==================== block 1
Figure 1. Wiring by layer (block 1).
Scale: 3 px per um. Two of the layers only.
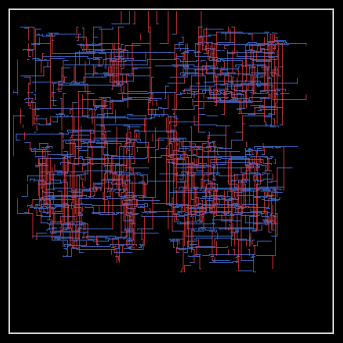

--- config.mk ---
export PLATFORM = sky130hd
export DESIGN_NAME = combination_lock_input_conditioner
export DESIGN_NICKNAME = d
export VERILOG_FILES = /design/src/rtl/combination_lock_pkg.sv /design/src/rtl/button_debouncer.sv /design/src/rtl/combination_lock_input_conditioner.sv
export SDC_FILE = /design/constraint.sdc
export NUM_CORES = 1
export LEC_CHECK = 0
export ABC_AREA = 1
export CAP_MARGIN = 5
export CORE_MARGIN = 2
export CORE_UTILIZATION = 35
export CTS_CLUSTER_DIAMETER = 200
export DETAILED_ROUTE_END_ITERATION = 8
export SLEW_MARGIN = 15
export SYNTH_ARGS = -nofsm -noshare
export SYNTH_HDL_FRONTEND = slang
export SYNTH_SLANG_ARGS = --single-unit
export TNS_END_PERCENT = 5
--- constraint.sdc ---
create_clock -name Clk -period 3.07 [get_ports Clk]
set_input_delay 0.4605 -clock Clk [delete_from_list [all_inputs] [get_ports Clk]]
set_output_delay 0.4605 -clock Clk [all_outputs]
set_load 0.005 [all_outputs]
--- src/rtl/combination_lock_pkg.sv ---
// Shared definitions for the combination lock input conditioner:
// debounce FSM state encoding, default qualification time and counter sizing.
package combination_lock_pkg;

    localparam int DEBOUNCE_CYCLES_DEFAULT = 20000;

    typedef enum logic [1:0] {
        RELEASED     = 2'd0,
        PRESS_WAIT   = 2'd1,
        PRESSED      = 2'd2,
        RELEASE_WAIT = 2'd3
    } debounce_state_t;

    // Width of a counter that must reach cycles-1; never narrower than one bit.
    function automatic int counter_width(input int cycles);
        return (cycles < 2) ? 1 : $clog2(cycles);
    endfunction

endpackage

--- src/rtl/button_debouncer.sv ---
// One push-button channel: two-flop synchronizer, press/release qualification
// FSM with a saturating counter, and a gated single-cycle press pulse.
module button_debouncer
    import combination_lock_pkg::*;
#(
    parameter int DEBOUNCE_CYCLES = DEBOUNCE_CYCLES_DEFAULT
) (
    input  logic clk,
    input  logic reset,
    input  logic raw,
    input  logic pulse_enable,
    output logic pulse
);

    localparam int CW = counter_width(DEBOUNCE_CYCLES);
    localparam logic [CW-1:0] COUNT_LAST = CW'(DEBOUNCE_CYCLES - 1);
    localparam logic [CW-1:0] COUNT_MAX  = '1;

    logic [1:0]      sync_ff;
    logic            level;
    logic [CW-1:0]   count;
    debounce_state_t state;

    assign level = sync_ff[1];

    // Bring the bouncing asynchronous button into the clock domain.
    always_ff @(posedge clk) begin
        if (reset) begin
            sync_ff <= 2'b00;
        end else begin
            sync_ff <= {sync_ff[0], raw};
        end
    end

    // Qualify presses and releases; the pulse fires on the qualifying edge only when enabled.
    always_ff @(posedge clk) begin
        if (reset) begin
            state <= RELEASED;
            count <= '0;
            pulse <= 1'b0;
        end else begin
            pulse <= 1'b0;
            case (state)
                RELEASED: begin
                    if (level) begin
                        state <= PRESS_WAIT;
                        count <= '0;
                    end
                end
                PRESS_WAIT: begin
                    if (!level) begin
                        state <= RELEASED;
                    end else if (count == COUNT_LAST) begin
                        state <= PRESSED;
                        pulse <= pulse_enable;
                    end else if (count != COUNT_MAX) begin
                        count <= count + 1'b1;
                    end
                end
                PRESSED: begin
                    if (!level) begin
                        state <= RELEASE_WAIT;
                        count <= '0;
                    end
                end
                RELEASE_WAIT: begin
                    if (level) begin
                        state <= PRESSED;
                    end else if (count == COUNT_LAST) begin
                        state <= RELEASED;
                    end else if (count != COUNT_MAX) begin
                        count <= count + 1'b1;
                    end
                end
                default: begin
                    state <= RELEASED;
                end
            endcase
        end
    end

endmodule

--- src/rtl/combination_lock_input_conditioner.sv ---
// Conditions the raw lock front panel: two debounced one-pulse buttons and a
// debounced 4-bit password, with key pulses suppressed while switches are unsettled.
module combination_lock_input_conditioner
    import combination_lock_pkg::*;
#(
    parameter int DEBOUNCE_CYCLES = DEBOUNCE_CYCLES_DEFAULT
) (
    input  logic       Clk,
    input  logic       Reset,
    input  logic       Btn1Raw,
    input  logic       Btn2Raw,
    input  logic [3:0] SwRaw,
    output logic       Key1,
    output logic       Key2,
    output logic [3:0] Password,
    output logic       PwStable
);

    localparam int CW = counter_width(DEBOUNCE_CYCLES);
    localparam logic [CW-1:0] COUNT_LAST = CW'(DEBOUNCE_CYCLES - 1);
    localparam logic [CW-1:0] COUNT_MAX  = '1;

    logic [3:0]    sw_sync1;
    logic [3:0]    sw_sync2;
    logic [3:0]    candidate;
    logic [CW-1:0] pw_count;

    // A key press only counts when the switches already match the accepted password.
    assign PwStable = (sw_sync2 == Password);

    button_debouncer #(.DEBOUNCE_CYCLES(DEBOUNCE_CYCLES)) btn1 (
        .clk          (Clk),
        .reset        (Reset),
        .raw          (Btn1Raw),
        .pulse_enable (PwStable),
        .pulse        (Key1)
    );

    button_debouncer #(.DEBOUNCE_CYCLES(DEBOUNCE_CYCLES)) btn2 (
        .clk          (Clk),
        .reset        (Reset),
        .raw          (Btn2Raw),
        .pulse_enable (PwStable),
        .pulse        (Key2)
    );

    // Bring the slide switches into the clock domain.
    always_ff @(posedge Clk) begin
        if (Reset) begin
            sw_sync1 <= 4'b0000;
            sw_sync2 <= 4'b0000;
        end else begin
            sw_sync1 <= SwRaw;
            sw_sync2 <= sw_sync1;
        end
    end

    // Track the current switch value and accept it once it has held long enough.
    always_ff @(posedge Clk) begin
        if (Reset) begin
            candidate <= 4'b0000;
            pw_count  <= '0;
            Password  <= 4'b0000;
        end else if (sw_sync2 != candidate) begin
            candidate <= sw_sync2;
            pw_count  <= '0;
        end else if (pw_count == COUNT_LAST) begin
            Password <= candidate;
        end else if (pw_count != COUNT_MAX) begin
            pw_count <= pw_count + 1'b1;
        end
    end

endmodule

==================== block 2
### src/rtl/fifo_rd_pkg.sv
// Shared definitions for the FIFO read-side streaming buffer: occupancy
// state encoding and the delivered-word counter width.
package fifo_rd_pkg;

  localparam int RD_CNT_W = 16;

  typedef enum logic [1:0] {
    ST_EMPTY = 2'd0,
    ST_ONE   = 2'd1,
    ST_TWO   = 2'd2
  } occ_state_t;

endpackage

### src/rtl/fifo_rd_stream.sv
// Drains an async-FIFO read port into a valid/ready stream through a 2-entry
// in-order buffer. Optional delivered-word counter rd_cnt under FIFO_RD_CNT_EN.
module fifo_rd_stream
  import fifo_rd_pkg::*;
#(
  parameter int DSIZE = 8
) (
  input  logic                rclk,
  input  logic                rrst_n,
  input  logic [DSIZE-1:0]    rdata,
  input  logic                rempty,
  output logic                rinc,
  input  logic                flush,
  output logic                m_valid,
  output logic [DSIZE-1:0]    m_data,
  input  logic                m_ready,
`ifdef FIFO_RD_CNT_EN
  output logic [RD_CNT_W-1:0] rd_cnt,
`endif
  output occ_state_t          dbg_state
);

  // Stream handshake: a word moves to the consumer on every rclk edge where
  // m_valid and m_ready are both 1; m_data is held while m_valid && !m_ready.

  occ_state_t       state;
  logic [DSIZE-1:0] buf_head;
  logic [DSIZE-1:0] buf_tail;
  logic             push;
  logic             pop;

  // rinc depends only on registered occupancy, rempty and flush, never m_ready.
  assign rinc    = rrst_n && !rempty && (state != ST_TWO) && !flush;
  assign push    = rinc;
  assign m_valid = (state != ST_EMPTY) && !flush;
  assign pop     = m_valid && m_ready;
  assign m_data  = buf_head;

  assign dbg_state = state;

  always_ff @(posedge rclk or negedge rrst_n) begin
    if (!rrst_n) begin
      state    <= ST_EMPTY;
      buf_head <= '0;
      buf_tail <= '0;
    end else if (flush) begin
      state <= ST_EMPTY;
    end else begin
      case (state)
        ST_EMPTY: begin
          if (push) begin
            buf_head <= rdata;
            state    <= ST_ONE;
          end
        end
        ST_ONE: begin
          if (push && pop) begin
            buf_head <= rdata;
          end else if (push) begin
            buf_tail <= rdata;
            state    <= ST_TWO;
          end else if (pop) begin
            state <= ST_EMPTY;
          end
        end
        ST_TWO: begin
          // Full: no push possible, a pop promotes the tail to the head.
          if (pop) begin
            buf_head <= buf_tail;
            state    <= ST_ONE;
          end
        end
        default: state <= ST_EMPTY;
      endcase
    end
  end

`ifdef FIFO_RD_CNT_EN
  always_ff @(posedge rclk or negedge rrst_n) begin
    if (!rrst_n) begin
      rd_cnt <= '0;
    end else if (pop) begin
      rd_cnt <= rd_cnt + 1'b1;
    end
  end
`endif

endmodule

### config.mk
export PLATFORM = sky130hd
export DESIGN_NAME = fifo_rd_stream
export DESIGN_NICKNAME = d
export VERILOG_FILES = /design/src/rtl/fifo_rd_pkg.sv /design/src/rtl/fifo_rd_stream.sv
export SDC_FILE = /design/constraint.sdc
export NUM_CORES = 1
export LEC_CHECK = 0
export CORE_MARGIN = 2
export CORE_UTILIZATION = 41
export CTS_CLUSTER_SIZE = 40
export DETAILED_ROUTE_END_ITERATION = 8
export PLACE_DENSITY = 0.73
export SYNTH_ARGS = -nofsm -noshare
export SYNTH_HDL_FRONTEND = slang
export SYNTH_SLANG_ARGS = --single-unit
### constraint.sdc
create_clock -name rclk -period 1.7 [get_ports rclk]
set_clock_uncertainty 0.2 [all_clocks]
set_input_delay 0.51 -clock rclk [delete_from_list [all_inputs] [get_ports rclk]]
set_output_delay 0.51 -clock rclk [all_outputs]
set_load 0.05 [all_outputs]
==================== block 3
## config.mk

```make
export PLATFORM = sky130hd
export DESIGN_NAME = zaxdma_traffic
export DESIGN_NICKNAME = d
export VERILOG_FILES = /design/src/rtl/zaxdma_traffic_pkg.sv /design/src/rtl/zaxdma_lfsr.sv /design/src/rtl/zaxdma_traffic.sv
export SDC_FILE = /design/constraint.sdc
export NUM_CORES = 1
export LEC_CHECK = 0
export CORE_MARGIN = 2
export CORE_UTILIZATION = 30
export CTS_BUF_LIST = sky130_fd_sc_hd__clkbuf_4
export CTS_CLUSTER_SIZE = 24
export DETAILED_ROUTE_END_ITERATION = 12
export PLACE_DENSITY_LB_ADDON = 0.2
export SLEW_MARGIN = 20
export SYNTH_ARGS = -nofsm -noshare
export SYNTH_HDL_FRONTEND = slang
export SYNTH_SLANG_ARGS = --single-unit
```

## constraint.sdc

```tcl
create_clock -name i_clk -period 7.1 [get_ports i_clk]
set_clock_uncertainty 0.1 [all_clocks]
set_input_delay 0.71 -clock i_clk [delete_from_list [all_inputs] [get_ports i_clk]]
set_output_delay 0.71 -clock i_clk [all_outputs]
set_load 0.02 [all_outputs]
```

## src/rtl/zaxdma_traffic_pkg.sv

```systemverilog
// rtl/zaxdma_traffic_pkg.sv - shared AXI constants, LFSR feedback rule and traffic FSM states
package zaxdma_traffic_pkg;

    localparam logic [1:0] AXI_BURST_INCR = 2'b01;
    localparam logic [1:0] AXI_RESP_OKAY  = 2'b00;
    localparam int         LFSR_SEED_W    = 32;

    typedef enum logic [2:0] {
        S_IDLE,
        S_WADDR,
        S_WDATA,
        S_WRESP,
        S_RADDR,
        S_RDATA,
        S_DONE
    } traffic_state_t;

    // Feedback from the two top state bits; the test slave uses the same rule.
    function automatic logic lfsr_feedback(input logic msb, input logic msb_m1);
        return msb ^ msb_m1;
    endfunction

    function automatic logic [LFSR_SEED_W-1:0] lfsr_seed_word(input logic [LFSR_SEED_W-1:0] seed);
        return seed;
    endfunction

endpackage

```

## src/rtl/zaxdma_lfsr.sv

```systemverilog
// rtl/zaxdma_lfsr.sv - bus-width LFSR with seed load and single-step advance
module zaxdma_lfsr
    import zaxdma_traffic_pkg::*;
#(
    parameter int DW = 64
) (
    input  logic                   i_clk,
    input  logic                   i_reset_n,
    input  logic                   i_load,
    input  logic [LFSR_SEED_W-1:0] i_seed,
    input  logic                   i_step,
    output logic [DW-1:0]          o_state
);

    always_ff @(posedge i_clk) begin
        if (!i_reset_n) begin
            o_state <= '0;
        end else if (i_load) begin
            // Seed sits in the top 32 bits, remaining bits start at zero.
            o_state <= DW'(lfsr_seed_word(i_seed)) << (DW - LFSR_SEED_W);
        end else if (i_step) begin
            o_state <= {o_state[DW-2:0], lfsr_feedback(o_state[DW-1], o_state[DW-2])};
        end
    end

endmodule

```

## src/rtl/zaxdma_traffic.sv

```systemverilog
// rtl/zaxdma_traffic.sv - AXI4 burst initiator writing then verifying an LFSR pattern
module zaxdma_traffic
    import zaxdma_traffic_pkg::*;
#(
    parameter int ADDRESS_WIDTH = 30,
    parameter int BUS_WIDTH     = 64,
    parameter int IW            = 1,
    parameter int MAXBURST      = 16
) (
    input  logic                     i_clk,
    input  logic                     i_reset_n,
    input  logic                     i_start,
    input  logic [31:0]              i_seed,
    input  logic [ADDRESS_WIDTH-1:0] i_addr,
    input  logic [15:0]              i_nbeats,
    output logic                     o_busy,
    output logic                     o_done,
    output logic                     o_err,
    output logic [15:0]              o_mismatches,

    output logic                     M_AXI_AWVALID,
    input  logic                     M_AXI_AWREADY,
    output logic [IW-1:0]            M_AXI_AWID,
    output logic [ADDRESS_WIDTH-1:0] M_AXI_AWADDR,
    output logic [7:0]               M_AXI_AWLEN,
    output logic [2:0]               M_AXI_AWSIZE,
    output logic [1:0]               M_AXI_AWBURST,

    output logic                     M_AXI_WVALID,
    input  logic                     M_AXI_WREADY,
    output logic [BUS_WIDTH-1:0]     M_AXI_WDATA,
    output logic [BUS_WIDTH/8-1:0]   M_AXI_WSTRB,
    output logic                     M_AXI_WLAST,

    input  logic                     M_AXI_BVALID,
    output logic                     M_AXI_BREADY,
    input  logic [IW-1:0]            M_AXI_BID,
    input  logic [1:0]               M_AXI_BRESP,

    output logic                     M_AXI_ARVALID,
    input  logic                     M_AXI_ARREADY,
    output logic [IW-1:0]            M_AXI_ARID,
    output logic [ADDRESS_WIDTH-1:0] M_AXI_ARADDR,
    output logic [7:0]               M_AXI_ARLEN,
    output logic [2:0]               M_AXI_ARSIZE,
    output logic [1:0]               M_AXI_ARBURST,

    input  logic                     M_AXI_RVALID,
    output logic                     M_AXI_RREADY,
    input  logic [IW-1:0]            M_AXI_RID,
    input  logic [BUS_WIDTH-1:0]     M_AXI_RDATA,
    input  logic [1:0]               M_AXI_RRESP,
    input  logic                     M_AXI_RLAST
);

    localparam int          BEAT_SHIFT = $clog2(BUS_WIDTH / 8);
    localparam logic [15:0] MAX_BEATS  = 16'(MAXBURST);

    traffic_state_t state, state_next;

    logic [ADDRESS_WIDTH-1:0] base_addr;
    logic [ADDRESS_WIDTH-1:0] cur_addr;
    logic [ADDRESS_WIDTH-1:0] burst_bytes;
    logic [15:0]              total_beats;
    logic [15:0]              remaining;
    logic [15:0]              beat_cnt;
    logic [15:0]              burst_beats;
    logic                     burst_last;
    logic                     final_burst;
    logic                     w_fire;
    logic                     b_fire;
    logic                     r_fire;
    logic                     lfsr_load;
    logic                     lfsr_step;
    logic [BUS_WIDTH-1:0]     lfsr_state;
    logic                     unused_ids;

    // Burst length derives from the not-yet-consumed beat count, so it is
    // stable for the whole address/data/response sequence of a burst.
    assign burst_beats = (remaining > MAX_BEATS) ? MAX_BEATS : remaining;
    assign burst_last  = (beat_cnt == burst_beats - 16'd1);
    assign final_burst = (remaining == burst_beats);
    assign burst_bytes = ADDRESS_WIDTH'(burst_beats) << BEAT_SHIFT;

    assign w_fire = M_AXI_WVALID && M_AXI_WREADY;
    assign b_fire = M_AXI_BVALID && M_AXI_BREADY;
    assign r_fire = M_AXI_RVALID && M_AXI_RREADY;

    assign lfsr_load = ((state == S_IDLE) && i_start) || (b_fire && final_burst);
    assign lfsr_step = w_fire || r_fire;

    assign M_AXI_AWID    = '0;
    assign M_AXI_AWADDR  = cur_addr;
    assign M_AXI_AWLEN   = 8'(burst_beats - 16'd1);
    assign M_AXI_AWSIZE  = 3'(BEAT_SHIFT);
    assign M_AXI_AWBURST = AXI_BURST_INCR;
    assign M_AXI_WDATA   = lfsr_state;
    assign M_AXI_WSTRB   = '1;
    assign M_AXI_WLAST   = burst_last;
    assign M_AXI_ARID    = '0;
    assign M_AXI_ARADDR  = cur_addr;
    assign M_AXI_ARLEN   = 8'(burst_beats - 16'd1);
    assign M_AXI_ARSIZE  = 3'(BEAT_SHIFT);
    assign M_AXI_ARBURST = AXI_BURST_INCR;

    assign unused_ids = ^{M_AXI_BID, M_AXI_RID};

    zaxdma_lfsr #(
        .DW(BUS_WIDTH)
    ) u_lfsr (
        .i_clk     (i_clk),
        .i_reset_n (i_reset_n),
        .i_load    (lfsr_load),
        .i_seed    (i_seed),
        .i_step    (lfsr_step),
        .o_state   (lfsr_state)
    );

    always_ff @(posedge i_clk) begin
        if (!i_reset_n) begin
            state <= S_IDLE;
        end else begin
            state <= state_next;
        end
    end

    always_comb begin
        state_next    = state;
        M_AXI_AWVALID = 1'b0;
        M_AXI_WVALID  = 1'b0;
        M_AXI_BREADY  = 1'b0;
        M_AXI_ARVALID = 1'b0;
        M_AXI_RREADY  = 1'b0;
        case (state)
            S_IDLE: begin
                if (i_start) begin
                    state_next = (i_nbeats == 16'd0) ? S_DONE : S_WADDR;
                end
            end
            S_WADDR: begin
                M_AXI_AWVALID = 1'b1;
                if (M_AXI_AWREADY) begin
                    state_next = S_WDATA;
                end
            end
            S_WDATA: begin
                M_AXI_WVALID = 1'b1;
                if (M_AXI_WREADY && burst_last) begin
                    state_next = S_WRESP;
                end
            end
            S_WRESP: begin
                M_AXI_BREADY = 1'b1;
                if (M_AXI_BVALID) begin
                    state_next = final_burst ? S_RADDR : S_WADDR;
                end
            end
            S_RADDR: begin
                M_AXI_ARVALID = 1'b1;
                if (M_AXI_ARREADY) begin
                    state_next = S_RDATA;
                end
            end
            S_RDATA: begin
                M_AXI_RREADY = 1'b1;
                if (M_AXI_RVALID && burst_last) begin
                    state_next = final_burst ? S_DONE : S_RADDR;
                end
            end
            S_DONE: begin
                state_next = S_IDLE;
            end
            default: begin
                state_next = S_IDLE;
            end
        endcase
    end

    always_ff @(posedge i_clk) begin
        if (!i_reset_n) begin
            base_addr    <= '0;
            cur_addr     <= '0;
            total_beats  <= '0;
            remaining    <= '0;
            beat_cnt     <= '0;
            o_busy       <= 1'b0;
            o_done       <= 1'b0;
            o_err        <= 1'b0;
            o_mismatches <= '0;
        end else begin
            o_done <= 1'b0;
            case (state)
                S_IDLE: begin
                    if (i_start) begin
                        base_addr    <= i_addr;
                        cur_addr     <= i_addr;
                        total_beats  <= i_nbeats;
                        remaining    <= i_nbeats;
                        o_busy       <= 1'b1;
                        o_err        <= 1'b0;
                        o_mismatches <= '0;
                    end
                end
                S_WADDR, S_RADDR: begin
                    beat_cnt <= '0;
                end
                S_WDATA: begin
                    if (w_fire) begin
                        beat_cnt <= beat_cnt + 16'd1;
                    end
                end
                S_WRESP: begin
                    if (b_fire) begin
                        if (M_AXI_BRESP != AXI_RESP_OKAY) begin
                            o_err <= 1'b1;
                        end
                        // After the last write burst, rewind to the base for read-back.
                        if (final_burst) begin
                            cur_addr  <= base_addr;
                            remaining <= total_beats;
                        end else begin
                            cur_addr  <= cur_addr + burst_bytes;
                            remaining <= remaining - burst_beats;
                        end
                    end
                end
                S_RDATA: begin
                    if (r_fire) begin
                        beat_cnt <= beat_cnt + 16'd1;
                        if (M_AXI_RDATA != lfsr_state) begin
                            o_err <= 1'b1;
                            if (o_mismatches != 16'hFFFF) begin
                                o_mismatches <= o_mismatches + 16'd1;
                            end
                        end
                        if (M_AXI_RRESP != AXI_RESP_OKAY) begin
                            o_err <= 1'b1;
                        end
                        // Our beat count ends the burst; RLAST only has to agree with it.
                        if (M_AXI_RLAST != burst_last) begin
                            o_err <= 1'b1;
                        end
                        if (burst_last) begin
                            cur_addr  <= cur_addr + burst_bytes;
                            remaining <= remaining - burst_beats;
                        end
                    end
                end
                S_DONE: begin
                    o_done <= 1'b1;
                    o_busy <= 1'b0;
                end
                default: begin
                end
            endcase
        end
    end

endmodule

```

==================== block 4
File: src/rtl/button_repeater_pkg.sv
// Shared types and helpers for the button auto-repeat block.
package button_repeater_pkg;

  typedef enum logic [1:0] {
    IDLE   = 2'd0,
    HOLD   = 2'd1,
    REPEAT = 2'd2
  } state_t;

  // Tick-counter width: wide enough for the larger of the delay/rate periods.
  function automatic int cnt_width(input int delay_ticks, input int rate_ticks);
    int m;
    m = (delay_ticks > rate_ticks) ? delay_ticks : rate_ticks;
    return (m > 1) ? $clog2(m) : 1;
  endfunction

endpackage

File: src/rtl/button_repeater_if.sv
// Button levels and repeat enables in; press/repeat pulses and held levels out.
interface button_repeater_if #(
  parameter int N = 4
);
  logic [N-1:0] Btn;
  logic [N-1:0] RepeatEn;
  logic [N-1:0] Pulse;
  logic [N-1:0] Held;

  modport master (output Btn, output RepeatEn, input Pulse, input Held);
  modport slave  (input Btn, input RepeatEn, output Pulse, output Held);
endinterface

File: src/rtl/button_repeater_channel.sv
// One channel: press pulse 1 cycle after Btn rises, then timed auto-repeat pulses.
// No backpressure: pulses are fire-and-forget single-cycle events.
module repeat_channel
  import button_repeater_pkg::*;
#(
  parameter int DELAY_TICKS = 500,
  parameter int RATE_TICKS  = 100
) (
  input  logic Clk,
  input  logic Reset,
  input  logic tick,
  input  logic btn,
  input  logic repeat_en,
  output logic pulse,
  output logic held
);
  localparam int CW = cnt_width(DELAY_TICKS, RATE_TICKS);
  localparam logic [CW-1:0] DELAY_LAST = CW'(DELAY_TICKS - 1);
  localparam logic [CW-1:0] RATE_LAST  = CW'(RATE_TICKS - 1);

  state_t        state;
  logic [CW-1:0] cnt;

  always_ff @(posedge Clk) begin
    if (Reset) begin
      state <= IDLE;
      cnt   <= '0;
      pulse <= 1'b0;
      held  <= 1'b0;
    end else begin
      pulse <= 1'b0;
      case (state)
        IDLE: begin
          if (btn) begin
            state <= HOLD;
            cnt   <= '0;
            pulse <= 1'b1;
            held  <= 1'b1;
          end
        end
        HOLD: begin
          // Release wins over any tick arriving in the same cycle.
          if (!btn) begin
            state <= IDLE;
            held  <= 1'b0;
          end else if (repeat_en && tick) begin
            if (cnt == DELAY_LAST) begin
              state <= REPEAT;
              cnt   <= '0;
              pulse <= 1'b1;
            end else begin
              cnt <= cnt + CW'(1);
            end
          end
        end
        REPEAT: begin
          if (!btn) begin
            state <= IDLE;
            held  <= 1'b0;
          end else if (!repeat_en) begin
            state <= HOLD;
            cnt   <= '0;
          end else if (tick) begin
            if (cnt == RATE_LAST) begin
              cnt   <= '0;
              pulse <= 1'b1;
            end else begin
              cnt <= cnt + CW'(1);
            end
          end
        end
        default: begin
          state <= IDLE;
          cnt   <= '0;
          held  <= 1'b0;
        end
      endcase
    end
  end

endmodule

File: src/rtl/button_repeater.sv
// N-channel button repeater sharing one free-running ms timebase; pulses lag Btn by 1 cycle.
// No backpressure: outputs are registered levels/pulses.
module button_repeater
  import button_repeater_pkg::*;
#(
  parameter int N           = 4,
  parameter int CLK_DIV     = 50000,
  parameter int DELAY_TICKS = 500,
  parameter int RATE_TICKS  = 100
) (
  input logic               Clk,
  input logic               Reset,
  button_repeater_if.slave  bus
);
  localparam int TBW = (CLK_DIV > 1) ? $clog2(CLK_DIV) : 1;
  localparam logic [TBW-1:0] TB_LAST = TBW'(CLK_DIV - 1);

  logic [TBW-1:0] tb_cnt;
  logic           tick;
  logic [N-1:0]   pulse_v;
  logic [N-1:0]   held_v;

  // Free-running: never realigned to button activity, only to Reset.
  always_ff @(posedge Clk) begin
    if (Reset) begin
      tb_cnt <= '0;
    end else if (tb_cnt == TB_LAST) begin
      tb_cnt <= '0;
    end else begin
      tb_cnt <= tb_cnt + TBW'(1);
    end
  end

  assign tick = (tb_cnt == TB_LAST);

  for (genvar i = 0; i < N; i++) begin : g_ch
    repeat_channel #(
      .DELAY_TICKS (DELAY_TICKS),
      .RATE_TICKS  (RATE_TICKS)
    ) u_ch (
      .Clk       (Clk),
      .Reset     (Reset),
      .tick      (tick),
      .btn       (bus.Btn[i]),
      .repeat_en (bus.RepeatEn[i]),
      .pulse     (pulse_v[i]),
      .held      (held_v[i])
    );
  end

  assign bus.Pulse = pulse_v;
  assign bus.Held  = held_v;

endmodule

File: src/flat_wrapper.sv
// flat-port wrapper written by rule: the top's interface ports become plain ports
module button_repeater_flat import button_repeater_pkg::*;
#(
  parameter int N           = 4,
  parameter int CLK_DIV     = 50000,
  parameter int DELAY_TICKS = 500,
  parameter int RATE_TICKS  = 100
)
  (Clk, Reset, bus_Btn, bus_RepeatEn, bus_Pulse, bus_Held);
  button_repeater_if #(.N(N)) bus_i ();
  input logic Clk;
  input logic Reset;
  input wire logic [$bits(bus_i.Btn)-1:0] bus_Btn;
  input wire logic [$bits(bus_i.RepeatEn)-1:0] bus_RepeatEn;
  output wire logic [$bits(bus_i.Pulse)-1:0] bus_Pulse;
  output wire logic [$bits(bus_i.Held)-1:0] bus_Held;
  assign bus_i.Btn = bus_Btn;
  assign bus_i.RepeatEn = bus_RepeatEn;
  assign bus_Pulse = bus_i.Pulse;
  assign bus_Held = bus_i.Held;
  button_repeater #(.N(N), .CLK_DIV(CLK_DIV), .DELAY_TICKS(DELAY_TICKS), .RATE_TICKS(RATE_TICKS)) u_core (.Clk(Clk), .Reset(Reset), .bus(bus_i));
endmodule
File: config.mk
export PLATFORM = sky130hd
export DESIGN_NAME = button_repeater_flat
export DESIGN_NICKNAME = d
export VERILOG_FILES = /design/src/rtl/button_repeater_pkg.sv /design/src/rtl/button_repeater_if.sv /design/src/rtl/button_repeater_channel.sv /design/src/rtl/button_repeater.sv /design/src/flat_wrapper.sv
export SDC_FILE = /design/constraint.sdc
export NUM_CORES = 1
export LEC_CHECK = 0
export CAP_MARGIN = 20
export CORE_MARGIN = 5
export CORE_UTILIZATION = 55
export DETAILED_ROUTE_END_ITERATION = 10
export MAX_ROUTING_LAYER = met4
export PLACE_DENSITY = 0.76
export SLEW_MARGIN = 20
export SYNTH_ARGS = -nofsm -noshare
export SYNTH_HDL_FRONTEND = slang
export SYNTH_SLANG_ARGS = --single-unit
export TNS_END_PERCENT = 50
File: constraint.sdc
create_clock -name Clk -period 2.4 [get_ports Clk]
set_clock_uncertainty 0.1 [all_clocks]
set_input_delay 0.6 -clock Clk [delete_from_list [all_inputs] [get_ports Clk]]
set_output_delay 0.6 -clock Clk [all_outputs]
set_load 0.005 [all_outputs]
Figure 2. The metal 3 layer (block 2).
Scale: 8 px per um.
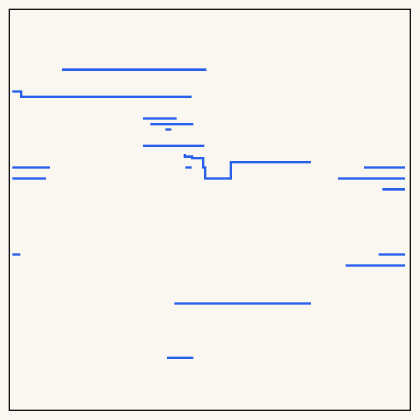
The wires run mostly horizontal. 14 nets have wire on it. The layer holds 4.9% of the routed length.
vias post-DR: 762
drt total wl: 2687 um
met3 GRT Util: 7.576%

==> impl_metrics.toml, block 2 <==
# flow metrics
[critical_path]
r2r_start = "dbg_state[0]"
cp.depth = 4
cp.buffers_inverters = 2
rrSetupSlack_ns = -0.10
worst_setup_path_start_kind = "flip-flop"
worstSetupPathType = "flip-flop to primary output"

[drt]
ant_nets = 0
drt_iter0_drc = 8

[yosys]
ys_seq_share_pct = 52.02
edf_count = 0
yosys_warnings = 0

[clock_network]
clk_pin_slew_ns = 0.11
clock_sinks = 18
h-tree-depth = 1

[die]
initial_core_util_pct = 43.69

[timing]
finalWorstSetupSlack_ns = -0.2301
slew_violations = 0
period_used_pct = 113.5
setup_viol = 20

[pwr]
power_frac_seq_pct = 40.6
powerDensity_mw_per_mm2 = 893.4

[grt]
grt_pass1_wl_um = 3532
antenna_found_initial = 0
first_global_vias = 739

[status]
violations = "setup timing"
outcome = "finished with violations"

[hold_path]
worstHoldPathCells = 1
==> block 2: cells in the final DEF, fill, tap and decap left out, types with 2 or more instances in the layout <==
cell type and instances:
dfrtp_1 16, buf_12 12, buf_6 11, buf_4 10
mux2i_1 8, mux2_4 8, clkdlybuf4s50_1 8, nand2_1 6
o21ai_1 6, nand2_2 4, clkbuf_4 3, nand2b_4 2
nor2_4 2, o21ai_2 2, mux2_2 2, nor2_1 2
or4_4 2, dfrtp_2 2, buf_2 2
==> block 2: layer usage <==
layer	up-vias	GRT usage, %
li1	346	-
met5	-	0
met2	20	31.33
met3	8	7.576
met1	388	24.51
met4	0	4.167
==> block 2: area by class of cell <==
cell class,instances,area (um2),area share (%)
tap,27,33.78,2.129
timing repair buffer,46,565.5,35.65
inverter,1,3.754,0.2366
clock buffer,4,36.28,2.287
multi-input combinational,50,494.2,31.15
sequential,18,452.9,28.55
==> block 2: cells by family (layout without fill, tap and decap cells) <==
group | after synthesis | count (layout) | share of synthesized area [%]
compound gates | 10 | 10 | 6.214
mux | 18 | 18 | 25.72
flops | 18 | 18 | 52.02
buf+inv | 4 | 51 | 2.890
simple gates | 21 | 22 | 13.15
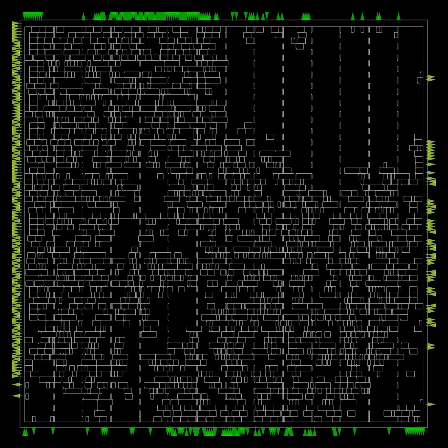
Figure 3: block 3, cell placement.
Seq/total area: 26.37%
core area: 0.03652 mm2
seq_cells: 194

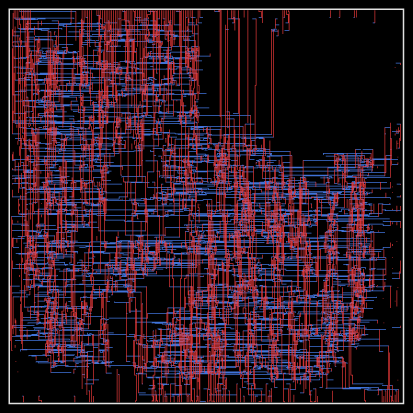
Figure 4: block 3, wiring by layer.
Scale: 2 px per um. Two of the layers only.
Key: red = M2 [wire length 20.2 mm]; blue = M1 [wire length 17900 um]
vias post-DR: 11370
drt total wl: 41730 um
All-Layer GR Usage: 21.08%

==> impl_metrics.toml, block 3 <==
# flow metrics
[timing]
worst_pin_slew_ns = 1.094
finalCriticalPeriod_ns = 6.128
max_slew_margin_pct = 26.43

[grt]
grt-busiest-layer = "met2"
grt_pass1_wl_um = 62980
grt.overflow.total = 0
grt_util_met2_pct = 35.74
grt_start_max_net_pins = 80
antenna_found_initial = 5

[critical_path]
cpMaxStageDelayCell = "nor4_1"
cp-startpoint = "remaining[11]"
r2r_start = "remaining[11]"
rrSetupSlack_ns = 1.86
critPathTopFamily = "simple AND/OR/NAND/NOR gates"

[place]
place_congestion = 0.8452
place_hpwl_um = 29860
io_buffers = 319
pre_cts_ws_ns = 1.713

[yosys]
top_area_share_pct = 34.99
ys_types = 75
ys.flop_type = "dfxtp_1"
syn_inst = 1449

[pwr]
power.total_uw = 5564
p_int_uw = 2851
power_frac_comb_pct = 56.9
powerDensity_mw_per_mm2 = 377.8

[cells_and_area]
comb-cell-share_pct = 44.03
area_delta_synth_final_pct = 32.69
layout.nets = 1864
n_all_inverters = 22
logic_gates = 1113
layout_top_cells = "319 x clkdlybuf4s50_1, 281 x nand2_1, 194 x dfxtp_1"
drive_gt1_share_pct = 5.003
logic_area_mm2 = 0.006485

[hold_path]
hold_path_class = "flip-flop to flip-flop"
min_from = "total_beats[7]"
worstHoldPathCells = 2
hold_end = "total_beats[7]"

[clock_network]
root_buffer = "clkbuf_4"
cts_made_buffers = 17
h-tree-depth = 4

[die]
die_x_um = 196.4
row_count = 70

[drt]
met1_length_um = 17880

[status]
outcome = "finished clean"
[block 3: sequential cells by signal (all words and copies together) (netlist names)]
| register | cells |
|---|---|
| M_AXI_ARADDR | 30 |
| beat_cnt | 16 |
| o_done | 1 |
| total_beats | 16 |
| o_busy | 1 |
| o_err | 1 |
| base_addr | 30 |
| u_lfsr.o_state | 64 |
| remaining | 16 |
| o_mismatches | 16 |
| state | 3 |
[block 3: power by group through the flow]
stage	clock network [uW]	logic [uW]	registers (uW)
after floorplan	0	2000	1730
after global placement	0	3110	1690
final	723	3160	1680
after global routing	783	3450	1720
after CTS	744	3160	1680
after detailed placement	0	3150	1700
[block 3: logic make-up after synthesis]
logic type / Yosys count / share of synthesized area [%]
fa+ha+maj: 21 / 2.435
other cells: 2 / 0.06766
simple gates: 541 / 21.91
xor+xnor: 105 / 8.285
flops: 194 / 34.99
compound gates: 409 / 23.90
buf+inv: 172 / 7.947
mux: 5 / 0.4622
[block 3: metrics by stage]
stage          utilization (%)  cells
2_1_floorplan                -   1479
3_3_place_gp             39.34   2135
3_5_place_dp             39.34   2135
4_1_cts                  40.28   2167
5_1_grt                  40.32   2170
6_report                 40.33   2171
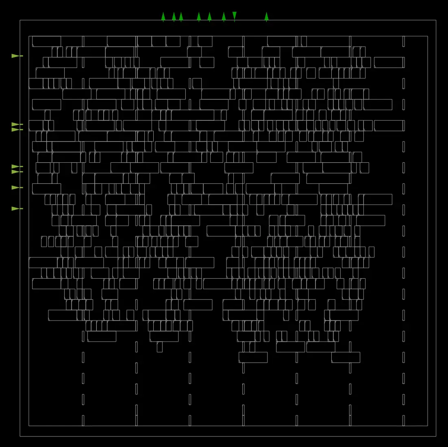
Figure 5: block 1, cell placement.
final std cells w/o fill: 725
seq_cells: 71
tapcell count: 136

Notes on Figure 1 above:
Key: red = M2 [wire length 3650 um]; blue = M1 [wire length 3880 um]
drt total wl: 7990 um
routed len/inst: 11.02 um
vias post-DR: 3456
All-Layer GR Usage: 14.68%

==> impl_metrics.toml, block 1 <==
# flow metrics
[yosys]
yosys-stat-cells = 568
ys_types = 34
ys_area_mm2 = 0.003750
yosysMostFrequentCell = "nand2_1"

[pwr]
power_leakage_uw = 0.001732

[cells_and_area]
num-clock-buffers = 9
seqAreaFraction_pct = 33.53
logic_area_mm2 = 0.001964
drive_gt1_share_pct = 8.829
logic_gates = 406

[clock_network]
clk_pin_slew_ns = 0.08

[status]
outcome = "finished clean"

[grt]
use_met1_pct = 19.52
grt_pass1_wl_um = 13830

[timing]
period_used_pct = 72.72
finClkSkew_ns = 0.009876

[critical_path]
critPathTopFamily = "buffers and inverters"
block 1: placed cells by master, fill, tap and decap left out, drive strengths merged:
cell type / Yosys / final
xnor2: 4 / 4
a21oi: 31 / 31
clkinvlp: 0 / 1
a31oi: 4 / 4
nand4: 11 / 11
nand3: 56 / 56
xor2: 14 / 14
ha: 3 / 3
buf: 6 / 1
or2: 4 / 4
clkbuf: 4 / 9
a211oi: 1 / 1
nor2: 108 / 108
nor3: 15 / 15
o21bai: 1 / 1
dfxtp: 71 / 71
nor3b: 1 / 1
clkdlybuf4s50: 0 / 14
inv: 80 / 82
nand2: 135 / 135
nor4: 2 / 2
o21ai: 16 / 16
clkinv: 1 / 3
bufinv: 0 / 2
block 1: worst min-delay path, stage by stage, from the launching register on:
cell,delay [ns]
dfxtp_1,0.30
inv_1,0.04
nor2_1,0.03
block 1: power breakdown:
| part | internal [uW] | switching [uW] |
|---|---|---|
| Sequential | 937 | 16.0 |
| Combinational | 34.4 | 56.4 |
| Clock | 469 | 394 |
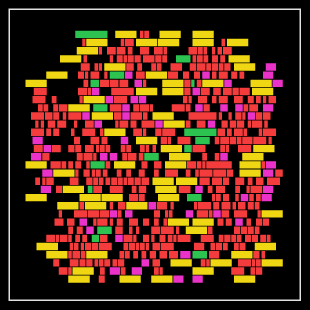
Figure 6: block 4, cell classes on the final placement.
Scale: 3 px per um.
Key: red = remaining logic cells [cells 395]; magenta = remaining buffers and delay cells [cells 53]; yellow = sequential cells [cells 68]; green = clock drivers and dummy loads [cells 16]
Seq/total area: 28.59%
post-route cell area: 0.004762 mm2
number of core rows: 31
fin util: 65.65%
core area: 0.007253 mm2

==> impl_metrics.toml, block 4 <==
# flow metrics
[drt]
via_per_inst = 5.864
met1_length_um = 4241
routed.top_layer = "met4"

[clock_network]
clock_sinks = 68

[status]
outcome = "finished clean"

[cells_and_area]
logic_gates = 373
clock_area_share_pct = 4.545
area_delta_synth_final_pct = 15.65
buffers = 53

[critical_path]
rrSetupSlack_ns = 0.06
cp.arrival_ns = 2.47

[yosys]
ys_area_mm2 = 0.004118
area_leaders = "dfxtp_1 33%, ha_1 6.4%, a21oi_1 4.0%"
ys_types = 72

[die]
io_pins = 18
block 4: placed cells by master, fill, tap and decap left out, drive strengths merged, types with 4 or more instances in the layout:
master	n
a21o	8
a21oi	33
a22o	7
a22oi	5
a31oi	6
and2	6
and3	21
buf	36
clkbuf	10
clkdlybuf4s50	17
dfxtp	68
ha	21
inv	22
mux2i	5
nand2	31
nand2b	4
nand3	29
nand3b	5
nand4	11
nor2	37
nor2b	10
nor3	10
nor4	6
o21ai	23
o22ai	8
o31ai	4
or3	11
or4	5
xnor2	11
xor2	7
block 4: registers in the layout, indices dropped and copies added (netlist names):
name / count
u_core.g_ch.u_ch.held: 4
u_core.tb_cnt: 16
u_core.g_ch.u_ch.state: 8
u_core.g_ch.u_ch.cnt: 36
u_core.g_ch.u_ch.pulse: 4
block 4: power by group through the flow:
stage                     combinational (uW)  clock (uW)  sequential, uW
after global routing                     546        1120            1200
after CTS                                491        1060            1190
after detailed placement                 488           0            1220
after global placement                   471           0            1220
final                                    492        1040            1190
after floorplan                          347           0            1210
block 4: worst reg2reg max path: stages (launching register included):
cell,delay [ns]
dfxtp_1,0.31
or4_4,0.53
or4_4,0.62
o22a_1,0.22
buf_4,0.17
o211ai_2,0.19
o31ai_2,0.08

==================== block 5
Figure 7. Where the registers sit (block 5).
Scale: 2 px per um. Other sequential cells in the stronger grey, the rest of the logic in the fainter grey.
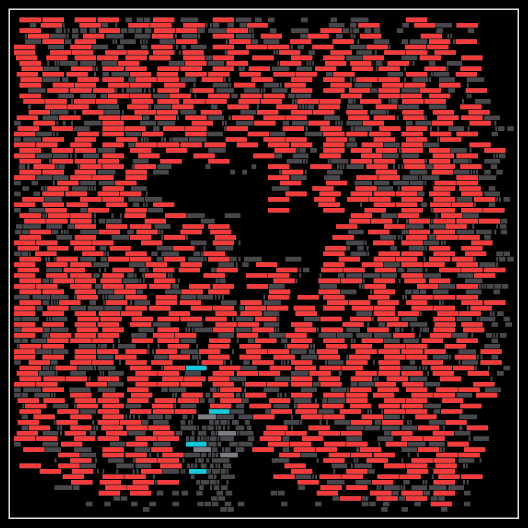

File: src/rtl/inst_queue.sv
// inst_queue: first-word-fall-through instruction FIFO between Fetch2 and Decode.
// Holds Fetch2 beats plus their exception info, replays them in order, and empties on flush.
package inst_queue_pkg;
    typedef struct packed {
        logic        valid;
        logic [31:0] pc;
        logic [31:0] inst;
        logic [31:0] btb_pre;
        logic        is_pred;
    } fetch2_decode_pass_t;

    typedef struct packed {
        logic       excp;
        logic [5:0] ecode;
        logic [8:0] esubcode;
    } excp_pass_t;
endpackage

module inst_queue
    import inst_queue_pkg::*;
#(
    parameter int DEPTH = 8,
    localparam int PTR_W = $clog2(DEPTH)
) (
    input  logic                clk,
    input  logic                rst_n,
    input  logic                flush,
    input  fetch2_decode_pass_t pass_in,
    input  excp_pass_t          excp_pass_in,
    output logic                rdy_in,
    input  logic                next_rdy_in,
    output fetch2_decode_pass_t pass_out,
    output excp_pass_t          excp_pass_out,
    output logic [PTR_W:0]      occupancy
);
    typedef struct packed {
        logic [31:0] pc;
        logic [31:0] inst;
        logic [31:0] btb_pre;
        logic        is_pred;
        excp_pass_t  excp;
    } entry_t;

    entry_t         mem [DEPTH];
    entry_t         head;
    logic [PTR_W:0] wr_ptr, rd_ptr;
    logic           empty, full, push, pop;

    // Pointers carry an extra wrap bit so full and empty are distinguishable.
    always_comb begin
        empty            = wr_ptr == rd_ptr;
        full             = (wr_ptr[PTR_W-1:0] == rd_ptr[PTR_W-1:0]) && (wr_ptr[PTR_W] != rd_ptr[PTR_W]);
        occupancy        = wr_ptr - rd_ptr;
        rdy_in           = ~full;
        push             = pass_in.valid & ~full & ~flush;
        head             = mem[rd_ptr[PTR_W-1:0]];
        pass_out.valid   = ~empty & ~flush;
        pass_out.pc      = head.pc;
        pass_out.inst    = head.inst;
        pass_out.btb_pre = head.btb_pre;
        pass_out.is_pred = head.is_pred;
        excp_pass_out    = head.excp;
        pop              = ~empty & ~flush & next_rdy_in;
    end

    always_ff @(posedge clk or negedge rst_n) begin
        if (!rst_n) begin
            wr_ptr <= '0;
            rd_ptr <= '0;
        end else if (flush) begin
            wr_ptr <= '0;
            rd_ptr <= '0;
        end else begin
            if (push) wr_ptr <= wr_ptr + 1'b1;
            if (pop) rd_ptr <= rd_ptr + 1'b1;
        end
    end

    always_ff @(posedge clk) begin
        if (push) mem[wr_ptr[PTR_W-1:0]] <= '{pass_in.pc, pass_in.inst, pass_in.btb_pre, pass_in.is_pred, excp_pass_in};
    end
endmodule
File: config.mk
export PLATFORM = sky130hd
export DESIGN_NAME = inst_queue
export DESIGN_NICKNAME = d
export VERILOG_FILES = /design/src/rtl/inst_queue.sv
export SDC_FILE = /design/constraint.sdc
export NUM_CORES = 1
export LEC_CHECK = 0
export CORE_MARGIN = 1.5
export CORE_UTILIZATION = 55
export DETAILED_ROUTE_END_ITERATION = 8
export GPL_ROUTABILITY_DRIVEN = 0
export PLACE_DENSITY = 0.75
export SYNTH_ARGS = -nofsm -noshare
export SYNTH_HDL_FRONTEND = slang
export SYNTH_SLANG_ARGS = --single-unit
File: constraint.sdc
create_clock -name clk -period 16.3 [get_ports clk]
set_clock_uncertainty 0.2 [all_clocks]
set_input_delay 1.63 -clock clk [delete_from_list [all_inputs] [get_ports clk]]
set_output_delay 1.63 -clock clk [all_outputs]
set_load 0.02 [all_outputs]
==================== block 6
**config.mk**
```make
export PLATFORM = sky130hd
export DESIGN_NAME = usr_shift_ctrl
export DESIGN_NICKNAME = d
export VERILOG_FILES = /design/src/rtl/usr_pkg.sv /design/src/rtl/usr_core.sv /design/src/rtl/usr_shift_ctrl.sv
export SDC_FILE = /design/constraint.sdc
export NUM_CORES = 1
export LEC_CHECK = 0
export CAP_MARGIN = 5
export CORE_MARGIN = 8
export CORE_UTILIZATION = 38
export CTS_BUF_LIST = sky130_fd_sc_hd__clkbuf_16
export CTS_CLUSTER_SIZE = 14
export DETAILED_ROUTE_END_ITERATION = 6
export PLACE_DENSITY = 0.68
export SYNTH_ARGS = -nofsm -noshare
export SYNTH_HDL_FRONTEND = slang
export SYNTH_SLANG_ARGS = --single-unit
export TNS_END_PERCENT = 10
```
**constraint.sdc**
```tcl
create_clock -name clk -period 1.15 [get_ports clk]
set_input_delay 0.23 -clock clk [delete_from_list [all_inputs] [get_ports clk]]
set_output_delay 0.23 -clock clk [all_outputs]
set_load 0.01 [all_outputs]
```
**src/rtl/usr_pkg.sv**
```systemverilog
// Shared definitions for the serial/parallel shift controller: register select
// encodings and FSM state encodings.
package usr_pkg;

  localparam logic [1:0] SEL_HOLD  = 2'b00;
  localparam logic [1:0] SEL_LEFT  = 2'b01;
  localparam logic [1:0] SEL_RIGHT = 2'b10;
  localparam logic [1:0] SEL_LOAD  = 2'b11;

  typedef logic [1:0] state_t;

  localparam state_t ST_IDLE  = 2'd0;
  localparam state_t ST_SHIFT = 2'd1;
  localparam state_t ST_DONE  = 2'd2;

endpackage

```
**src/rtl/usr_core.sv**
```systemverilog
// Universal shift register: hold, shift left, shift right or parallel load per sel.
// Single-cycle update, no flow control; the controller owns sequencing.
module usr_core
  import usr_pkg::*;
#(
  parameter int WIDTH = 8
) (
  input  logic             clk,
  input  logic             rst,
  input  logic [1:0]       sel,
  input  logic [WIDTH-1:0] par_in,
  input  logic             ser_l,
  input  logic             ser_r,
  output logic [WIDTH-1:0] q
);

  always_ff @(posedge clk or negedge rst) begin
    if (!rst) begin
      q <= '0;
    end else begin
      case (sel)
        SEL_LOAD:  q <= par_in;
        SEL_LEFT:  q <= {q[WIDTH-2:0], ser_l};
        SEL_RIGHT: q <= {ser_r, q[WIDTH-1:1]};
        default:   q <= q;
      endcase
    end
  end

endmodule

```
**src/rtl/usr_shift_ctrl.sv**
```systemverilog
// Command-driven shift controller: loads, shifts min(count,WIDTH) edges, holds result until rsp_ready.
// Commands only accepted in IDLE; optional rotate mode enabled by USR_ROTATE_EN (adds cmd_rot).
module usr_shift_ctrl
  import usr_pkg::*;
#(
  parameter int WIDTH = 8,
  parameter int CNT_W = 4
) (
  input  logic             clk,
  input  logic             rst,
`ifdef USR_ROTATE_EN
  input  logic             cmd_rot,
`endif
  input  logic             cmd_valid,
  output logic             cmd_ready,
  input  logic             cmd_dir,
  input  logic [CNT_W-1:0] cmd_count,
  input  logic [WIDTH-1:0] cmd_data,
  input  logic             ser_in,
  output logic             ser_out,
  output logic             rsp_valid,
  input  logic             rsp_ready,
  output logic [WIDTH-1:0] rsp_data,
  output logic             busy
);

  state_t           state;
  logic [CNT_W-1:0] remaining;
  logic             dir_q;
  logic [1:0]       sel;
  logic [WIDTH-1:0] q;
  logic [CNT_W-1:0] cnt_clamp;
  logic             accept;
  logic             out_bit;
  logic             fill;

  assign cmd_ready = (state == ST_IDLE);
  assign busy      = (state != ST_IDLE);
  assign rsp_valid = (state == ST_DONE);
  assign rsp_data  = q;
  assign accept    = cmd_ready && cmd_valid;
  assign cnt_clamp = (cmd_count > CNT_W'(WIDTH)) ? CNT_W'(WIDTH) : cmd_count;
  assign out_bit   = dir_q ? q[0] : q[WIDTH-1];

`ifdef USR_ROTATE_EN
  logic rot_q;

  always_ff @(posedge clk or negedge rst) begin
    if (!rst) begin
      rot_q <= 1'b0;
    end else if (accept) begin
      rot_q <= cmd_rot;
    end
  end

  // Rotate feeds the departing bit back into the vacated end.
  assign fill = rot_q ? out_bit : ser_in;
`else
  assign fill = ser_in;
`endif

  always_comb begin
    sel = SEL_HOLD;
    if (accept) begin
      sel = SEL_LOAD;
    end else if (state == ST_SHIFT) begin
      sel = dir_q ? SEL_RIGHT : SEL_LEFT;
    end
  end

  always_ff @(posedge clk or negedge rst) begin
    if (!rst) begin
      state     <= ST_IDLE;
      remaining <= '0;
      dir_q     <= 1'b0;
      ser_out   <= 1'b0;
    end else begin
      case (state)
        ST_IDLE: begin
          if (cmd_valid) begin
            remaining <= cnt_clamp;
            dir_q     <= cmd_dir;
            state     <= (cnt_clamp == '0) ? ST_DONE : ST_SHIFT;
          end
        end
        ST_SHIFT: begin
          ser_out   <= out_bit;
          remaining <= remaining - 1'b1;
          if (remaining == CNT_W'(1)) begin
            state <= ST_DONE;
          end
        end
        ST_DONE: begin
          if (rsp_ready) begin
            state <= ST_IDLE;
          end
        end
        default: state <= ST_IDLE;
      endcase
    end
  end

  usr_core #(
    .WIDTH(WIDTH)
  ) u_core (
    .clk    (clk),
    .rst    (rst),
    .sel    (sel),
    .par_in (cmd_data),
    .ser_l  (fill),
    .ser_r  (fill),
    .q      (q)
  );

endmodule

```
==================== block 7
<file path="src/rtl/sr_cmd_gen.sv">
// sr_cmd_gen: turns level requests into separated set/reset pulses for a
// downstream SR flop and keeps a shadow copy of the flop's output.
// After reset an optional clearing r pulse puts the flop in a known state.
// Each command is a pulse of PULSE_CYCLES cycles. An idle gap of GAP_CYCLES
// cycles follows it. s and r are never high together.

module sr_cmd_gen #(
   parameter int PULSE_CYCLES = 1,
   parameter int GAP_CYCLES   = 1,
   parameter bit INIT_CLEAR   = 1'b1
) (
   input  logic       clk,
   input  logic       rst,
   input  logic       in_valid,
   input  logic       in_data,
   output logic       in_ready,
   output logic       s,
   output logic       r,
   output logic       shadow_q,
   output logic       busy,
   output logic [7:0] cmd_cnt
);

   localparam logic [1:0] S_INIT  = 2'd0;
   localparam logic [1:0] S_IDLE  = 2'd1;
   localparam logic [1:0] S_PULSE = 2'd2;
   localparam logic [1:0] S_GAP   = 2'd3;

   // The counter holds the number of cycles still to spend in the current state
   // after this one. INIT is loaded with one extra count because the reset cycle
   // itself drives r low. The clearing pulse therefore starts on the first edge.
   localparam logic [4:0] C_PULSE_LOAD = 5'(PULSE_CYCLES - 1);
   localparam logic [4:0] C_GAP_LOAD   = 5'(GAP_CYCLES - 1);
   localparam logic [4:0] C_INIT_LOAD  = 5'(PULSE_CYCLES);
   localparam logic       C_GAP_EN     = (GAP_CYCLES != 0);
   localparam logic [1:0] C_RST_STATE  = INIT_CLEAR ? S_INIT : S_IDLE;
   localparam logic       C_RST_BUSY   = INIT_CLEAR;

   logic [1:0] r_state;
   logic [4:0] r_cnt;
   logic       r_level;
   logic       r_shadow;
   logic [7:0] r_cmd_cnt;
   logic       r_s;
   logic       r_r;
   logic       r_in_ready;
   logic       r_busy;

   logic [1:0] w_nstate;
   logic [4:0] w_ncnt;
   logic       w_nlevel;
   logic       w_nshadow;
   logic [7:0] w_ncmd_cnt;
   logic       w_xfer;

   assign w_xfer = in_valid & r_in_ready;

   // Next-state, counter, shadow and command-count computation.
   always_comb begin
      w_nstate   = r_state;
      w_ncnt     = r_cnt;
      w_nlevel   = r_level;
      w_nshadow  = r_shadow;
      w_ncmd_cnt = r_cmd_cnt;
      case (r_state)
         S_INIT: begin
            if (r_cnt == 5'd0) begin
               if (C_GAP_EN) begin
                  w_nstate = S_GAP;
                  w_ncnt   = C_GAP_LOAD;
               end else begin
                  w_nstate = S_IDLE;
                  w_ncnt   = 5'd0;
               end
            end else begin
               w_ncnt = r_cnt - 5'd1;
            end
         end
         S_IDLE: begin
            // A request equal to the tracked level needs no pulse at all.
            if (w_xfer && (in_data != r_shadow)) begin
               w_nstate   = S_PULSE;
               w_ncnt     = C_PULSE_LOAD;
               w_nlevel   = in_data;
               w_ncmd_cnt = r_cmd_cnt + 8'd1;
            end else begin
               w_nstate = S_IDLE;
            end
         end
         S_PULSE: begin
            if (r_cnt == 5'd0) begin
               w_nshadow = r_level;
               if (C_GAP_EN) begin
                  w_nstate = S_GAP;
                  w_ncnt   = C_GAP_LOAD;
               end else begin
                  w_nstate = S_IDLE;
                  w_ncnt   = 5'd0;
               end
            end else begin
               w_ncnt = r_cnt - 5'd1;
            end
         end
         S_GAP: begin
            if (r_cnt == 5'd0) begin
               w_nstate = S_IDLE;
               w_ncnt   = 5'd0;
            end else begin
               w_ncnt = r_cnt - 5'd1;
            end
         end
         default: begin
            w_nstate = C_RST_STATE;
            w_ncnt   = C_INIT_LOAD;
         end
      endcase
   end

   // State registers plus outputs registered from the next state, so every output is a flop.
   always_ff @(posedge clk or posedge rst) begin
      if (rst) begin
         r_state    <= C_RST_STATE;
         r_cnt      <= C_INIT_LOAD;
         r_level    <= 1'b0;
         r_shadow   <= 1'b0;
         r_cmd_cnt  <= 8'd0;
         r_s        <= 1'b0;
         r_r        <= 1'b0;
         r_in_ready <= 1'b0;
         r_busy     <= C_RST_BUSY;
      end else begin
         r_state    <= w_nstate;
         r_cnt      <= w_ncnt;
         r_level    <= w_nlevel;
         r_shadow   <= w_nshadow;
         r_cmd_cnt  <= w_ncmd_cnt;
         r_s        <= (w_nstate == S_PULSE) & w_nlevel;
         r_r        <= ((w_nstate == S_PULSE) & ~w_nlevel) | (w_nstate == S_INIT);
         r_in_ready <= (w_nstate == S_IDLE);
         r_busy     <= (w_nstate != S_IDLE);
      end
   end

   assign s        = r_s;
   assign r        = r_r;
   assign in_ready = r_in_ready;
   assign busy     = r_busy;
   assign shadow_q = r_shadow;
   assign cmd_cnt  = r_cmd_cnt;

endmodule

</file>
<file path="config.mk">
export PLATFORM = sky130hd
export DESIGN_NAME = sr_cmd_gen
export DESIGN_NICKNAME = d
export VERILOG_FILES = /design/src/rtl/sr_cmd_gen.sv
export SDC_FILE = /design/constraint.sdc
export NUM_CORES = 1
export LEC_CHECK = 0
export ABC_AREA = 1
export CAP_MARGIN = 20
export CORE_MARGIN = 8
export CORE_UTILIZATION = 46
export CTS_BUF_LIST = sky130_fd_sc_hd__clkbuf_16
export CTS_CLUSTER_DIAMETER = 80
export DETAILED_ROUTE_END_ITERATION = 12
export PLACE_DENSITY = 0.81
export SYNTH_ARGS = -nofsm -noshare
export SYNTH_HDL_FRONTEND = slang
export SYNTH_SLANG_ARGS = --single-unit
</file>
<file path="constraint.sdc">
create_clock -name clk -period 1.39 [get_ports clk]
set_input_delay 0.278 -clock clk [delete_from_list [all_inputs] [get_ports clk]]
set_output_delay 0.278 -clock clk [all_outputs]
set_load 0.005 [all_outputs]
</file>
==================== block 8
**src/rtl/display_scan_if.sv**
```systemverilog
// Bus between the display scanner and its environment: scan control and the
// nibble-mux return path in, digit select and display drive out.
interface display_scan_if;
  logic       en;
  logic [3:0] digit;
  logic [3:0] blank;
  logic [3:0] dp_in;
  logic [1:0] sel;
  logic [3:0] an;
  logic [6:0] seg;
  logic       dp;
  logic       tick;

  // Environment side: drives enable, the muxed nibble and per-digit controls.
  modport master (
    output en,
    output digit,
    output blank,
    output dp_in,
    input  sel,
    input  an,
    input  seg,
    input  dp,
    input  tick
  );

  // Scanner side.
  modport slave (
    input  en,
    input  digit,
    input  blank,
    input  dp_in,
    output sel,
    output an,
    output seg,
    output dp,
    output tick
  );
endinterface

```
**src/rtl/display_scan.sv**
```systemverilog
// Four-digit multiplexed seven-segment scanner. Each digit slot lasts DIV
// clocks: DIV-1 lit cycles followed by one dead cycle (all anodes off) in
// which sel advances, so two anodes are never on together. All outputs are
// registered; an/seg/dp follow sel by one clock.
module display_scan #(
  parameter int unsigned DIV = 100000
) (
  input logic           clk,
  input logic           rst_n,
  display_scan_if.slave bus
);

  localparam int unsigned CntW = (DIV > 1) ? $clog2(DIV) : 1;
  localparam logic [CntW-1:0] CntMax = CntW'(DIV - 1);

  logic [CntW-1:0] cnt_q;
  logic [1:0]      sel_q;
  logic [3:0]      an_q;
  logic [6:0]      seg_q;
  logic            dp_q;
  logic            tick_q;
  logic [6:0]      seg_dec;

  // Hex nibble to active-low {g,f,e,d,c,b,a}.
  always_comb begin
    seg_dec = 7'h7F;
    unique case (bus.digit)
      4'h0: seg_dec = 7'h40;
      4'h1: seg_dec = 7'h79;
      4'h2: seg_dec = 7'h24;
      4'h3: seg_dec = 7'h30;
      4'h4: seg_dec = 7'h19;
      4'h5: seg_dec = 7'h12;
      4'h6: seg_dec = 7'h02;
      4'h7: seg_dec = 7'h78;
      4'h8: seg_dec = 7'h00;
      4'h9: seg_dec = 7'h10;
      4'hA: seg_dec = 7'h08;
      4'hB: seg_dec = 7'h03;
      4'hC: seg_dec = 7'h46;
      4'hD: seg_dec = 7'h21;
      4'hE: seg_dec = 7'h06;
      4'hF: seg_dec = 7'h0E;
    endcase
  end

  // Prescaler, digit select and registered display drive.
  always_ff @(posedge clk or negedge rst_n) begin
    if (!rst_n) begin
      cnt_q  <= '0;
      sel_q  <= 2'd0;
      an_q   <= 4'hF;
      seg_q  <= 7'h7F;
      dp_q   <= 1'b1;
      tick_q <= 1'b0;
    end else if (!bus.en) begin
      // Paused: position is held so resuming neither skips nor repeats a slot.
      an_q   <= 4'hF;
      seg_q  <= 7'h7F;
      dp_q   <= 1'b1;
      tick_q <= 1'b0;
    end else if (cnt_q == CntMax) begin
      // Dead cycle: anodes off while sel moves; seg/dp keep their last value.
      cnt_q  <= '0;
      sel_q  <= sel_q + 2'd1;
      tick_q <= 1'b1;
      an_q   <= 4'hF;
    end else begin
      cnt_q  <= cnt_q + CntW'(1);
      tick_q <= 1'b0;
      if (bus.blank[sel_q]) begin
        an_q  <= 4'hF;
        seg_q <= 7'h7F;
        dp_q  <= 1'b1;
      end else begin
        an_q  <= ~(4'b0001 << sel_q);
        seg_q <= seg_dec;
        dp_q  <= ~bus.dp_in[sel_q];
      end
    end
  end

  assign bus.sel  = sel_q;
  assign bus.an   = an_q;
  assign bus.seg  = seg_q;
  assign bus.dp   = dp_q;
  assign bus.tick = tick_q;

endmodule
```
**src/flat_wrapper.sv**
```systemverilog
// flat-port wrapper written by rule: the top's interface ports become plain ports
module display_scan_flat 
#(
  parameter int unsigned DIV = 100000
)
  (clk, rst_n, bus_en, bus_digit, bus_blank, bus_dp_in, bus_sel, bus_an, bus_seg, bus_dp, bus_tick);
  display_scan_if bus_i ();
  input logic clk;
  input logic rst_n;
  input wire logic [$bits(bus_i.en)-1:0] bus_en;
  input wire logic [$bits(bus_i.digit)-1:0] bus_digit;
  input wire logic [$bits(bus_i.blank)-1:0] bus_blank;
  input wire logic [$bits(bus_i.dp_in)-1:0] bus_dp_in;
  output wire logic [$bits(bus_i.sel)-1:0] bus_sel;
  output wire logic [$bits(bus_i.an)-1:0] bus_an;
  output wire logic [$bits(bus_i.seg)-1:0] bus_seg;
  output wire logic [$bits(bus_i.dp)-1:0] bus_dp;
  output wire logic [$bits(bus_i.tick)-1:0] bus_tick;
  assign bus_i.en = bus_en;
  assign bus_i.digit = bus_digit;
  assign bus_i.blank = bus_blank;
  assign bus_i.dp_in = bus_dp_in;
  assign bus_sel = bus_i.sel;
  assign bus_an = bus_i.an;
  assign bus_seg = bus_i.seg;
  assign bus_dp = bus_i.dp;
  assign bus_tick = bus_i.tick;
  display_scan #(.DIV(DIV)) u_core (.clk(clk), .rst_n(rst_n), .bus(bus_i));
endmodule
```
**config.mk**
```make
export PLATFORM = sky130hd
export DESIGN_NAME = display_scan_flat
export DESIGN_NICKNAME = d
export VERILOG_FILES = /design/src/rtl/display_scan_if.sv /design/src/rtl/display_scan.sv /design/src/flat_wrapper.sv
export SDC_FILE = /design/constraint.sdc
export NUM_CORES = 1
export LEC_CHECK = 0
export ABC_AREA = 1
export CORE_MARGIN = 5
export CORE_UTILIZATION = 54
export DETAILED_ROUTE_END_ITERATION = 6
export PLACE_DENSITY = 0.79
export SYNTH_ARGS = -nofsm -noshare
export SYNTH_HDL_FRONTEND = slang
export SYNTH_SLANG_ARGS = --single-unit
```
**constraint.sdc**
```tcl
create_clock -name clk -period 1.69 [get_ports clk]
set_clock_uncertainty 0.2 [all_clocks]
set_input_delay 0.338 -clock clk [delete_from_list [all_inputs] [get_ports clk]]
set_output_delay 0.338 -clock clk [all_outputs]
set_load 0.02 [all_outputs]
```
==================== block 9
[src/rtl/debounce_pkg.sv]
// -----------------------------------------------------------------------------
// debounce_pkg
// Shared types and constants for the input_debouncer block.
//   db_state_e     : per-channel debounce FSM state
//   CLK_HZ         : CLOCK_50 frequency
//   DEBOUNCE_10MS  : cycles in 10 ms at CLK_HZ, default debounce window
//   state_level()  : accepted level implied by an FSM state
// -----------------------------------------------------------------------------
package debounce_pkg;

  // Bit 1 of the encoding is the accepted level; bit 0 marks a pending change.
  typedef enum logic [1:0] {
    STABLE_LO = 2'b00,
    WAIT_HI   = 2'b01,
    STABLE_HI = 2'b10,
    WAIT_LO   = 2'b11
  } db_state_e;

  localparam int unsigned CLK_HZ        = 50_000_000;
  localparam int unsigned DEBOUNCE_10MS = CLK_HZ / 100;

  function automatic logic state_level(input db_state_e s);
    return (s == STABLE_HI) || (s == WAIT_LO);
  endfunction

endpackage

[src/rtl/debounce_ch.sv]
// -----------------------------------------------------------------------------
// debounce_ch
// One debounce channel: 2-FF synchroniser, counter-based debounce FSM,
// registered level plus one-cycle rise/fall strobes, optional toggle bit.
//
// Build option: DEBOUNCE_TOGGLE_EN
//   defined   -> toggle_o flips on every rise strobe (reset value 0)
//   undefined -> toggle_o tied to 0, no toggle flop
//
// Ports:
//   clk_i     in   system clock
//   rst_i     in   synchronous reset, active high
//   raw_i     in   asynchronous raw input
//   level_o   out  debounced level (after optional inversion)
//   rise_o    out  one-cycle strobe when level_o goes 0->1
//   fall_o    out  one-cycle strobe when level_o goes 1->0
//   toggle_o  out  push-on/push-off bit
// -----------------------------------------------------------------------------
module debounce_ch
  import debounce_pkg::*;
#(
  parameter int unsigned DEBOUNCE_CYCLES = DEBOUNCE_10MS,
  parameter bit          INVERT          = 1'b0,
  parameter bit          RESET_LEVEL     = 1'b0
) (
  input  logic clk_i,
  input  logic rst_i,
  input  logic raw_i,
  output logic level_o,
  output logic rise_o,
  output logic fall_o,
  output logic toggle_o
);

  localparam int unsigned      CNT_W       = (DEBOUNCE_CYCLES > 2) ? $clog2(DEBOUNCE_CYCLES) : 1;
  localparam logic [CNT_W-1:0] CNT_LAST    = CNT_W'(DEBOUNCE_CYCLES - 1);
  localparam db_state_e        RESET_STATE = RESET_LEVEL ? STABLE_HI : STABLE_LO;

  logic             sync1_q;
  logic             sync2_q;
  db_state_e        state_q;
  db_state_e        state_d;
  logic [CNT_W-1:0] cnt_q;
  logic [CNT_W-1:0] cnt_d;
  logic             level_q;
  logic             level_d;
  logic             rise_q;
  logic             rise_d;
  logic             fall_q;
  logic             fall_d;

  // Synchroniser; inversion is applied before the first flop.
  always_ff @(posedge clk_i) begin
    if (rst_i) begin
      sync1_q <= RESET_LEVEL;
      sync2_q <= RESET_LEVEL;
    end else begin
      sync1_q <= raw_i ^ INVERT;
      sync2_q <= sync1_q;
    end
  end

  always_ff @(posedge clk_i) begin
    if (rst_i) begin
      state_q <= RESET_STATE;
      cnt_q   <= '0;
    end else begin
      state_q <= state_d;
      cnt_q   <= cnt_d;
    end
  end

  // cnt counts consecutive synchronised samples that disagree with the
  // accepted level; it is zero in both stable states.
  always_comb begin
    state_d = state_q;
    cnt_d   = cnt_q;
    case (state_q)
      STABLE_LO: begin
        if (sync2_q) begin
          state_d = WAIT_HI;
          cnt_d   = CNT_W'(1);
        end
      end
      WAIT_HI: begin
        if (!sync2_q) begin
          state_d = STABLE_LO;
          cnt_d   = '0;
        end else if (cnt_q == CNT_LAST) begin
          state_d = STABLE_HI;
          cnt_d   = '0;
        end else begin
          cnt_d = cnt_q + 1'b1;
        end
      end
      STABLE_HI: begin
        if (!sync2_q) begin
          state_d = WAIT_LO;
          cnt_d   = CNT_W'(1);
        end
      end
      WAIT_LO: begin
        if (sync2_q) begin
          state_d = STABLE_HI;
          cnt_d   = '0;
        end else if (cnt_q == CNT_LAST) begin
          state_d = STABLE_LO;
          cnt_d   = '0;
        end else begin
          cnt_d = cnt_q + 1'b1;
        end
      end
      default: begin
        state_d = RESET_STATE;
        cnt_d   = '0;
      end
    endcase
  end

  // Output stage registers the level implied by the FSM state, so level and
  // strobes change together one clock after acceptance (2 + DEBOUNCE_CYCLES
  // clocks after the raw edge is first sampled). Reset loads a level that
  // matches the reset state, so no strobe appears on reset entry or exit.
  always_comb begin
    level_d = state_level(state_q);
    rise_d  = level_d & ~level_q;
    fall_d  = ~level_d & level_q;
  end

  always_ff @(posedge clk_i) begin
    if (rst_i) begin
      level_q <= RESET_LEVEL;
      rise_q  <= 1'b0;
      fall_q  <= 1'b0;
    end else begin
      level_q <= level_d;
      rise_q  <= rise_d;
      fall_q  <= fall_d;
    end
  end

  assign level_o = level_q;
  assign rise_o  = rise_q;
  assign fall_o  = fall_q;

`ifdef DEBOUNCE_TOGGLE_EN
  logic toggle_q;

  always_ff @(posedge clk_i) begin
    if (rst_i) begin
      toggle_q <= 1'b0;
    end else if (rise_d) begin
      toggle_q <= ~toggle_q;
    end
  end

  assign toggle_o = toggle_q;
`else
  assign toggle_o = 1'b0;
`endif

endmodule

[src/rtl/input_debouncer.sv]
// -----------------------------------------------------------------------------
// input_debouncer
// Conditions raw board inputs (SW/KEY) into clean levels and one-cycle
// rise/fall strobes in the CLOCK_50 domain. One independent debounce_ch per
// input channel.
//
// Build option: DEBOUNCE_TOGGLE_EN (adds push-on/push-off toggle_out bits;
// toggle_out is constant 0 when undefined).
//
// Ports:
//   CLOCK_50    in   [1]     system clock, 50 MHz
//   rst         in   [1]     synchronous reset, active high
//   raw_in      in   [N_CH]  asynchronous board inputs
//   level_out   out  [N_CH]  debounced level, post-inversion
//   rise_pulse  out  [N_CH]  one-cycle strobe on level_out 0->1
//   fall_pulse  out  [N_CH]  one-cycle strobe on level_out 1->0
//   toggle_out  out  [N_CH]  toggle state per channel
//
// Parameters: N_CH, DEBOUNCE_CYCLES (>= 2), INVERT (per-channel raw
// inversion), RESET_LEVEL (per-channel post-inversion reset level).
// -----------------------------------------------------------------------------
module input_debouncer
  import debounce_pkg::*;
#(
  parameter int unsigned     N_CH            = 4,
  parameter int unsigned     DEBOUNCE_CYCLES = DEBOUNCE_10MS,
  parameter logic [N_CH-1:0] INVERT          = '0,
  parameter logic [N_CH-1:0] RESET_LEVEL     = '0
) (
  input  logic            CLOCK_50,
  input  logic            rst,
  input  logic [N_CH-1:0] raw_in,
  output logic [N_CH-1:0] level_out,
  output logic [N_CH-1:0] rise_pulse,
  output logic [N_CH-1:0] fall_pulse,
  output logic [N_CH-1:0] toggle_out
);

  for (genvar i = 0; i < N_CH; i++) begin : g_ch
    debounce_ch #(
      .DEBOUNCE_CYCLES (DEBOUNCE_CYCLES),
      .INVERT          (INVERT[i]),
      .RESET_LEVEL     (RESET_LEVEL[i])
    ) u_ch (
      .clk_i    (CLOCK_50),
      .rst_i    (rst),
      .raw_i    (raw_in[i]),
      .level_o  (level_out[i]),
      .rise_o   (rise_pulse[i]),
      .fall_o   (fall_pulse[i]),
      .toggle_o (toggle_out[i])
    );
  end

endmodule

[config.mk]
export PLATFORM = sky130hd
export DESIGN_NAME = input_debouncer
export DESIGN_NICKNAME = d
export VERILOG_FILES = /design/src/rtl/debounce_pkg.sv /design/src/rtl/debounce_ch.sv /design/src/rtl/input_debouncer.sv
export SDC_FILE = /design/constraint.sdc
export NUM_CORES = 1
export LEC_CHECK = 0
export CORE_MARGIN = 1
export CORE_UTILIZATION = 55
export CTS_CLUSTER_SIZE = 30
export DETAILED_ROUTE_END_ITERATION = 8
export PLACE_DENSITY = 0.84
export SLEW_MARGIN = 40
export SYNTH_ARGS = -nofsm -noshare
export SYNTH_HDL_FRONTEND = slang
export SYNTH_HIERARCHICAL = 1
export SYNTH_SLANG_ARGS = --single-unit
[constraint.sdc]
create_clock -name CLOCK_50 -period 5.2 [get_ports CLOCK_50]
set_input_delay 0.52 -clock CLOCK_50 [delete_from_list [all_inputs] [get_ports CLOCK_50]]
set_output_delay 0.52 -clock CLOCK_50 [all_outputs]
set_load 0.02 [all_outputs]
Figure 8. The metal 3 layer (block 5).
Scale: 1.5 px per um.
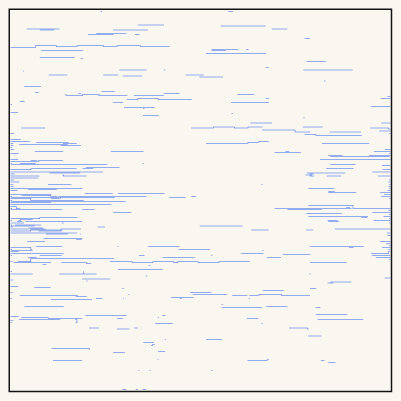
The layer carries 4410 um of wire. The longest straight run is 66.9 um. The wires run mostly horizontal. 171 nets have wire on it.
drt total wl: 70410 um
vias post-DR: 16220
met3 GRT Util: 4.957%

## Picture notes: Figure 7
Key: red = mem [sequential cells 904, where widely spread]; cyan = rd_ptr [sequential cells 4]
Another 4 sequential cells are not coloured.
Seq/total area: 67.34%
FF+latch area: 0.02736 mm2

==> impl_metrics.toml, block 5 <==
# flow metrics
[critical_path]
ff2ff_path_depth = 8
rrSetupSlack_ns = 10.73
critical_path.cell_chain = "buf_12 > buf_4 > mux4_2 > nand2_1 > nand2_1 > clkdlybuf4s50_1"
worstPathRequired_ns = 14.47
r2r-end = "mem[1][38]"

[cells_and_area]
buffers = 261
final_area_mm2 = 0.04063
n_all_inverters = 8
layout_top_cells = "904 x edfxtp_1, 347 x nand2_1, 236 x clkdlybuf4s50_1"

[clock_network]
cts_tree = "done"

[job]
openroad.warnings = 46

[timing]
period_used_pct = 37.11
finalWorstSetupSlack_ns = 10.25
tns_ns = 0

[pwr]
powerClk_uw = 1940
p_clk_share_pct = 37.0
power_frac_seq_pct = 50.3
p_int_uw = 4046
p_sw_share_pct = 22.84
pg_seq_uw = 2640

[yosys]
syn_inst = 1619
ys.flop_type = "edfxtp_1"
yosys_warnings = 0
ys_async_sr_fraction_pct = 0.8772
edf_count = 904
synthesis.area_mm2 = 0.03459

[status]
outcome = "finished clean"

[grt]
grt_pass1_wl_um = 105700
grt.overflow.total = 0
antenna_found_initial = 9
grt-busiest-layer = "met2"

[die]
fp.dieArea_mm2 = 0.06441
io_pins = 237
taps = 837
initial_core_util_pct = 55.85

[place]
pre_cts_ws_ns = 10.63
## block 5: how the worst max path moves through the flow
| stage | from | endpoint | slack, ns | depth (start not counted) |
|---|---|---|---|---|
| after global routing | rd_ptr[0] | pass_out[42] | 9.98 | 5 |
| after CTS | rd_ptr[0] | pass_out[42] | 10.15 | 5 |
| final | rd_ptr[1] | pass_out[95] | 10.25 | 6 |
| after global placement | rd_ptr[0] | mem[1][44] | 10.80 | 8 |
| after floorplan | flush | mem[0][0] | 2.43 | 3 |
| after detailed placement | rd_ptr[0] | mem[1][43] | 10.63 | 8 |
## block 5: kinds of logic after synthesis
| family | count (synthesis) | synth area share [%] |
|---|---|---|
| adder cells (fa/ha/maj) | 6 | 0.2387 |
| multiplexers | 227 | 14.74 |
| AND-OR/OR-AND | 15 | 0.2532 |
| flip-flops | 912 | 79.06 |
| AND/OR/NAND/NOR | 366 | 4.066 |
| XOR/XNOR | 6 | 0.1519 |
| buffers and inverters | 87 | 1.490 |
## block 5: routing by layer
metal	up-vias	share of wire (%)
met2	460	51
met5	-	0.060
met1	8560	40
met4	6	2.3
met3	114	6.3
li1	7079	-
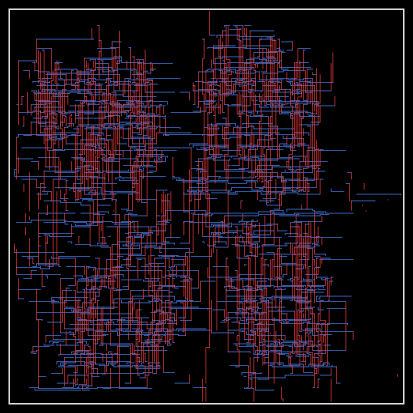
Figure 9: block 9, wiring by layer.
Scale: 4 px per um. Two of the layers only.
Key: blue = M1 [wire length 4480 um]; red = M2 [wire length 4870 um]
drt total wl: 9934 um
routed len/inst: 14.27 um
All-Layer GR Usage: 21.28%
vias post-DR: 4207

==> impl_metrics.toml, block 9 <==
# flow metrics
[hold_path]
worstHoldPathCells = 1

[cells_and_area]
nFillCells = 735
dominant_cells = "multi-input combinational cells"
drive_gt1_share_pct = 10.54

[timing]
finalCriticalPeriod_ns = 2.093

[pwr]
pg_seq_uw = 808
p_clk_share_pct = 34.0

[status]
outcome = "finished clean"

[yosys]
area_leaders = "dfxtp_1 41%, o21ai_0 3.5%, nand3_1 3.4%"

[drt]
drc = 0
routed.top_layer = "met4"
ant_nets = 0

[critical_path]
worst_setup_path_start_kind = "flip-flop"

[grt]
grt-busiest-layer = "met2"

[die]
io_pins = 22
block 9: registers in the layout, summed over array words and instances (netlist names), named ones only:
name	flops
g_ch.u_ch/level_o	4
g_ch.u_ch/rise_o	4
g_ch.u_ch/cnt_q	76
g_ch.u_ch/sync2_q	4
g_ch.u_ch/sync1_q	4
g_ch.u_ch/fall_o	4
g_ch.u_ch/state_q	4
block 9: logic make-up (layout without fill, tap and decap cells):
kind of cell | after synthesis | count (layout) | share of synthesized area (%)
flip-flops | 104 | 104 | 40.87
AND-OR/OR-AND | 135 | 135 | 16.63
XOR/XNOR | 20 | 20 | 3.439
buffers and inverters | 50 | 62 | 5.748
AND/OR/NAND/NOR | 249 | 249 | 30.02
multiplexers | 9 | 9 | 1.769
adder cells (fa/ha/maj) | 5 | 5 | 1.228
other | 4 | 4 | 0.2947
block 9: critical path, stage by stage, from the launching register on:
cell     delay, ns
dfxtp_1       0.41
ha_1          0.29
nand4_4       0.18
nor3_1        0.40
nand3_1       0.21
or3_2         0.44
o21ai_0       0.08
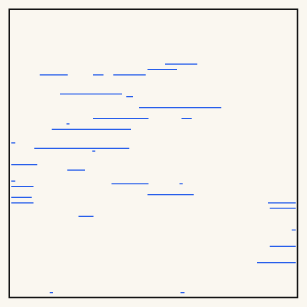
Figure 10: block 8, the metal 3 layer.
Scale: 4 px per um.
The longest straight run is 23.5 um. 25 nets have wire on it. The wires run mostly horizontal. The layer holds 4.2% of the routed length. The layer carries 209 um of wire.
drt total wl: 4929 um
met3 GRT Util: 4.909%
vias post-DR: 1999

==> impl_metrics.toml, block 8 <==
# flow metrics
[status]
outcome = "finished clean"

[critical_path]
slowest_delay_ns = 0.36
cp.depth = 9
r2r-end = "u_core.cnt_q[1]"
cp_max_fo = 5
endpoint_kind = "flip-flop"
critical_path.cell_chain = "ha_2 > nand2_2 > inv_2 > nand2_4 > nor2_4 > nand2_4 > buf_4 > nand3_1 > nand2_1"
cpMaxStageDelayCell = "dfrtp_1"
worstPathRequired_ns = 1.66
cp.buffers_inverters = 2

[timing]
rsz0062_at_grt = "yes"
hold-worst-slack_ns = 0.2364
tns_ns = 0
slew_violations = 0
max_freq_mhz = 602.8

[clock_network]
clock_sinks = 32
ctsResizeCount = 20
insertion_delay_ns = 0.28
h-tree-depth = 2
cts_tree = "done"
root_buffer = "clkbuf_8"

[pwr]
p_clk_share_pct = 23.6
power_leakage_uw = 0.001417
p_switching_uw = 952.3

[die]
io_pins = 30
row_count = 22
die-height_um = 71.66

[yosys]
top_cells_by_count = "85 x nand2_1, 53 x nor2_1, 39 x inv_1"
ys_seq_share_pct = 39.73
ys_sh_mux_pct = 0
syn_inst = 290
xor_share_pct = 2.133
top_area_share_pct = 24.38
synth_area_per_cell_um2 = 7.080
ys_sh_adder_pct = 7.313
ys_area_mm2 = 0.002053

[hold_path]
hold_path_class = "input pin to asynchronous set/reset pin"

[job]
drv_cap = 0

[grt]
grt_start_max_net_pins = 33
grt.overflow.total = 0
grt_util_met2_pct = 34.39

[cells_and_area]
fin_util_pct = 74.57

[drt]
wl_per_cell_um = 12.35
-- block 8: layout by cell type (no fill, tap or decap), types with 2 or more instances in the layout --
cell,instances
nor2_2,5
clkbuf_2,2
xor2_1,4
dlygate4sd2_1,4
dfstp_2,12
nand2_2,3
clkdlybuf4s50_1,14
nor2_4,4
nand2_4,3
clkbuf_8,6
inv_2,2
clkdlybuf4s15_1,9
nand3_1,25
nand2_1,82
buf_12,2
nand3_4,2
dfrtp_1,20
ha_1,11
inv_1,38
a21oi_1,7
buf_4,24
clkbuf_1,2
nor2_1,50
o21ai_0,7
nand4_1,5
-- block 8: cell type report --
cell class	count	area share, %
inverters	40	5.500
repair buffers	55	18.15
well taps	48	2.200
clock buffers	8	3.300
multi-input cells	216	40.97
flip-flops and latches	32	29.88
-- block 8: power by group through the flow --
stage	clock network (uW)	registers [uW]	logic, uW
6_report	615	1060	929
5_1_grt	668	1090	1050
4_1_cts	626	1060	879
3_5_place_dp	0	1070	878
3_3_place_gp	0	1060	851
2_1_floorplan	0	1080	500
-- block 8: metal layers --
layer	wire, um	vias to the layer above	share of wire [%]
met5	0	-	0
met4	127	0	2.6
met3	209	12	4.2
met2	2396	43	49
met1	2196	926	45
li1	-	1018	-
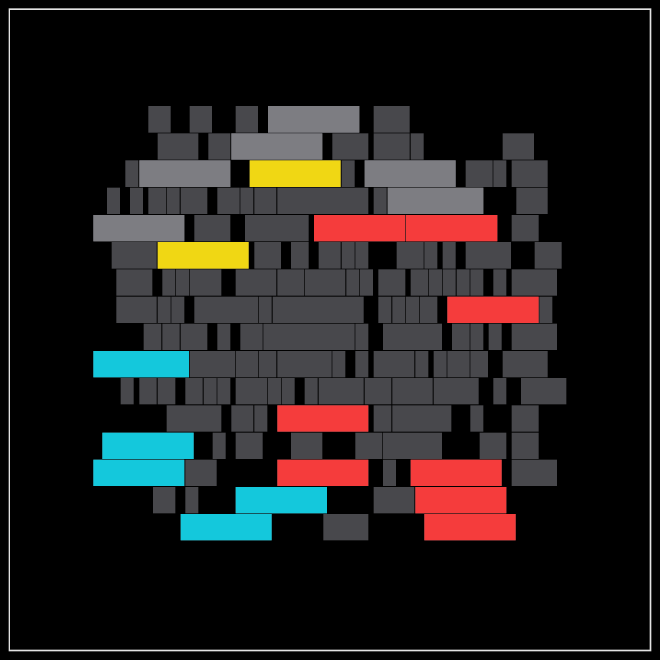
Figure 11: block 7, where the registers sit.
Scale: 10 px per um. Other sequential cells in the stronger grey, the rest of the logic in the fainter grey.
Key: red = cmd_cnt [sequential cells 8]; yellow = r_state [sequential cells 2]; cyan = r_cnt [sequential cells 5, where bottom left]
Another 6 sequential cells are not coloured.
Seq/total area: 34.79%
Sequential Power: 876 uW
fin util: 69.27%
FF+latch area: 528.0 um2

==> impl_metrics.toml, block 7 <==
# flow metrics
[yosys]
logic_family = "simple AND/OR/NAND/NOR gates"
synth-simple-area-share_pct = 28.96
area_leaders = "dfrtp_1 45%, nand2_1 12%, inv_1 5.3%"
ys_types = 24
yosys-stat-cells = 114
synthesis.area_mm2 = 0.001059
ys_async_sr_fraction_pct = 100.0

[die]
die_x_um = 63.97

[cells_and_area]
nFillCells = 166
clock_area_share_pct = 5.194
comb-cell-share_pct = 31.82

[timing]
finalWorstSetupSlack_ns = 0.02860
tns_ns = 0
slew_violations = 0

[critical_path]
cp-startpoint = "in_data"

[status]
outcome = "finished clean"

[pwr]
p_int_uw = 1638

[drt]
drc = 0

[job]
drv_cap = 0
[block 7: critical path, cell delays in order]
cell	delay, ns
clkdlybuf4s50_1	0.47
nand2_2	0.11
inv_2	0.04
nor2_4	0.14
nand3_4	0.11
buf_4	0.16
nand3_4	0.09
nand2_2	0.06
nor2_2	0.08
[block 7: metal layers]
layer	GRT usage (%)	up-vias
met5	0	-
met4	3.343	0
met3	2.962	4
met2	18.95	21
met1	11.92	428
li1	-	429
[block 7: worst paths after layout]
check	to	slack [ns]	cells past startpoint
worst max register to register	s	0.05	6
min in group clk	r_cnt[0]	0.50	2
worst min-delay path	in_ready	0.37	3
max in group asynchronous	r_cnt[0]	0.75	3
worst min register to register	r_cnt[0]	0.50	2
worst max-delay path	s	0.03	9
[block 7: kinds of logic (layout without fill, tap and decap cells)]
kind of cell	after synthesis	after routing
simple gates	59	59
flops	21	21
buf+inv	19	55
compound gates	7	7
xor+xnor	6	6
fa+ha+maj	2	2
[block 7: registers in the layout (all words and copies together), names as in the netlist]
name and flops:
s 1, in_ready 1, r_cnt 5, busy 1
r_level 1, r_state 2, shadow_q 1, r 1
cmd_cnt 8
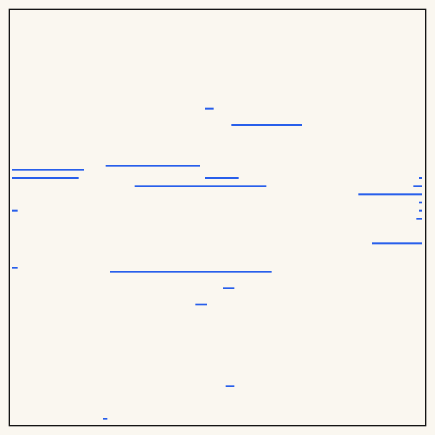
Figure 12: block 6, the metal 3 layer.
Scale: 6 px per um.
17 nets have wire on it. The layer carries 131 um of wire.
met3 GRT Util: 2.289%
drt total wl: 3197 um
vias post-DR: 1027

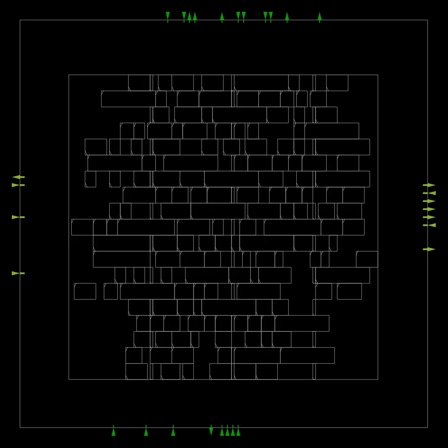
Figure 13: block 6, cell placement.
fin util: 63.67%
number of core rows: 19
final std cells w/o fill: 195
core area: 0.002710 mm2
seq_cells: 16

==> impl_metrics.toml, block 6 <==
# flow metrics
[pwr]
p_int_uw = 2915
power_frac_seq_pct = 24.2
p_switching_uw = 1733
power_leakage_uw = 0.0007694

[timing]
setup_viol = 15
finalWorstSetupSlack_ns = -0.1012
finalCriticalPeriod_ns = 1.251
tns_ns = -0.8676

[grt]
grt-busiest-layer = "met2"
grt_start_max_net_pins = 17

[yosys]
yosys_warnings = 0
yosysTopAreaCell = "dfrtp_1"
area_leaders = "dfrtp_1 37%, nor2b_1 7.0%, mux2_1 6.3%"
top_cells_by_count = "16 x dfrtp_1, 12 x nor2b_1, 10 x a21oi_1, 10 x o21ai_1, 8 x a22oi_1"

[status]
violations = "setup timing"
outcome = "finished with violations"

[critical_path]
cp_max_fo = 4

[clock_network]
clk_pin_slew_ns = 0.05

[cells_and_area]
seqCellArea_um2 = 405.4
==> block 6: timing repair <==
action                     in CTS  in global routing
pin swaps                       1                  2
setup buffers                   0                  5
cloned                          0                  0
resized                        39                 24
setup endpoints to repair      28                 22
==> block 6: critical path: stages, from the launching register on <==
cell	delay (ns)
dfrtp_2	0.44
nor2_4	0.15
inv_1	0.07
buf_6	0.12
==> block 6: through the flow <==
step | hold slack [ns] | power [uW]
2_1_floorplan | -0.06559 | 2524
3_3_place_gp | 0.4654 | 3605
5_1_grt | 0.3479 | 4988
3_5_place_dp | 0.4737 | 3680
4_1_cts | 0.3265 | 4355
6_report | 0.3116 | 4648
==> block 6: per-layer routing <==
metal	vias to the layer above	part of all wire, %	wire length [um]
li1	507	-	-
met1	487	45	1450
met2	26	48	1525
met3	7	4.1	131
met4	0	2.8	91
met5	-	0	0
==> block 6: state kept, by name, indices dropped and copies added, names as in the netlist <==
| name | count |
|---|---|
| u_core.q | 8 |
| remaining | 4 |
| ser_out | 1 |
| dir_q | 1 |
| state | 2 |
==> block 6: area by class of cell <==
type,instances,share of cell area (%)
clock buffers,3,4.351
inverters,4,0.8702
flip-flops and latches,16,23.50
multi-input cells,83,38.36
well taps,31,2.248
repair buffers,58,30.67

==> screenshots <==
Cell classes on the final placement.
image #1
Scale: 4 px per um.
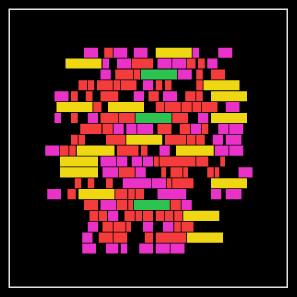
image #2
Scale: 1 px per um.
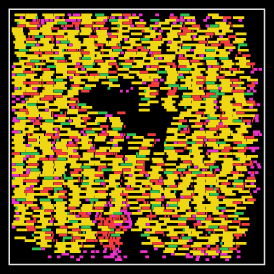
image #3
Scale: 4 px per um.
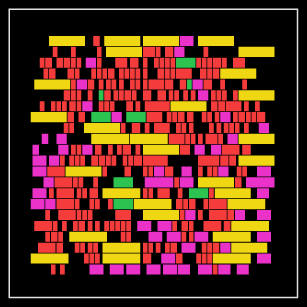
image #4
Scale: 4 px per um.
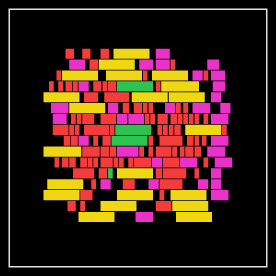
The one with the fewest sequential cells is image #1.
The one with the most cells is image #2.
Image #3 comes from block 8.
Image #4 comes from block 7.
Image #2 comes from block 5.
Image #1 comes from block 6.


==================== block 10
$ cat src/rtl/vga_timing_pkg.sv
// Package: vga_timing_pkg
// Shared definitions for the VGA raster timing generator.
//   - Default 640x480@60 timing values (pixels / lines).
//   - clog2_total(): bit width needed to hold the values 0..n-1 (minimum 1).
//   - vga_region_e: the four regions of one axis, in raster order.
package vga_timing_pkg;

  localparam int DEF_H_ACTIVE = 640;
  localparam int DEF_H_FP     = 16;
  localparam int DEF_H_SYNC   = 96;
  localparam int DEF_H_BP     = 48;
  localparam int DEF_V_ACTIVE = 480;
  localparam int DEF_V_FP     = 10;
  localparam int DEF_V_SYNC   = 2;
  localparam int DEF_V_BP     = 33;
  localparam int DEF_SCALE    = 5;

  typedef enum logic [1:0] {
    SYNC        = 2'd0,
    BACK_PORCH  = 2'd1,
    ACTIVE      = 2'd2,
    FRONT_PORCH = 2'd3
  } vga_region_e;

  // Width of a counter covering 0..n-1; a single value still needs one bit.
  function automatic int clog2_total(input int n);
    int w;
    w = 1;
    while ((32'sd1 <<< w) < n) w = w + 1;
    return w;
  endfunction

endpackage

$ cat src/rtl/vga_axis_counter.sv
// Module: vga_axis_counter
// One raster axis (horizontal or vertical): wrapping position counter,
// region decode, SCALE phase counter and scaled-coordinate counter.
// All decoded outputs are registered from the next count value, so they
// line up with cnt in the same cycle.
// Ports:
//   clk, reset   clock, asynchronous active-high reset
//   step         advance the axis by one position this clock
//   cnt          current position, 0..TOTAL-1
//   scl          scaled coordinate inside the active range, else 0
//   in_sync      cnt is inside the sync region
//   in_active    cnt is inside the active region
//   wrap_out     step while cnt is at TOTAL-1 (the axis wraps on this edge)
module vga_axis_counter
  import vga_timing_pkg::*;
#(
  parameter int SYNC_LEN   = 96,
  parameter int BP_LEN     = 48,
  parameter int ACTIVE_LEN = 640,
  parameter int FP_LEN     = 16,
  parameter int SCALE      = 5,
  parameter int CW         = 10,
  parameter int SW         = 7
) (
  input  logic          clk,
  input  logic          reset,
  input  logic          step,
  output logic [CW-1:0] cnt,
  output logic [SW-1:0] scl,
  output logic          in_sync,
  output logic          in_active,
  output logic          wrap_out
);

  localparam int TOTAL = SYNC_LEN + BP_LEN + ACTIVE_LEN + FP_LEN;
  localparam int PW    = clog2_total(SCALE);

  localparam logic [CW-1:0] CNT_LAST    = CW'(TOTAL - 1);
  localparam logic [CW-1:0] SYNC_END    = CW'(SYNC_LEN);
  localparam logic [CW-1:0] ACT_START   = CW'(SYNC_LEN + BP_LEN);
  localparam logic [CW-1:0] ACT_END     = CW'(SYNC_LEN + BP_LEN + ACTIVE_LEN);
  localparam logic [PW-1:0] PHASE_LAST  = PW'(SCALE - 1);

  logic [CW-1:0] cnt_next;
  logic [PW-1:0] phase;
  logic          last;
  vga_region_e   region_next;

  function automatic vga_region_e region_of(input logic [CW-1:0] c);
    if (c < SYNC_END)       return SYNC;
    else if (c < ACT_START) return BACK_PORCH;
    else if (c < ACT_END)   return ACTIVE;
    else                    return FRONT_PORCH;
  endfunction

  // Next position and the region it falls in.
  always_comb begin
    cnt_next = '0;
    if (last) begin
      cnt_next = '0;
    end else begin
      cnt_next = cnt + 1'b1;
    end
    region_next = region_of(cnt_next);
  end

  // Terminal flag is registered so the wrap decision needs no comparator.
  assign wrap_out = step & last;

  // Position, decoded flags and scaled coordinate, all updated on a step.
  always_ff @(posedge clk or posedge reset) begin
    if (reset) begin
      cnt       <= '0;
      last      <= 1'b0;
      in_sync   <= 1'b1;
      in_active <= 1'b0;
      phase     <= '0;
      scl       <= '0;
    end else if (step) begin
      cnt       <= cnt_next;
      last      <= (cnt_next == CNT_LAST);
      in_sync   <= (region_next == SYNC);
      in_active <= (region_next == ACTIVE);
      // The phase restarts on the first active position, so each scaled
      // coordinate spans exactly SCALE positions from there on.
      if ((region_next != ACTIVE) || (cnt_next == ACT_START)) begin
        phase <= '0;
        scl   <= '0;
      end else if (phase == PHASE_LAST) begin
        phase <= '0;
        scl   <= scl + 1'b1;
      end else begin
        phase <= phase + 1'b1;
      end
    end
  end

endmodule

$ cat src/rtl/vga_timing_generator.sv
// Module: vga_timing_generator
// Parametrised VGA raster timing generator. Produces the raster position,
// sync pulses, data enable, line/frame pulses and scaled coordinates that
// address a low-resolution frame buffer (each stored pixel covers
// SCALE x SCALE screen pixels).
// Build option: define VGA_TIMING_PIXEL_CE_EN to add the pix_ce port; the
// raster then advances only on clocks with pix_ce=1. Without it the raster
// advances every clock.
// Ports:
//   clk, reset          pixel clock, asynchronous active-high reset
//   pix_ce              pixel clock enable (VGA_TIMING_PIXEL_CE_EN only)
//   h_cnt, v_cnt        raster position
//   scl_x, scl_y        scaled column / row, 0 outside the active area
//   hsync, vsync        sync outputs, active level H_SYNC_POL / V_SYNC_POL
//   de                  active video
//   new_line            pulse on the advancing clock of the last pixel of a line
//   new_frame           pulse on the advancing clock of the last pixel of a frame
module vga_timing_generator
  import vga_timing_pkg::*;
#(
  parameter int   H_ACTIVE   = DEF_H_ACTIVE,
  parameter int   H_FP       = DEF_H_FP,
  parameter int   H_SYNC     = DEF_H_SYNC,
  parameter int   H_BP       = DEF_H_BP,
  parameter int   V_ACTIVE   = DEF_V_ACTIVE,
  parameter int   V_FP       = DEF_V_FP,
  parameter int   V_SYNC     = DEF_V_SYNC,
  parameter int   V_BP       = DEF_V_BP,
  parameter int   SCALE      = DEF_SCALE,
  parameter logic H_SYNC_POL = 1'b0,
  parameter logic V_SYNC_POL = 1'b0
) (
  input  logic clk,
  input  logic reset,
`ifdef VGA_TIMING_PIXEL_CE_EN
  input  logic pix_ce,
`endif
  output logic [clog2_total(H_SYNC+H_BP+H_ACTIVE+H_FP)-1:0] h_cnt,
  output logic [clog2_total(V_SYNC+V_BP+V_ACTIVE+V_FP)-1:0] v_cnt,
  output logic [clog2_total(H_ACTIVE/SCALE)-1:0]            scl_x,
  output logic [clog2_total(V_ACTIVE/SCALE)-1:0]            scl_y,
  output logic hsync,
  output logic vsync,
  output logic de,
  output logic new_line,
  output logic new_frame
);

  localparam int HW  = clog2_total(H_SYNC + H_BP + H_ACTIVE + H_FP);
  localparam int VW  = clog2_total(V_SYNC + V_BP + V_ACTIVE + V_FP);
  localparam int SXW = clog2_total(H_ACTIVE / SCALE);
  localparam int SYW = clog2_total(V_ACTIVE / SCALE);

  if ((SCALE < 1) || (SCALE > 8) || (H_ACTIVE % SCALE != 0) ||
      (V_ACTIVE % SCALE != 0) || (H_SYNC == 0) || (H_BP == 0) ||
      (H_FP == 0) || (V_SYNC == 0) || (V_BP == 0) || (V_FP == 0)) begin : g_bad_cfg
    $error("vga_timing_generator: illegal timing or SCALE parameters");
  end

  logic advance;
  logic h_wrap;
  logic h_in_sync;
  logic h_in_active;
  logic v_in_sync;
  logic v_in_active;

`ifdef VGA_TIMING_PIXEL_CE_EN
  assign advance = pix_ce;
`else
  assign advance = 1'b1;
`endif

  vga_axis_counter #(
    .SYNC_LEN(H_SYNC), .BP_LEN(H_BP), .ACTIVE_LEN(H_ACTIVE), .FP_LEN(H_FP),
    .SCALE(SCALE), .CW(HW), .SW(SXW)
  ) u_h_axis (
    .clk(clk), .reset(reset), .step(advance),
    .cnt(h_cnt), .scl(scl_x), .in_sync(h_in_sync), .in_active(h_in_active),
    .wrap_out(h_wrap)
  );

  // The vertical axis steps once per line, on the horizontal wrap.
  vga_axis_counter #(
    .SYNC_LEN(V_SYNC), .BP_LEN(V_BP), .ACTIVE_LEN(V_ACTIVE), .FP_LEN(V_FP),
    .SCALE(SCALE), .CW(VW), .SW(SYW)
  ) u_v_axis (
    .clk(clk), .reset(reset), .step(h_wrap),
    .cnt(v_cnt), .scl(scl_y), .in_sync(v_in_sync), .in_active(v_in_active),
    .wrap_out(new_frame)
  );

  assign new_line = h_wrap;
  assign hsync    = h_in_sync ? H_SYNC_POL : ~H_SYNC_POL;
  assign vsync    = v_in_sync ? V_SYNC_POL : ~V_SYNC_POL;
  assign de       = h_in_active & v_in_active;

endmodule
$ cat config.mk
export PLATFORM = sky130hd
export DESIGN_NAME = vga_timing_generator
export DESIGN_NICKNAME = d
export VERILOG_FILES = /design/src/rtl/vga_timing_pkg.sv /design/src/rtl/vga_axis_counter.sv /design/src/rtl/vga_timing_generator.sv
export SDC_FILE = /design/constraint.sdc
export NUM_CORES = 1
export LEC_CHECK = 0
export CAP_MARGIN = 40
export CORE_MARGIN = 2
export CORE_UTILIZATION = 52
export CTS_CLUSTER_SIZE = 16
export DETAILED_ROUTE_END_ITERATION = 6
export PLACE_DENSITY = 0.78
export SYNTH_ARGS = -nofsm -noshare
export SYNTH_HDL_FRONTEND = slang
export SYNTH_HIERARCHICAL = 1
export SYNTH_SLANG_ARGS = --single-unit
$ cat constraint.sdc
create_clock -name clk -period 3.2 [get_ports clk]
set_input_delay 0.64 -clock clk [delete_from_list [all_inputs] [get_ports clk]]
set_output_delay 0.64 -clock clk [all_outputs]
set_load 0.01 [all_outputs]
==================== block 11
### src/rtl/uart_rx_ctrl.sv
// Host-side controller for an 8N1 receiver: owns the baud divisor (host write or
// auto-baud on 0x55), drains received bytes into a show-ahead FIFO, reports status.
module uart_rx_ctrl #(
  parameter int          DEPTH       = 16,
  parameter int          AW          = 4,
  parameter logic [15:0] DEFAULT_DIV = 16'd867,
  parameter logic [15:0] MIN_DIV     = 16'd15
) (
  input  logic          clk,
  input  logic          rst_n,
  input  logic          rx_pin,
  input  logic          cfg_wr,
  input  logic [15:0]   cfg_div,
  input  logic          ab_start,
  output logic [15:0]   baud_div,
  output logic          uart_clr_n,
  input  logic          uart_rx_done,
  input  logic [7:0]    uart_rx_byte,
  output logic          uart_rx_read,
  input  logic          rd_en,
  output logic [7:0]    rd_data,
  output logic          rd_valid,
  output logic [AW:0]   count,
  output logic          overflow,
  input  logic          ovf_clr,
  output logic          ab_busy,
  output logic          ab_err
);

  typedef enum logic [2:0] {
    AB_IDLE, AB_WAIT_IDLE, AB_WAIT_FALL, AB_MEASURE, AB_SETTLE
  } ab_state_t;

  localparam logic [AW:0] FULL_CNT = (AW+1)'(DEPTH);

  ab_state_t     state_q, state_d;
  logic          rx_s1_q, rx_s1_d, rx_s2_q, rx_s2_d;
  logic          read_q, read_d, read_dly_q, read_dly_d;
  logic [AW-1:0] wr_ptr_q, wr_ptr_d, rd_ptr_q, rd_ptr_d;
  logic [AW:0]   count_q, count_d;
  logic          overflow_q, overflow_d;
  logic [15:0]   baud_div_q, baud_div_d;
  logic          clr_n_q, clr_n_d;
  logic          ab_busy_q, ab_busy_d, ab_err_q, ab_err_d;
  logic [15:0]   meas_q, meas_d;
  logic [19:0]   settle_q, settle_d;

  logic [7:0]    mem [DEPTH];
  logic          line, capture, accept, push, pop, drop, full;
  logic [19:0]   bit_cycles, settle_target;

  assign line = rx_s2_q;
  // The receiver keeps rx_done high for a cycle after it sees rx_read, so a
  // capture is blocked while rx_read is high and for the cycle after it.
  assign capture = uart_rx_done && !read_q && !read_dly_q;
  assign accept  = capture && !ab_busy_q;
  assign full    = (count_q == FULL_CNT);
  assign pop     = rd_en && (count_q != '0);
  assign push    = accept && (!full || pop);
  assign drop    = accept && full && !pop;

  // One frame (10 bit times) of continuous idle before the receiver is released.
  assign bit_cycles    = {4'd0, baud_div_q} + 20'd1;
  assign settle_target = (bit_cycles << 3) + (bit_cycles << 1);

  always_comb begin
    rx_s1_d    = rx_pin;
    rx_s2_d    = rx_s1_q;
    read_d     = capture;
    read_dly_d = read_q;
    wr_ptr_d   = wr_ptr_q;
    rd_ptr_d   = rd_ptr_q;
    count_d    = count_q;
    overflow_d = overflow_q;
    if (push) wr_ptr_d = wr_ptr_q + AW'(1);
    if (pop)  rd_ptr_d = rd_ptr_q + AW'(1);
    case ({push, pop})
      2'b10:   count_d = count_q + (AW+1)'(1);
      2'b01:   count_d = count_q - (AW+1)'(1);
      default: count_d = count_q;
    endcase
    if (drop)         overflow_d = 1'b1;
    else if (ovf_clr) overflow_d = 1'b0;
  end

  always_comb begin
    state_d    = state_q;
    baud_div_d = baud_div_q;
    clr_n_d    = 1'b1;
    ab_busy_d  = ab_busy_q;
    ab_err_d   = ab_err_q;
    meas_d     = meas_q;
    settle_d   = settle_q;
    if (cfg_wr && !ab_busy_q && !ab_start) begin
      baud_div_d = cfg_div;
      clr_n_d    = 1'b0;
    end
    case (state_q)
      AB_IDLE: begin
        if (ab_start) begin
          ab_busy_d = 1'b1;
          ab_err_d  = 1'b0;
          state_d   = AB_WAIT_IDLE;
        end
      end
      AB_WAIT_IDLE: if (line) state_d = AB_WAIT_FALL;
      AB_WAIT_FALL: begin
        if (!line) begin
          meas_d  = 16'd1;
          state_d = AB_MEASURE;
        end
      end
      AB_MEASURE: begin
        if (line) begin
          if (meas_q - 16'd1 >= MIN_DIV) begin
            baud_div_d = meas_q - 16'd1;
            settle_d   = '0;
            state_d    = AB_SETTLE;
          end else begin
            ab_err_d  = 1'b1;
            ab_busy_d = 1'b0;
            state_d   = AB_IDLE;
          end
        end else if (meas_q == 16'hFFFF) begin
          ab_err_d  = 1'b1;
          ab_busy_d = 1'b0;
          state_d   = AB_IDLE;
        end else begin
          meas_d = meas_q + 16'd1;
        end
      end
      AB_SETTLE: begin
        if (!line) begin
          settle_d = '0;
        end else if (settle_q + 20'd1 == settle_target) begin
          clr_n_d   = 1'b0;
          ab_busy_d = 1'b0;
          state_d   = AB_IDLE;
        end else begin
          settle_d = settle_q + 20'd1;
        end
      end
      default: state_d = AB_IDLE;
    endcase
  end

  always_ff @(posedge clk or negedge rst_n) begin
    if (!rst_n) begin
      state_q    <= AB_IDLE;
      rx_s1_q    <= 1'b1;
      rx_s2_q    <= 1'b1;
      read_q     <= 1'b0;
      read_dly_q <= 1'b0;
      wr_ptr_q   <= '0;
      rd_ptr_q   <= '0;
      count_q    <= '0;
      overflow_q <= 1'b0;
      baud_div_q <= DEFAULT_DIV;
      clr_n_q    <= 1'b1;
      ab_busy_q  <= 1'b0;
      ab_err_q   <= 1'b0;
      meas_q     <= '0;
      settle_q   <= '0;
    end else begin
      state_q    <= state_d;
      rx_s1_q    <= rx_s1_d;
      rx_s2_q    <= rx_s2_d;
      read_q     <= read_d;
      read_dly_q <= read_dly_d;
      wr_ptr_q   <= wr_ptr_d;
      rd_ptr_q   <= rd_ptr_d;
      count_q    <= count_d;
      overflow_q <= overflow_d;
      baud_div_q <= baud_div_d;
      clr_n_q    <= clr_n_d;
      ab_busy_q  <= ab_busy_d;
      ab_err_q   <= ab_err_d;
      meas_q     <= meas_d;
      settle_q   <= settle_d;
    end
  end

  // Storage is not reset; an empty FIFO presents zero on rd_data instead.
  always_ff @(posedge clk) begin
    if (push) mem[wr_ptr_q] <= uart_rx_byte;
  end

  assign rd_valid     = (count_q != '0);
  assign rd_data      = rd_valid ? mem[rd_ptr_q] : 8'h00;
  assign count        = count_q;
  assign overflow     = overflow_q;
  assign baud_div     = baud_div_q;
  assign uart_clr_n   = clr_n_q;
  assign uart_rx_read = read_q;
  assign ab_busy      = ab_busy_q;
  assign ab_err       = ab_err_q;

endmodule

### config.mk
export PLATFORM = sky130hd
export DESIGN_NAME = uart_rx_ctrl
export DESIGN_NICKNAME = d
export VERILOG_FILES = /design/src/rtl/uart_rx_ctrl.sv
export SDC_FILE = /design/constraint.sdc
export NUM_CORES = 1
export LEC_CHECK = 0
export ABC_CLOCK_PERIOD_IN_PS = 11740
export CORE_MARGIN = 1
export CORE_UTILIZATION = 51
export DETAILED_ROUTE_END_ITERATION = 8
export GPL_ROUTABILITY_DRIVEN = 0
export PLACE_DENSITY = 0.76
export SYNTH_ARGS = -nofsm -noshare
export SYNTH_HDL_FRONTEND = slang
export SYNTH_SLANG_ARGS = --single-unit
### constraint.sdc
create_clock -name clk -period 11.74 [get_ports clk]
set_input_delay 1.761 -clock clk [delete_from_list [all_inputs] [get_ports clk]]
set_output_delay 1.761 -clock clk [all_outputs]
set_load 0.02 [all_outputs]
==================== block 12
==> src/rtl/spi_slave_ctrl.sv <==
// SPI slave front end for the single-port RAM: deserialises 10-bit MOSI
// frames into {cmd, data} words and shifts the RAM read byte out on MISO.
module spi_slave_ctrl #(
    parameter int FRAME_W = 10,
    parameter int DATA_W  = 8
) (
    input  logic               clk,
    input  logic               rst,
    input  logic               SS_n,
    input  logic               MOSI,
    output logic               MISO,
    output logic [FRAME_W-1:0] rx_data,
    output logic               rx_valid,
    input  logic [DATA_W-1:0]  tx_data,
    input  logic               tx_valid
);

    localparam int CNT_W = $clog2(FRAME_W + 1);
    localparam int TXC_W = $clog2(DATA_W);

    localparam logic [CNT_W-1:0] CNT_ONE  = CNT_W'(1);
    localparam logic [CNT_W-1:0] CNT_LAST = CNT_W'(FRAME_W - 1);
    localparam logic [CNT_W-1:0] CNT_FULL = CNT_W'(FRAME_W);
    localparam logic [TXC_W-1:0] TXC_LOAD = TXC_W'(DATA_W - 1);
    localparam logic [TXC_W-1:0] TXC_ONE  = TXC_W'(1);

    localparam logic [2:0] IDLE      = 3'd0;
    localparam logic [2:0] CHK_CMD   = 3'd1;
    localparam logic [2:0] WRITE     = 3'd2;
    localparam logic [2:0] READ_ADD  = 3'd3;
    localparam logic [2:0] READ_DATA = 3'd4;

    logic [2:0]         state_q, state_d;
    logic [CNT_W-1:0]   bit_cnt_q, bit_cnt_d;
    logic [FRAME_W-2:0] rx_sh_q, rx_sh_d;
    logic [FRAME_W-1:0] rx_data_q, rx_data_d;
    logic               rx_valid_q, rx_valid_d;
    logic               seen_q, seen_d;
    logic [DATA_W-1:0]  tx_sh_q, tx_sh_d;
    logic [TXC_W-1:0]   tx_cnt_q, tx_cnt_d;
    logic               tx_arm_q, tx_arm_d;
    logic               miso_q, miso_d;

    always_comb begin
        state_d    = state_q;
        bit_cnt_d  = bit_cnt_q;
        rx_sh_d    = rx_sh_q;
        rx_data_d  = rx_data_q;
        rx_valid_d = 1'b0;
        seen_d     = seen_q;
        tx_sh_d    = tx_sh_q;
        tx_cnt_d   = tx_cnt_q;
        tx_arm_d   = tx_arm_q;
        miso_d     = 1'b0;

        // Deselect wins over everything: drop the partial frame and any shift
        if (state_q != IDLE && SS_n) begin
            state_d   = IDLE;
            bit_cnt_d = '0;
            tx_sh_d   = '0;
            tx_cnt_d  = '0;
            tx_arm_d  = 1'b0;
        end else begin
            case (state_q)
                IDLE: begin
                    bit_cnt_d = '0;
                    tx_cnt_d  = '0;
                    tx_arm_d  = 1'b0;
                    if (!SS_n) begin
                        state_d = CHK_CMD;
                    end
                end
                CHK_CMD: begin
                    rx_sh_d   = {{(FRAME_W-2){1'b0}}, MOSI};
                    bit_cnt_d = CNT_ONE;
                    if (!MOSI) begin
                        state_d = WRITE;
                    end else if (!seen_q) begin
                        state_d = READ_ADD;
                    end else begin
                        state_d = READ_DATA;
                    end
                end
                WRITE, READ_ADD, READ_DATA: begin
                    if (bit_cnt_q != CNT_FULL) begin
                        rx_sh_d   = {rx_sh_q[FRAME_W-3:0], MOSI};
                        bit_cnt_d = bit_cnt_q + CNT_ONE;
                    end
                    if (bit_cnt_q == CNT_LAST) begin
                        rx_data_d  = {rx_sh_q, MOSI};
                        rx_valid_d = 1'b1;
                        if (state_q == READ_ADD) begin
                            seen_d = 1'b1;
                        end
                        if (state_q == READ_DATA) begin
                            seen_d = 1'b0;
                        end
                    end
                    // Read byte is accepted only once, strictly after the strobe
                    if (state_q == READ_DATA) begin
                        if (rx_valid_q) begin
                            tx_arm_d = 1'b1;
                        end
                        if (tx_arm_q && tx_valid) begin
                            miso_d   = tx_data[DATA_W-1];
                            tx_sh_d  = {tx_data[DATA_W-2:0], 1'b0};
                            tx_cnt_d = TXC_LOAD;
                            tx_arm_d = 1'b0;
                        end else if (tx_cnt_q != '0) begin
                            miso_d   = tx_sh_q[DATA_W-1];
                            tx_sh_d  = {tx_sh_q[DATA_W-2:0], 1'b0};
                            tx_cnt_d = tx_cnt_q - TXC_ONE;
                        end
                    end
                end
                default: begin
                    state_d = IDLE;
                end
            endcase
        end
    end

    always_ff @(posedge clk) begin
        if (rst) begin
            state_q    <= IDLE;
            bit_cnt_q  <= '0;
            rx_sh_q    <= '0;
            rx_data_q  <= '0;
            rx_valid_q <= 1'b0;
            seen_q     <= 1'b0;
            tx_sh_q    <= '0;
            tx_cnt_q   <= '0;
            tx_arm_q   <= 1'b0;
            miso_q     <= 1'b0;
        end else begin
            state_q    <= state_d;
            bit_cnt_q  <= bit_cnt_d;
            rx_sh_q    <= rx_sh_d;
            rx_data_q  <= rx_data_d;
            rx_valid_q <= rx_valid_d;
            seen_q     <= seen_d;
            tx_sh_q    <= tx_sh_d;
            tx_cnt_q   <= tx_cnt_d;
            tx_arm_q   <= tx_arm_d;
            miso_q     <= miso_d;
        end
    end

    assign MISO     = miso_q;
    assign rx_data  = rx_data_q;
    assign rx_valid = rx_valid_q;

endmodule

==> config.mk <==
export PLATFORM = sky130hd
export DESIGN_NAME = spi_slave_ctrl
export DESIGN_NICKNAME = d
export VERILOG_FILES = /design/src/rtl/spi_slave_ctrl.sv
export SDC_FILE = /design/constraint.sdc
export NUM_CORES = 1
export LEC_CHECK = 0
export CORE_MARGIN = 4
export CORE_UTILIZATION = 53
export CTS_CLUSTER_DIAMETER = 80
export DETAILED_ROUTE_END_ITERATION = 12
export PLACE_DENSITY = 0.9
export SLEW_MARGIN = 20
export SYNTH_ARGS = -nofsm -noshare
export SYNTH_HDL_FRONTEND = slang
export SYNTH_SLANG_ARGS = --single-unit
==> constraint.sdc <==
create_clock -name clk -period 1.93 [get_ports clk]
set_input_delay 0.386 -clock clk [delete_from_list [all_inputs] [get_ports clk]]
set_output_delay 0.386 -clock clk [all_outputs]
set_load 0.05 [all_outputs]

==> layout pictures side by side <==
Where the registers sit.
picture 1
Scale: 8 px per um. Other sequential cells in the stronger grey, the rest of the logic in the fainter grey.
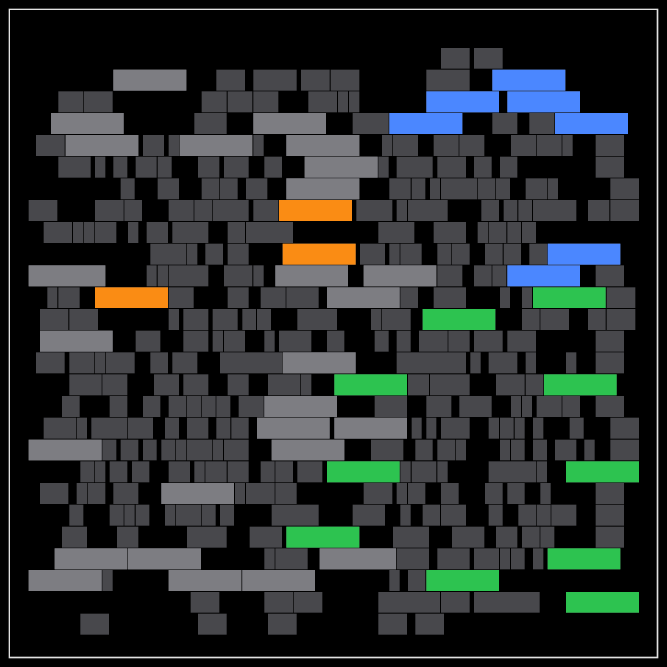
picture 2
Scale: 4 px per um. Other sequential cells in the stronger grey, the rest of the logic in the fainter grey.
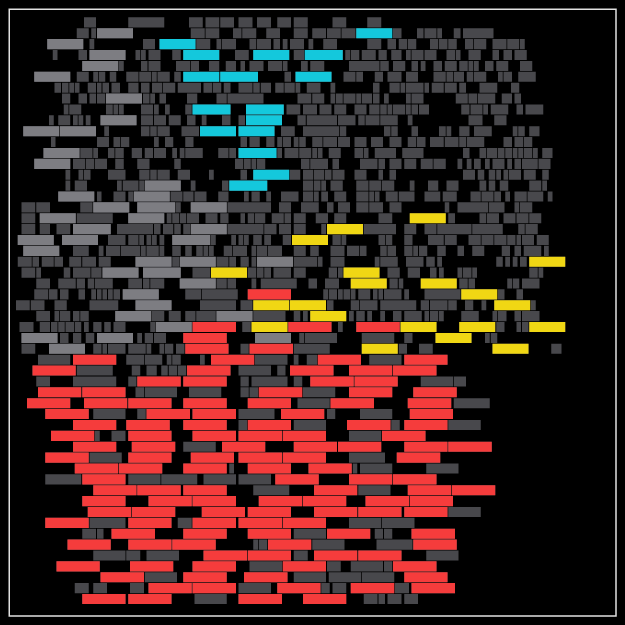
picture 3
Scale: 8 px per um. Other sequential cells in the stronger grey, the rest of the logic in the fainter grey.
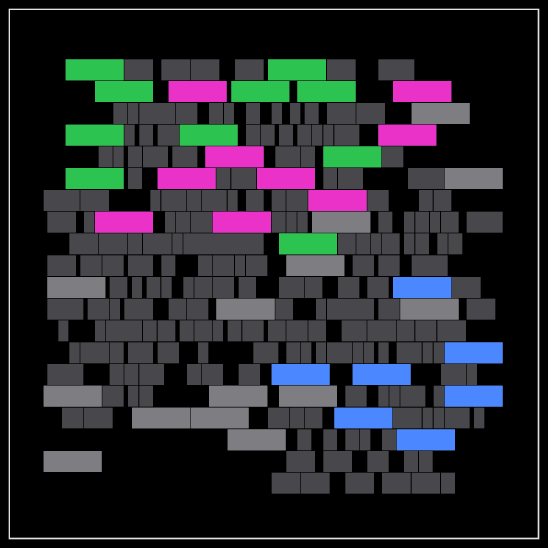
picture 3: block 12
picture 1: block 10
picture 2: block 11

Key to picture 1:
Key: blue = u_v_axis/scl [sequential cells 7, where top right]; green = u_v_axis/cnt [sequential cells 10]; orange = u_h_axis/phase [sequential cells 3]
Another 26 sequential cells are not coloured.

Figure 14. Cell classes on the final placement (block 12).
Scale: 4 px per um.
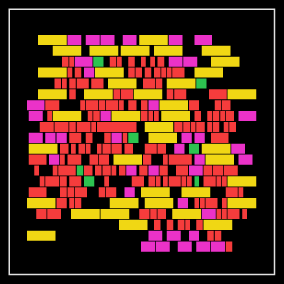
Key: yellow = sequential cells [cells 40]; red = remaining logic cells [cells 150]; magenta = remaining buffers and delay cells [cells 40]; green = clock drivers and dummy loads [cells 7]
fin util: 70.00%
Seq/total area: 36.57%

==> impl_metrics.toml, block 12 <==
# flow metrics
[pwr]
p_clk_share_pct = 28.2
pg_seq_uw = 842
powerDensity_mw_per_mm2 = 630.1
p_comb_uw = 149

[timing]
finClkSkew_ns = 0.005117
hold-worst-slack_ns = 0.4634

[yosys]
area_leaders = "dfxtp_1 45%, nand3_1 5.6%, a21oi_1 5.3%"
edf_count = 0
syn_inst = 204

[job]
openroad.warnings = 29

[die]
die-height_um = 65.96
initial_core_util_pct = 56.92
row_count = 20
die_x_um = 65.96
io_pins = 25

[grt]
use_met1_pct = 22.94
grt-busiest-layer = "met2"
antenna_found_initial = 0

[clock_network]
ctsResizeCount = 0
cts_tree = "done"
root_buffer = "clkbuf_4"

[critical_path]
slowest_delay_ns = 0.81
r2r_start = "state_q[2]"
cpMaxStageDelayCell = "clkdlybuf4s50_1"

[drt]
drt_wl_total_um = 3628

[place]
pre_cts_ws_ns = 0.1196

[status]
outcome = "finished clean"

[cells_and_area]
layout.nets = 255
largest_register_ffs = 10
block 12: worst min-delay path by stage:
stage | start | end | slack (ns) | cells after the start
floorplan | rx_sh_q[8] | rx_sh_q[8] | 0.44 | 1
global placement | rx_data[6] | rx_data[6] | 0.45 | 2
detailed placement | rx_data[3] | rx_data[3] | 0.45 | 2
CTS | rx_data[3] | rx_data[3] | 0.47 | 2
global route | rx_data[9] | rx_data[9] | 0.50 | 2
finish | rx_data[3] | rx_data[3] | 0.46 | 2
block 12: cell type report:
cell class / instances / area share, %
Multi-Input combinational cell: 142 / 40.51
Sequential cell: 40 / 36.57
Timing Repair Buffer: 40 / 16.91
Tap cell: 44 / 2.514
Clock buffer: 6 / 1.886
Inverter: 8 / 1.371
Clock inverter: 1 / 0.2286
block 12: kinds of logic after synthesis:
kind of cell	Yosys count	synth area share, %
xor+xnor	1	0.4920
buf+inv	22	5.200
flops	40	44.98
mux	3	1.687
simple gates	81	22.35
compound gates	52	21.79
fa+ha+maj	5	3.514
block 12: metal layers:
layer / vias up / part of all wire (%)
met5: - / 0
met4: 0 / 2.4
met3: 8 / 4.1
met2: 27 / 49
met1: 727 / 45
li1: 788 / -
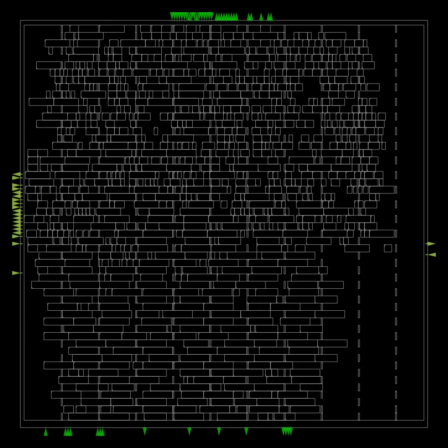
Figure 15: block 11, cell placement.
tapcell count: 280
Seq/total area: 44.68%

==> impl_metrics.toml, block 11 <==
# flow metrics
[die]
io_pins = 67

[grt]
grt_pass1_wl_um = 41270
antenna_found_initial = 0

[drt]
drt_wl_total_um = 25690

[place]
io_buffers = 66

[cells_and_area]
comb-cell-share_pct = 40.64
layout.nets = 1056
fin_util_pct = 59.05

[critical_path]
endpoint_kind = "flip-flop"
cp-startpoint = "baud_div[5]"

[clock_network]
ctsResizeCount = 0
insertion_delay_ns = 0.52
cts_setup_buffers = 0

[status]
outcome = "finished clean"

[timing]
finalHoldViolations = 0
rsz0062_at_grt = "no"

[hold_path]
hold_path_class = "flip-flop to flip-flop"
worstHoldPathCells = 0

[yosys]
synth_area_per_cell_um2 = 11.89
[block 11: cell usage after synthesis (all sizes together) (6+ instances only)]
library cell  instances
dfstp                 9
mux2i                 6
buf                  20
clkbuf               33
xnor2                64
nor4                 12
and2                 31
inv                  40
nand3                36
nand4                20
nand2                50
nor3                 18
edfxtp              128
o211ai               12
o21ai                26
or3                  15
ha                   25
dfrtp                67
nand2b                9
nor2b                11
o22ai                 6
mux4                 40
a21o                  6
a211oi               12
and3                 22
xor2                 27
a21oi                43
a31oi                10
nor2                 69
nor3b                 6
[block 11: routing by layer]
| metal | routed length (um) | vias to the layer above | track usage [%] |
|---|---|---|---|
| met5 | 0 | - | 0 |
| met4 | 479 | 0 | 6.150 |
| met3 | 1556 | 44 | 3.133 |
| met2 | 12170 | 270 | 36.00 |
| met1 | 11480 | 3946 | 34.82 |
| li1 | - | 3680 | - |
[block 11: worst reg2reg max path: cells and delay by family (launching register included)]
kind | cells | cell delay, ns
xor gates and xnor gates | 1 | 0.21
buffers and inverters | 1 | 0.21
AOI/OAI and AO/OA | 5 | 1.43
adders and majority gates | 1 | 0.36
and+or+nand+nor | 10 | 2.42
DFF | 1 | 0.67
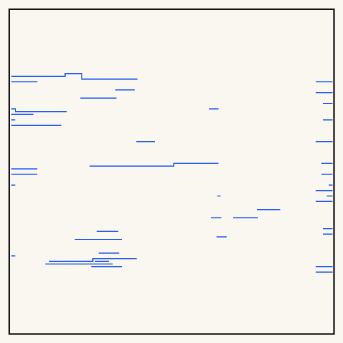
Figure 16: block 10, the metal 3 layer.
Scale: 4 px per um.
The layer holds 4.2% of the routed length. 37 nets have wire on it.
vias post-DR: 2473
met3 GRT Util: 3.667%
drt total wl: 6369 um

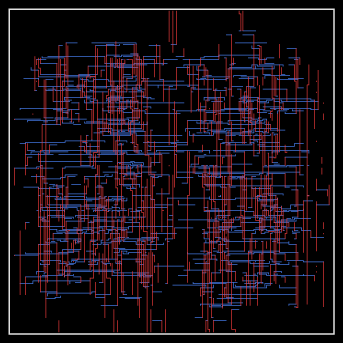
Figure 17: block 10, wiring by layer.
Scale: 4 px per um. Two of the layers only.
Key: blue = M1 [wire length 2870 um]; red = M2 [wire length 3170 um]
routed len/inst: 15.02 um
All-Layer GR Usage: 20.80%

==> impl_metrics.toml, block 10 <==
# flow metrics
[status]
outcome = "finished clean"

[yosys]
numSynthFlops = 46
ys_sh_adder_pct = 3.260
ys.flop_type = "dfrtp_1"
yosys-stat-cells = 315
ys_types = 71
synthesis.area_mm2 = 0.003070
yosysMostFrequentCell = "dfrtp_1"
synth_area_per_cell_um2 = 9.747

[critical_path]
r2r-end = "u_h_axis/scl[0]"
cpMaxStageDelayCell = "or4_1"

[clock_network]
cts_buffer_depth = 2
ctsResizeCount = 0
root_buffer = "clkbuf_8"
cts_setup_buffers = 0

[timing]
finalHoldViolations = 0
worst_pin_slew_ns = 0.5608
slew_violations = 0

[die]
fp.dieArea_mm2 = 0.006535
die_x_um = 80.84

[hold_path]
hold_path_class = "flip-flop to flip-flop"

[drt]
routed.top_layer = "met4"
drt_iter0_drc = 87

[pwr]
power_frac_comb_pct = 26.4

[grt]
grt.overflow.total = 0
use_met1_pct = 27.14

[place]
io_buffers = 40
==> block 10: sequential cells by signal, summed over array words and instances, names as in the netlist, 3 cells and up <==
signal and count:
u_h_axis/cnt 10, u_h_axis/phase 3, u_h_axis/scl 7, u_v_axis/cnt 10, u_v_axis/phase 3, u_v_axis/scl 7
==> block 10: power groups by stage <==
stage                     logic (uW)  clock network [uW]  registers, uW
after global routing             442                 416            768
after CTS                        404                 387            751
after floorplan                  334                   0            709
after detailed placement         402                   0            763
after global placement           392                   0            759
final                            403                 374            753
==> block 10: through the flow <==
stage	hold slack [ns]	area, um2	util, %	power, uW	setup WS, ns
final	0.5391	3596	64.12	1531	0.5574
after global routing	0.5838	3596	64.12	1625	0.3125
after CTS	0.5463	3596	64.12	1542	0.5646
after detailed placement	0.5235	3503	62.47	1164	0.5889
after global placement	0.5067	3473	61.94	1151	0.6562
after floorplan	0.4831	3082	-	1043	0.7581
==> block 10: layout by cell type (no fill, tap or decap), types with 9 or more instances in the layout <==
master and count:
nor2_1 18, o31ai_1 9, and3_1 12, inv_1 19
dfrtp_1 44, nand3_1 11, o21ai_0 17, a22o_1 9
nand2_1 21, clkdlybuf4s50_1 40, mux2_2 15


==> gallery <==
Wiring by layer.
(a)
Scale: 2 px per um. Two of the layers only.
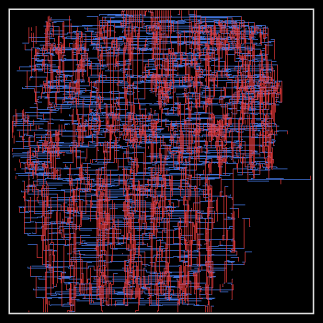
(b)
Scale: 4 px per um. Two of the layers only.
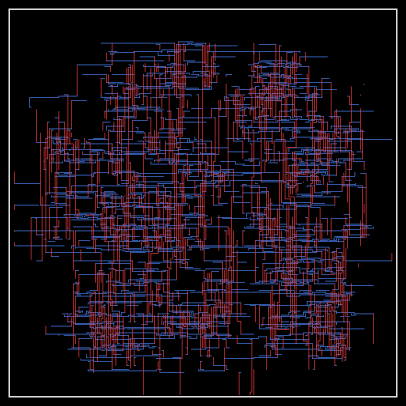
(c)
Scale: 6 px per um. Two of the layers only.
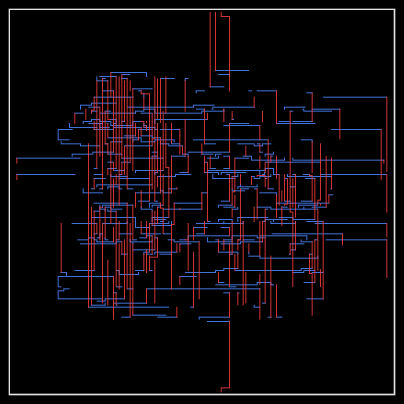
(d)
Scale: 6 px per um. Two of the layers only.
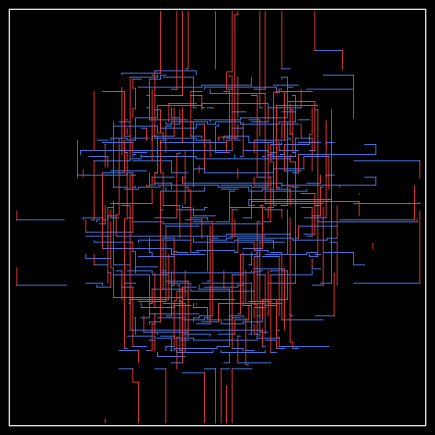
(e)
Scale: 1.5 px per um. Two of the layers only.
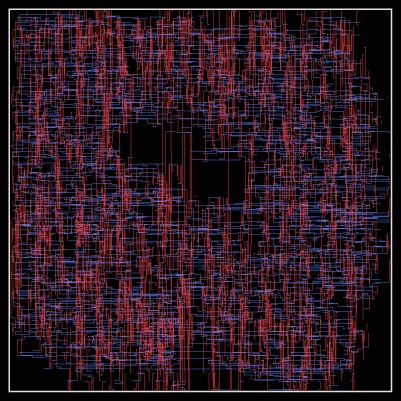
(f)
Scale: 6 px per um. Two of the layers only.
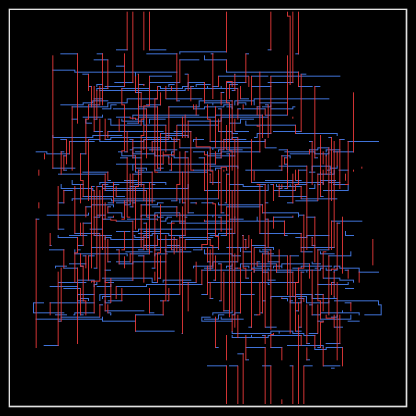
(b): block 4
(e): block 5
(f): block 12
(c): block 7
(a): block 11
(d): block 6

Key to (a):
Key: red = M2 [wire length 12200 um]; blue = M1 [wire length 11500 um]


==> notes/layouts.md <==
Pictures saved along the way, in no particular order.

Cell placement.
panel A
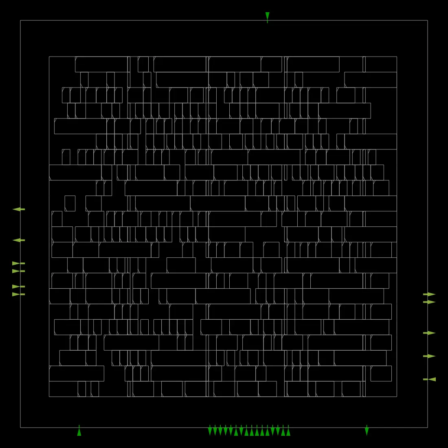
panel B
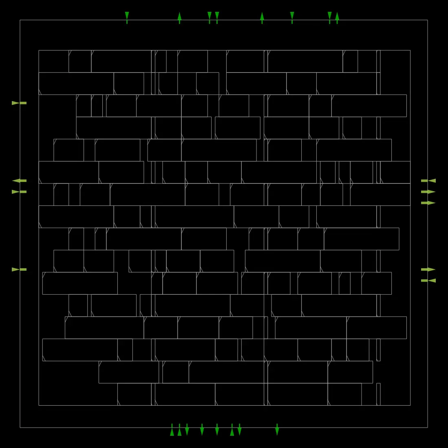
panel C
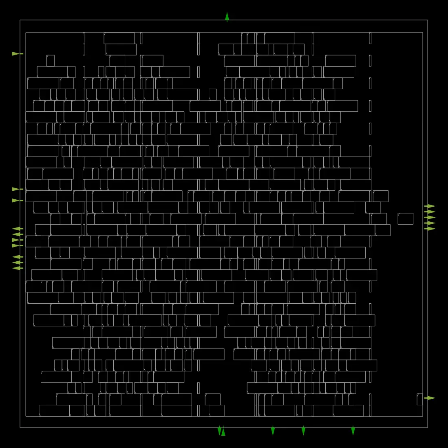
panel D
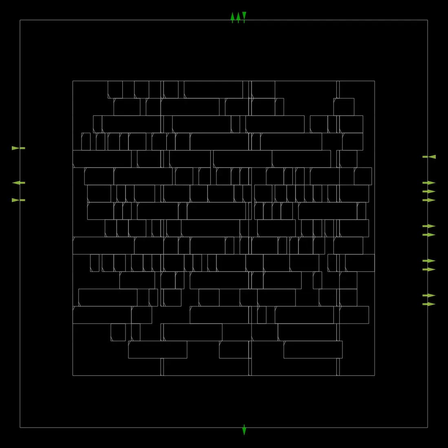
panel E
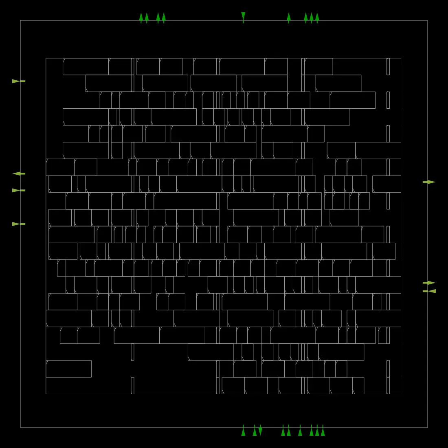
panel F
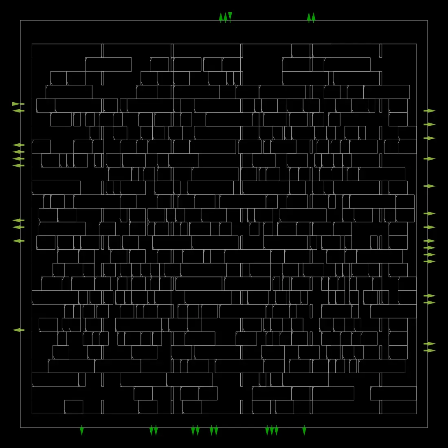
- most cells: panel C
- most sequential cells: panel C
Panel C is block 9.
Panel F is block 10.
Panel E is block 12.
Panel D is block 7.
Panel A is block 8.
Panel B is block 2.

Power and IR drop assume default switching activity.
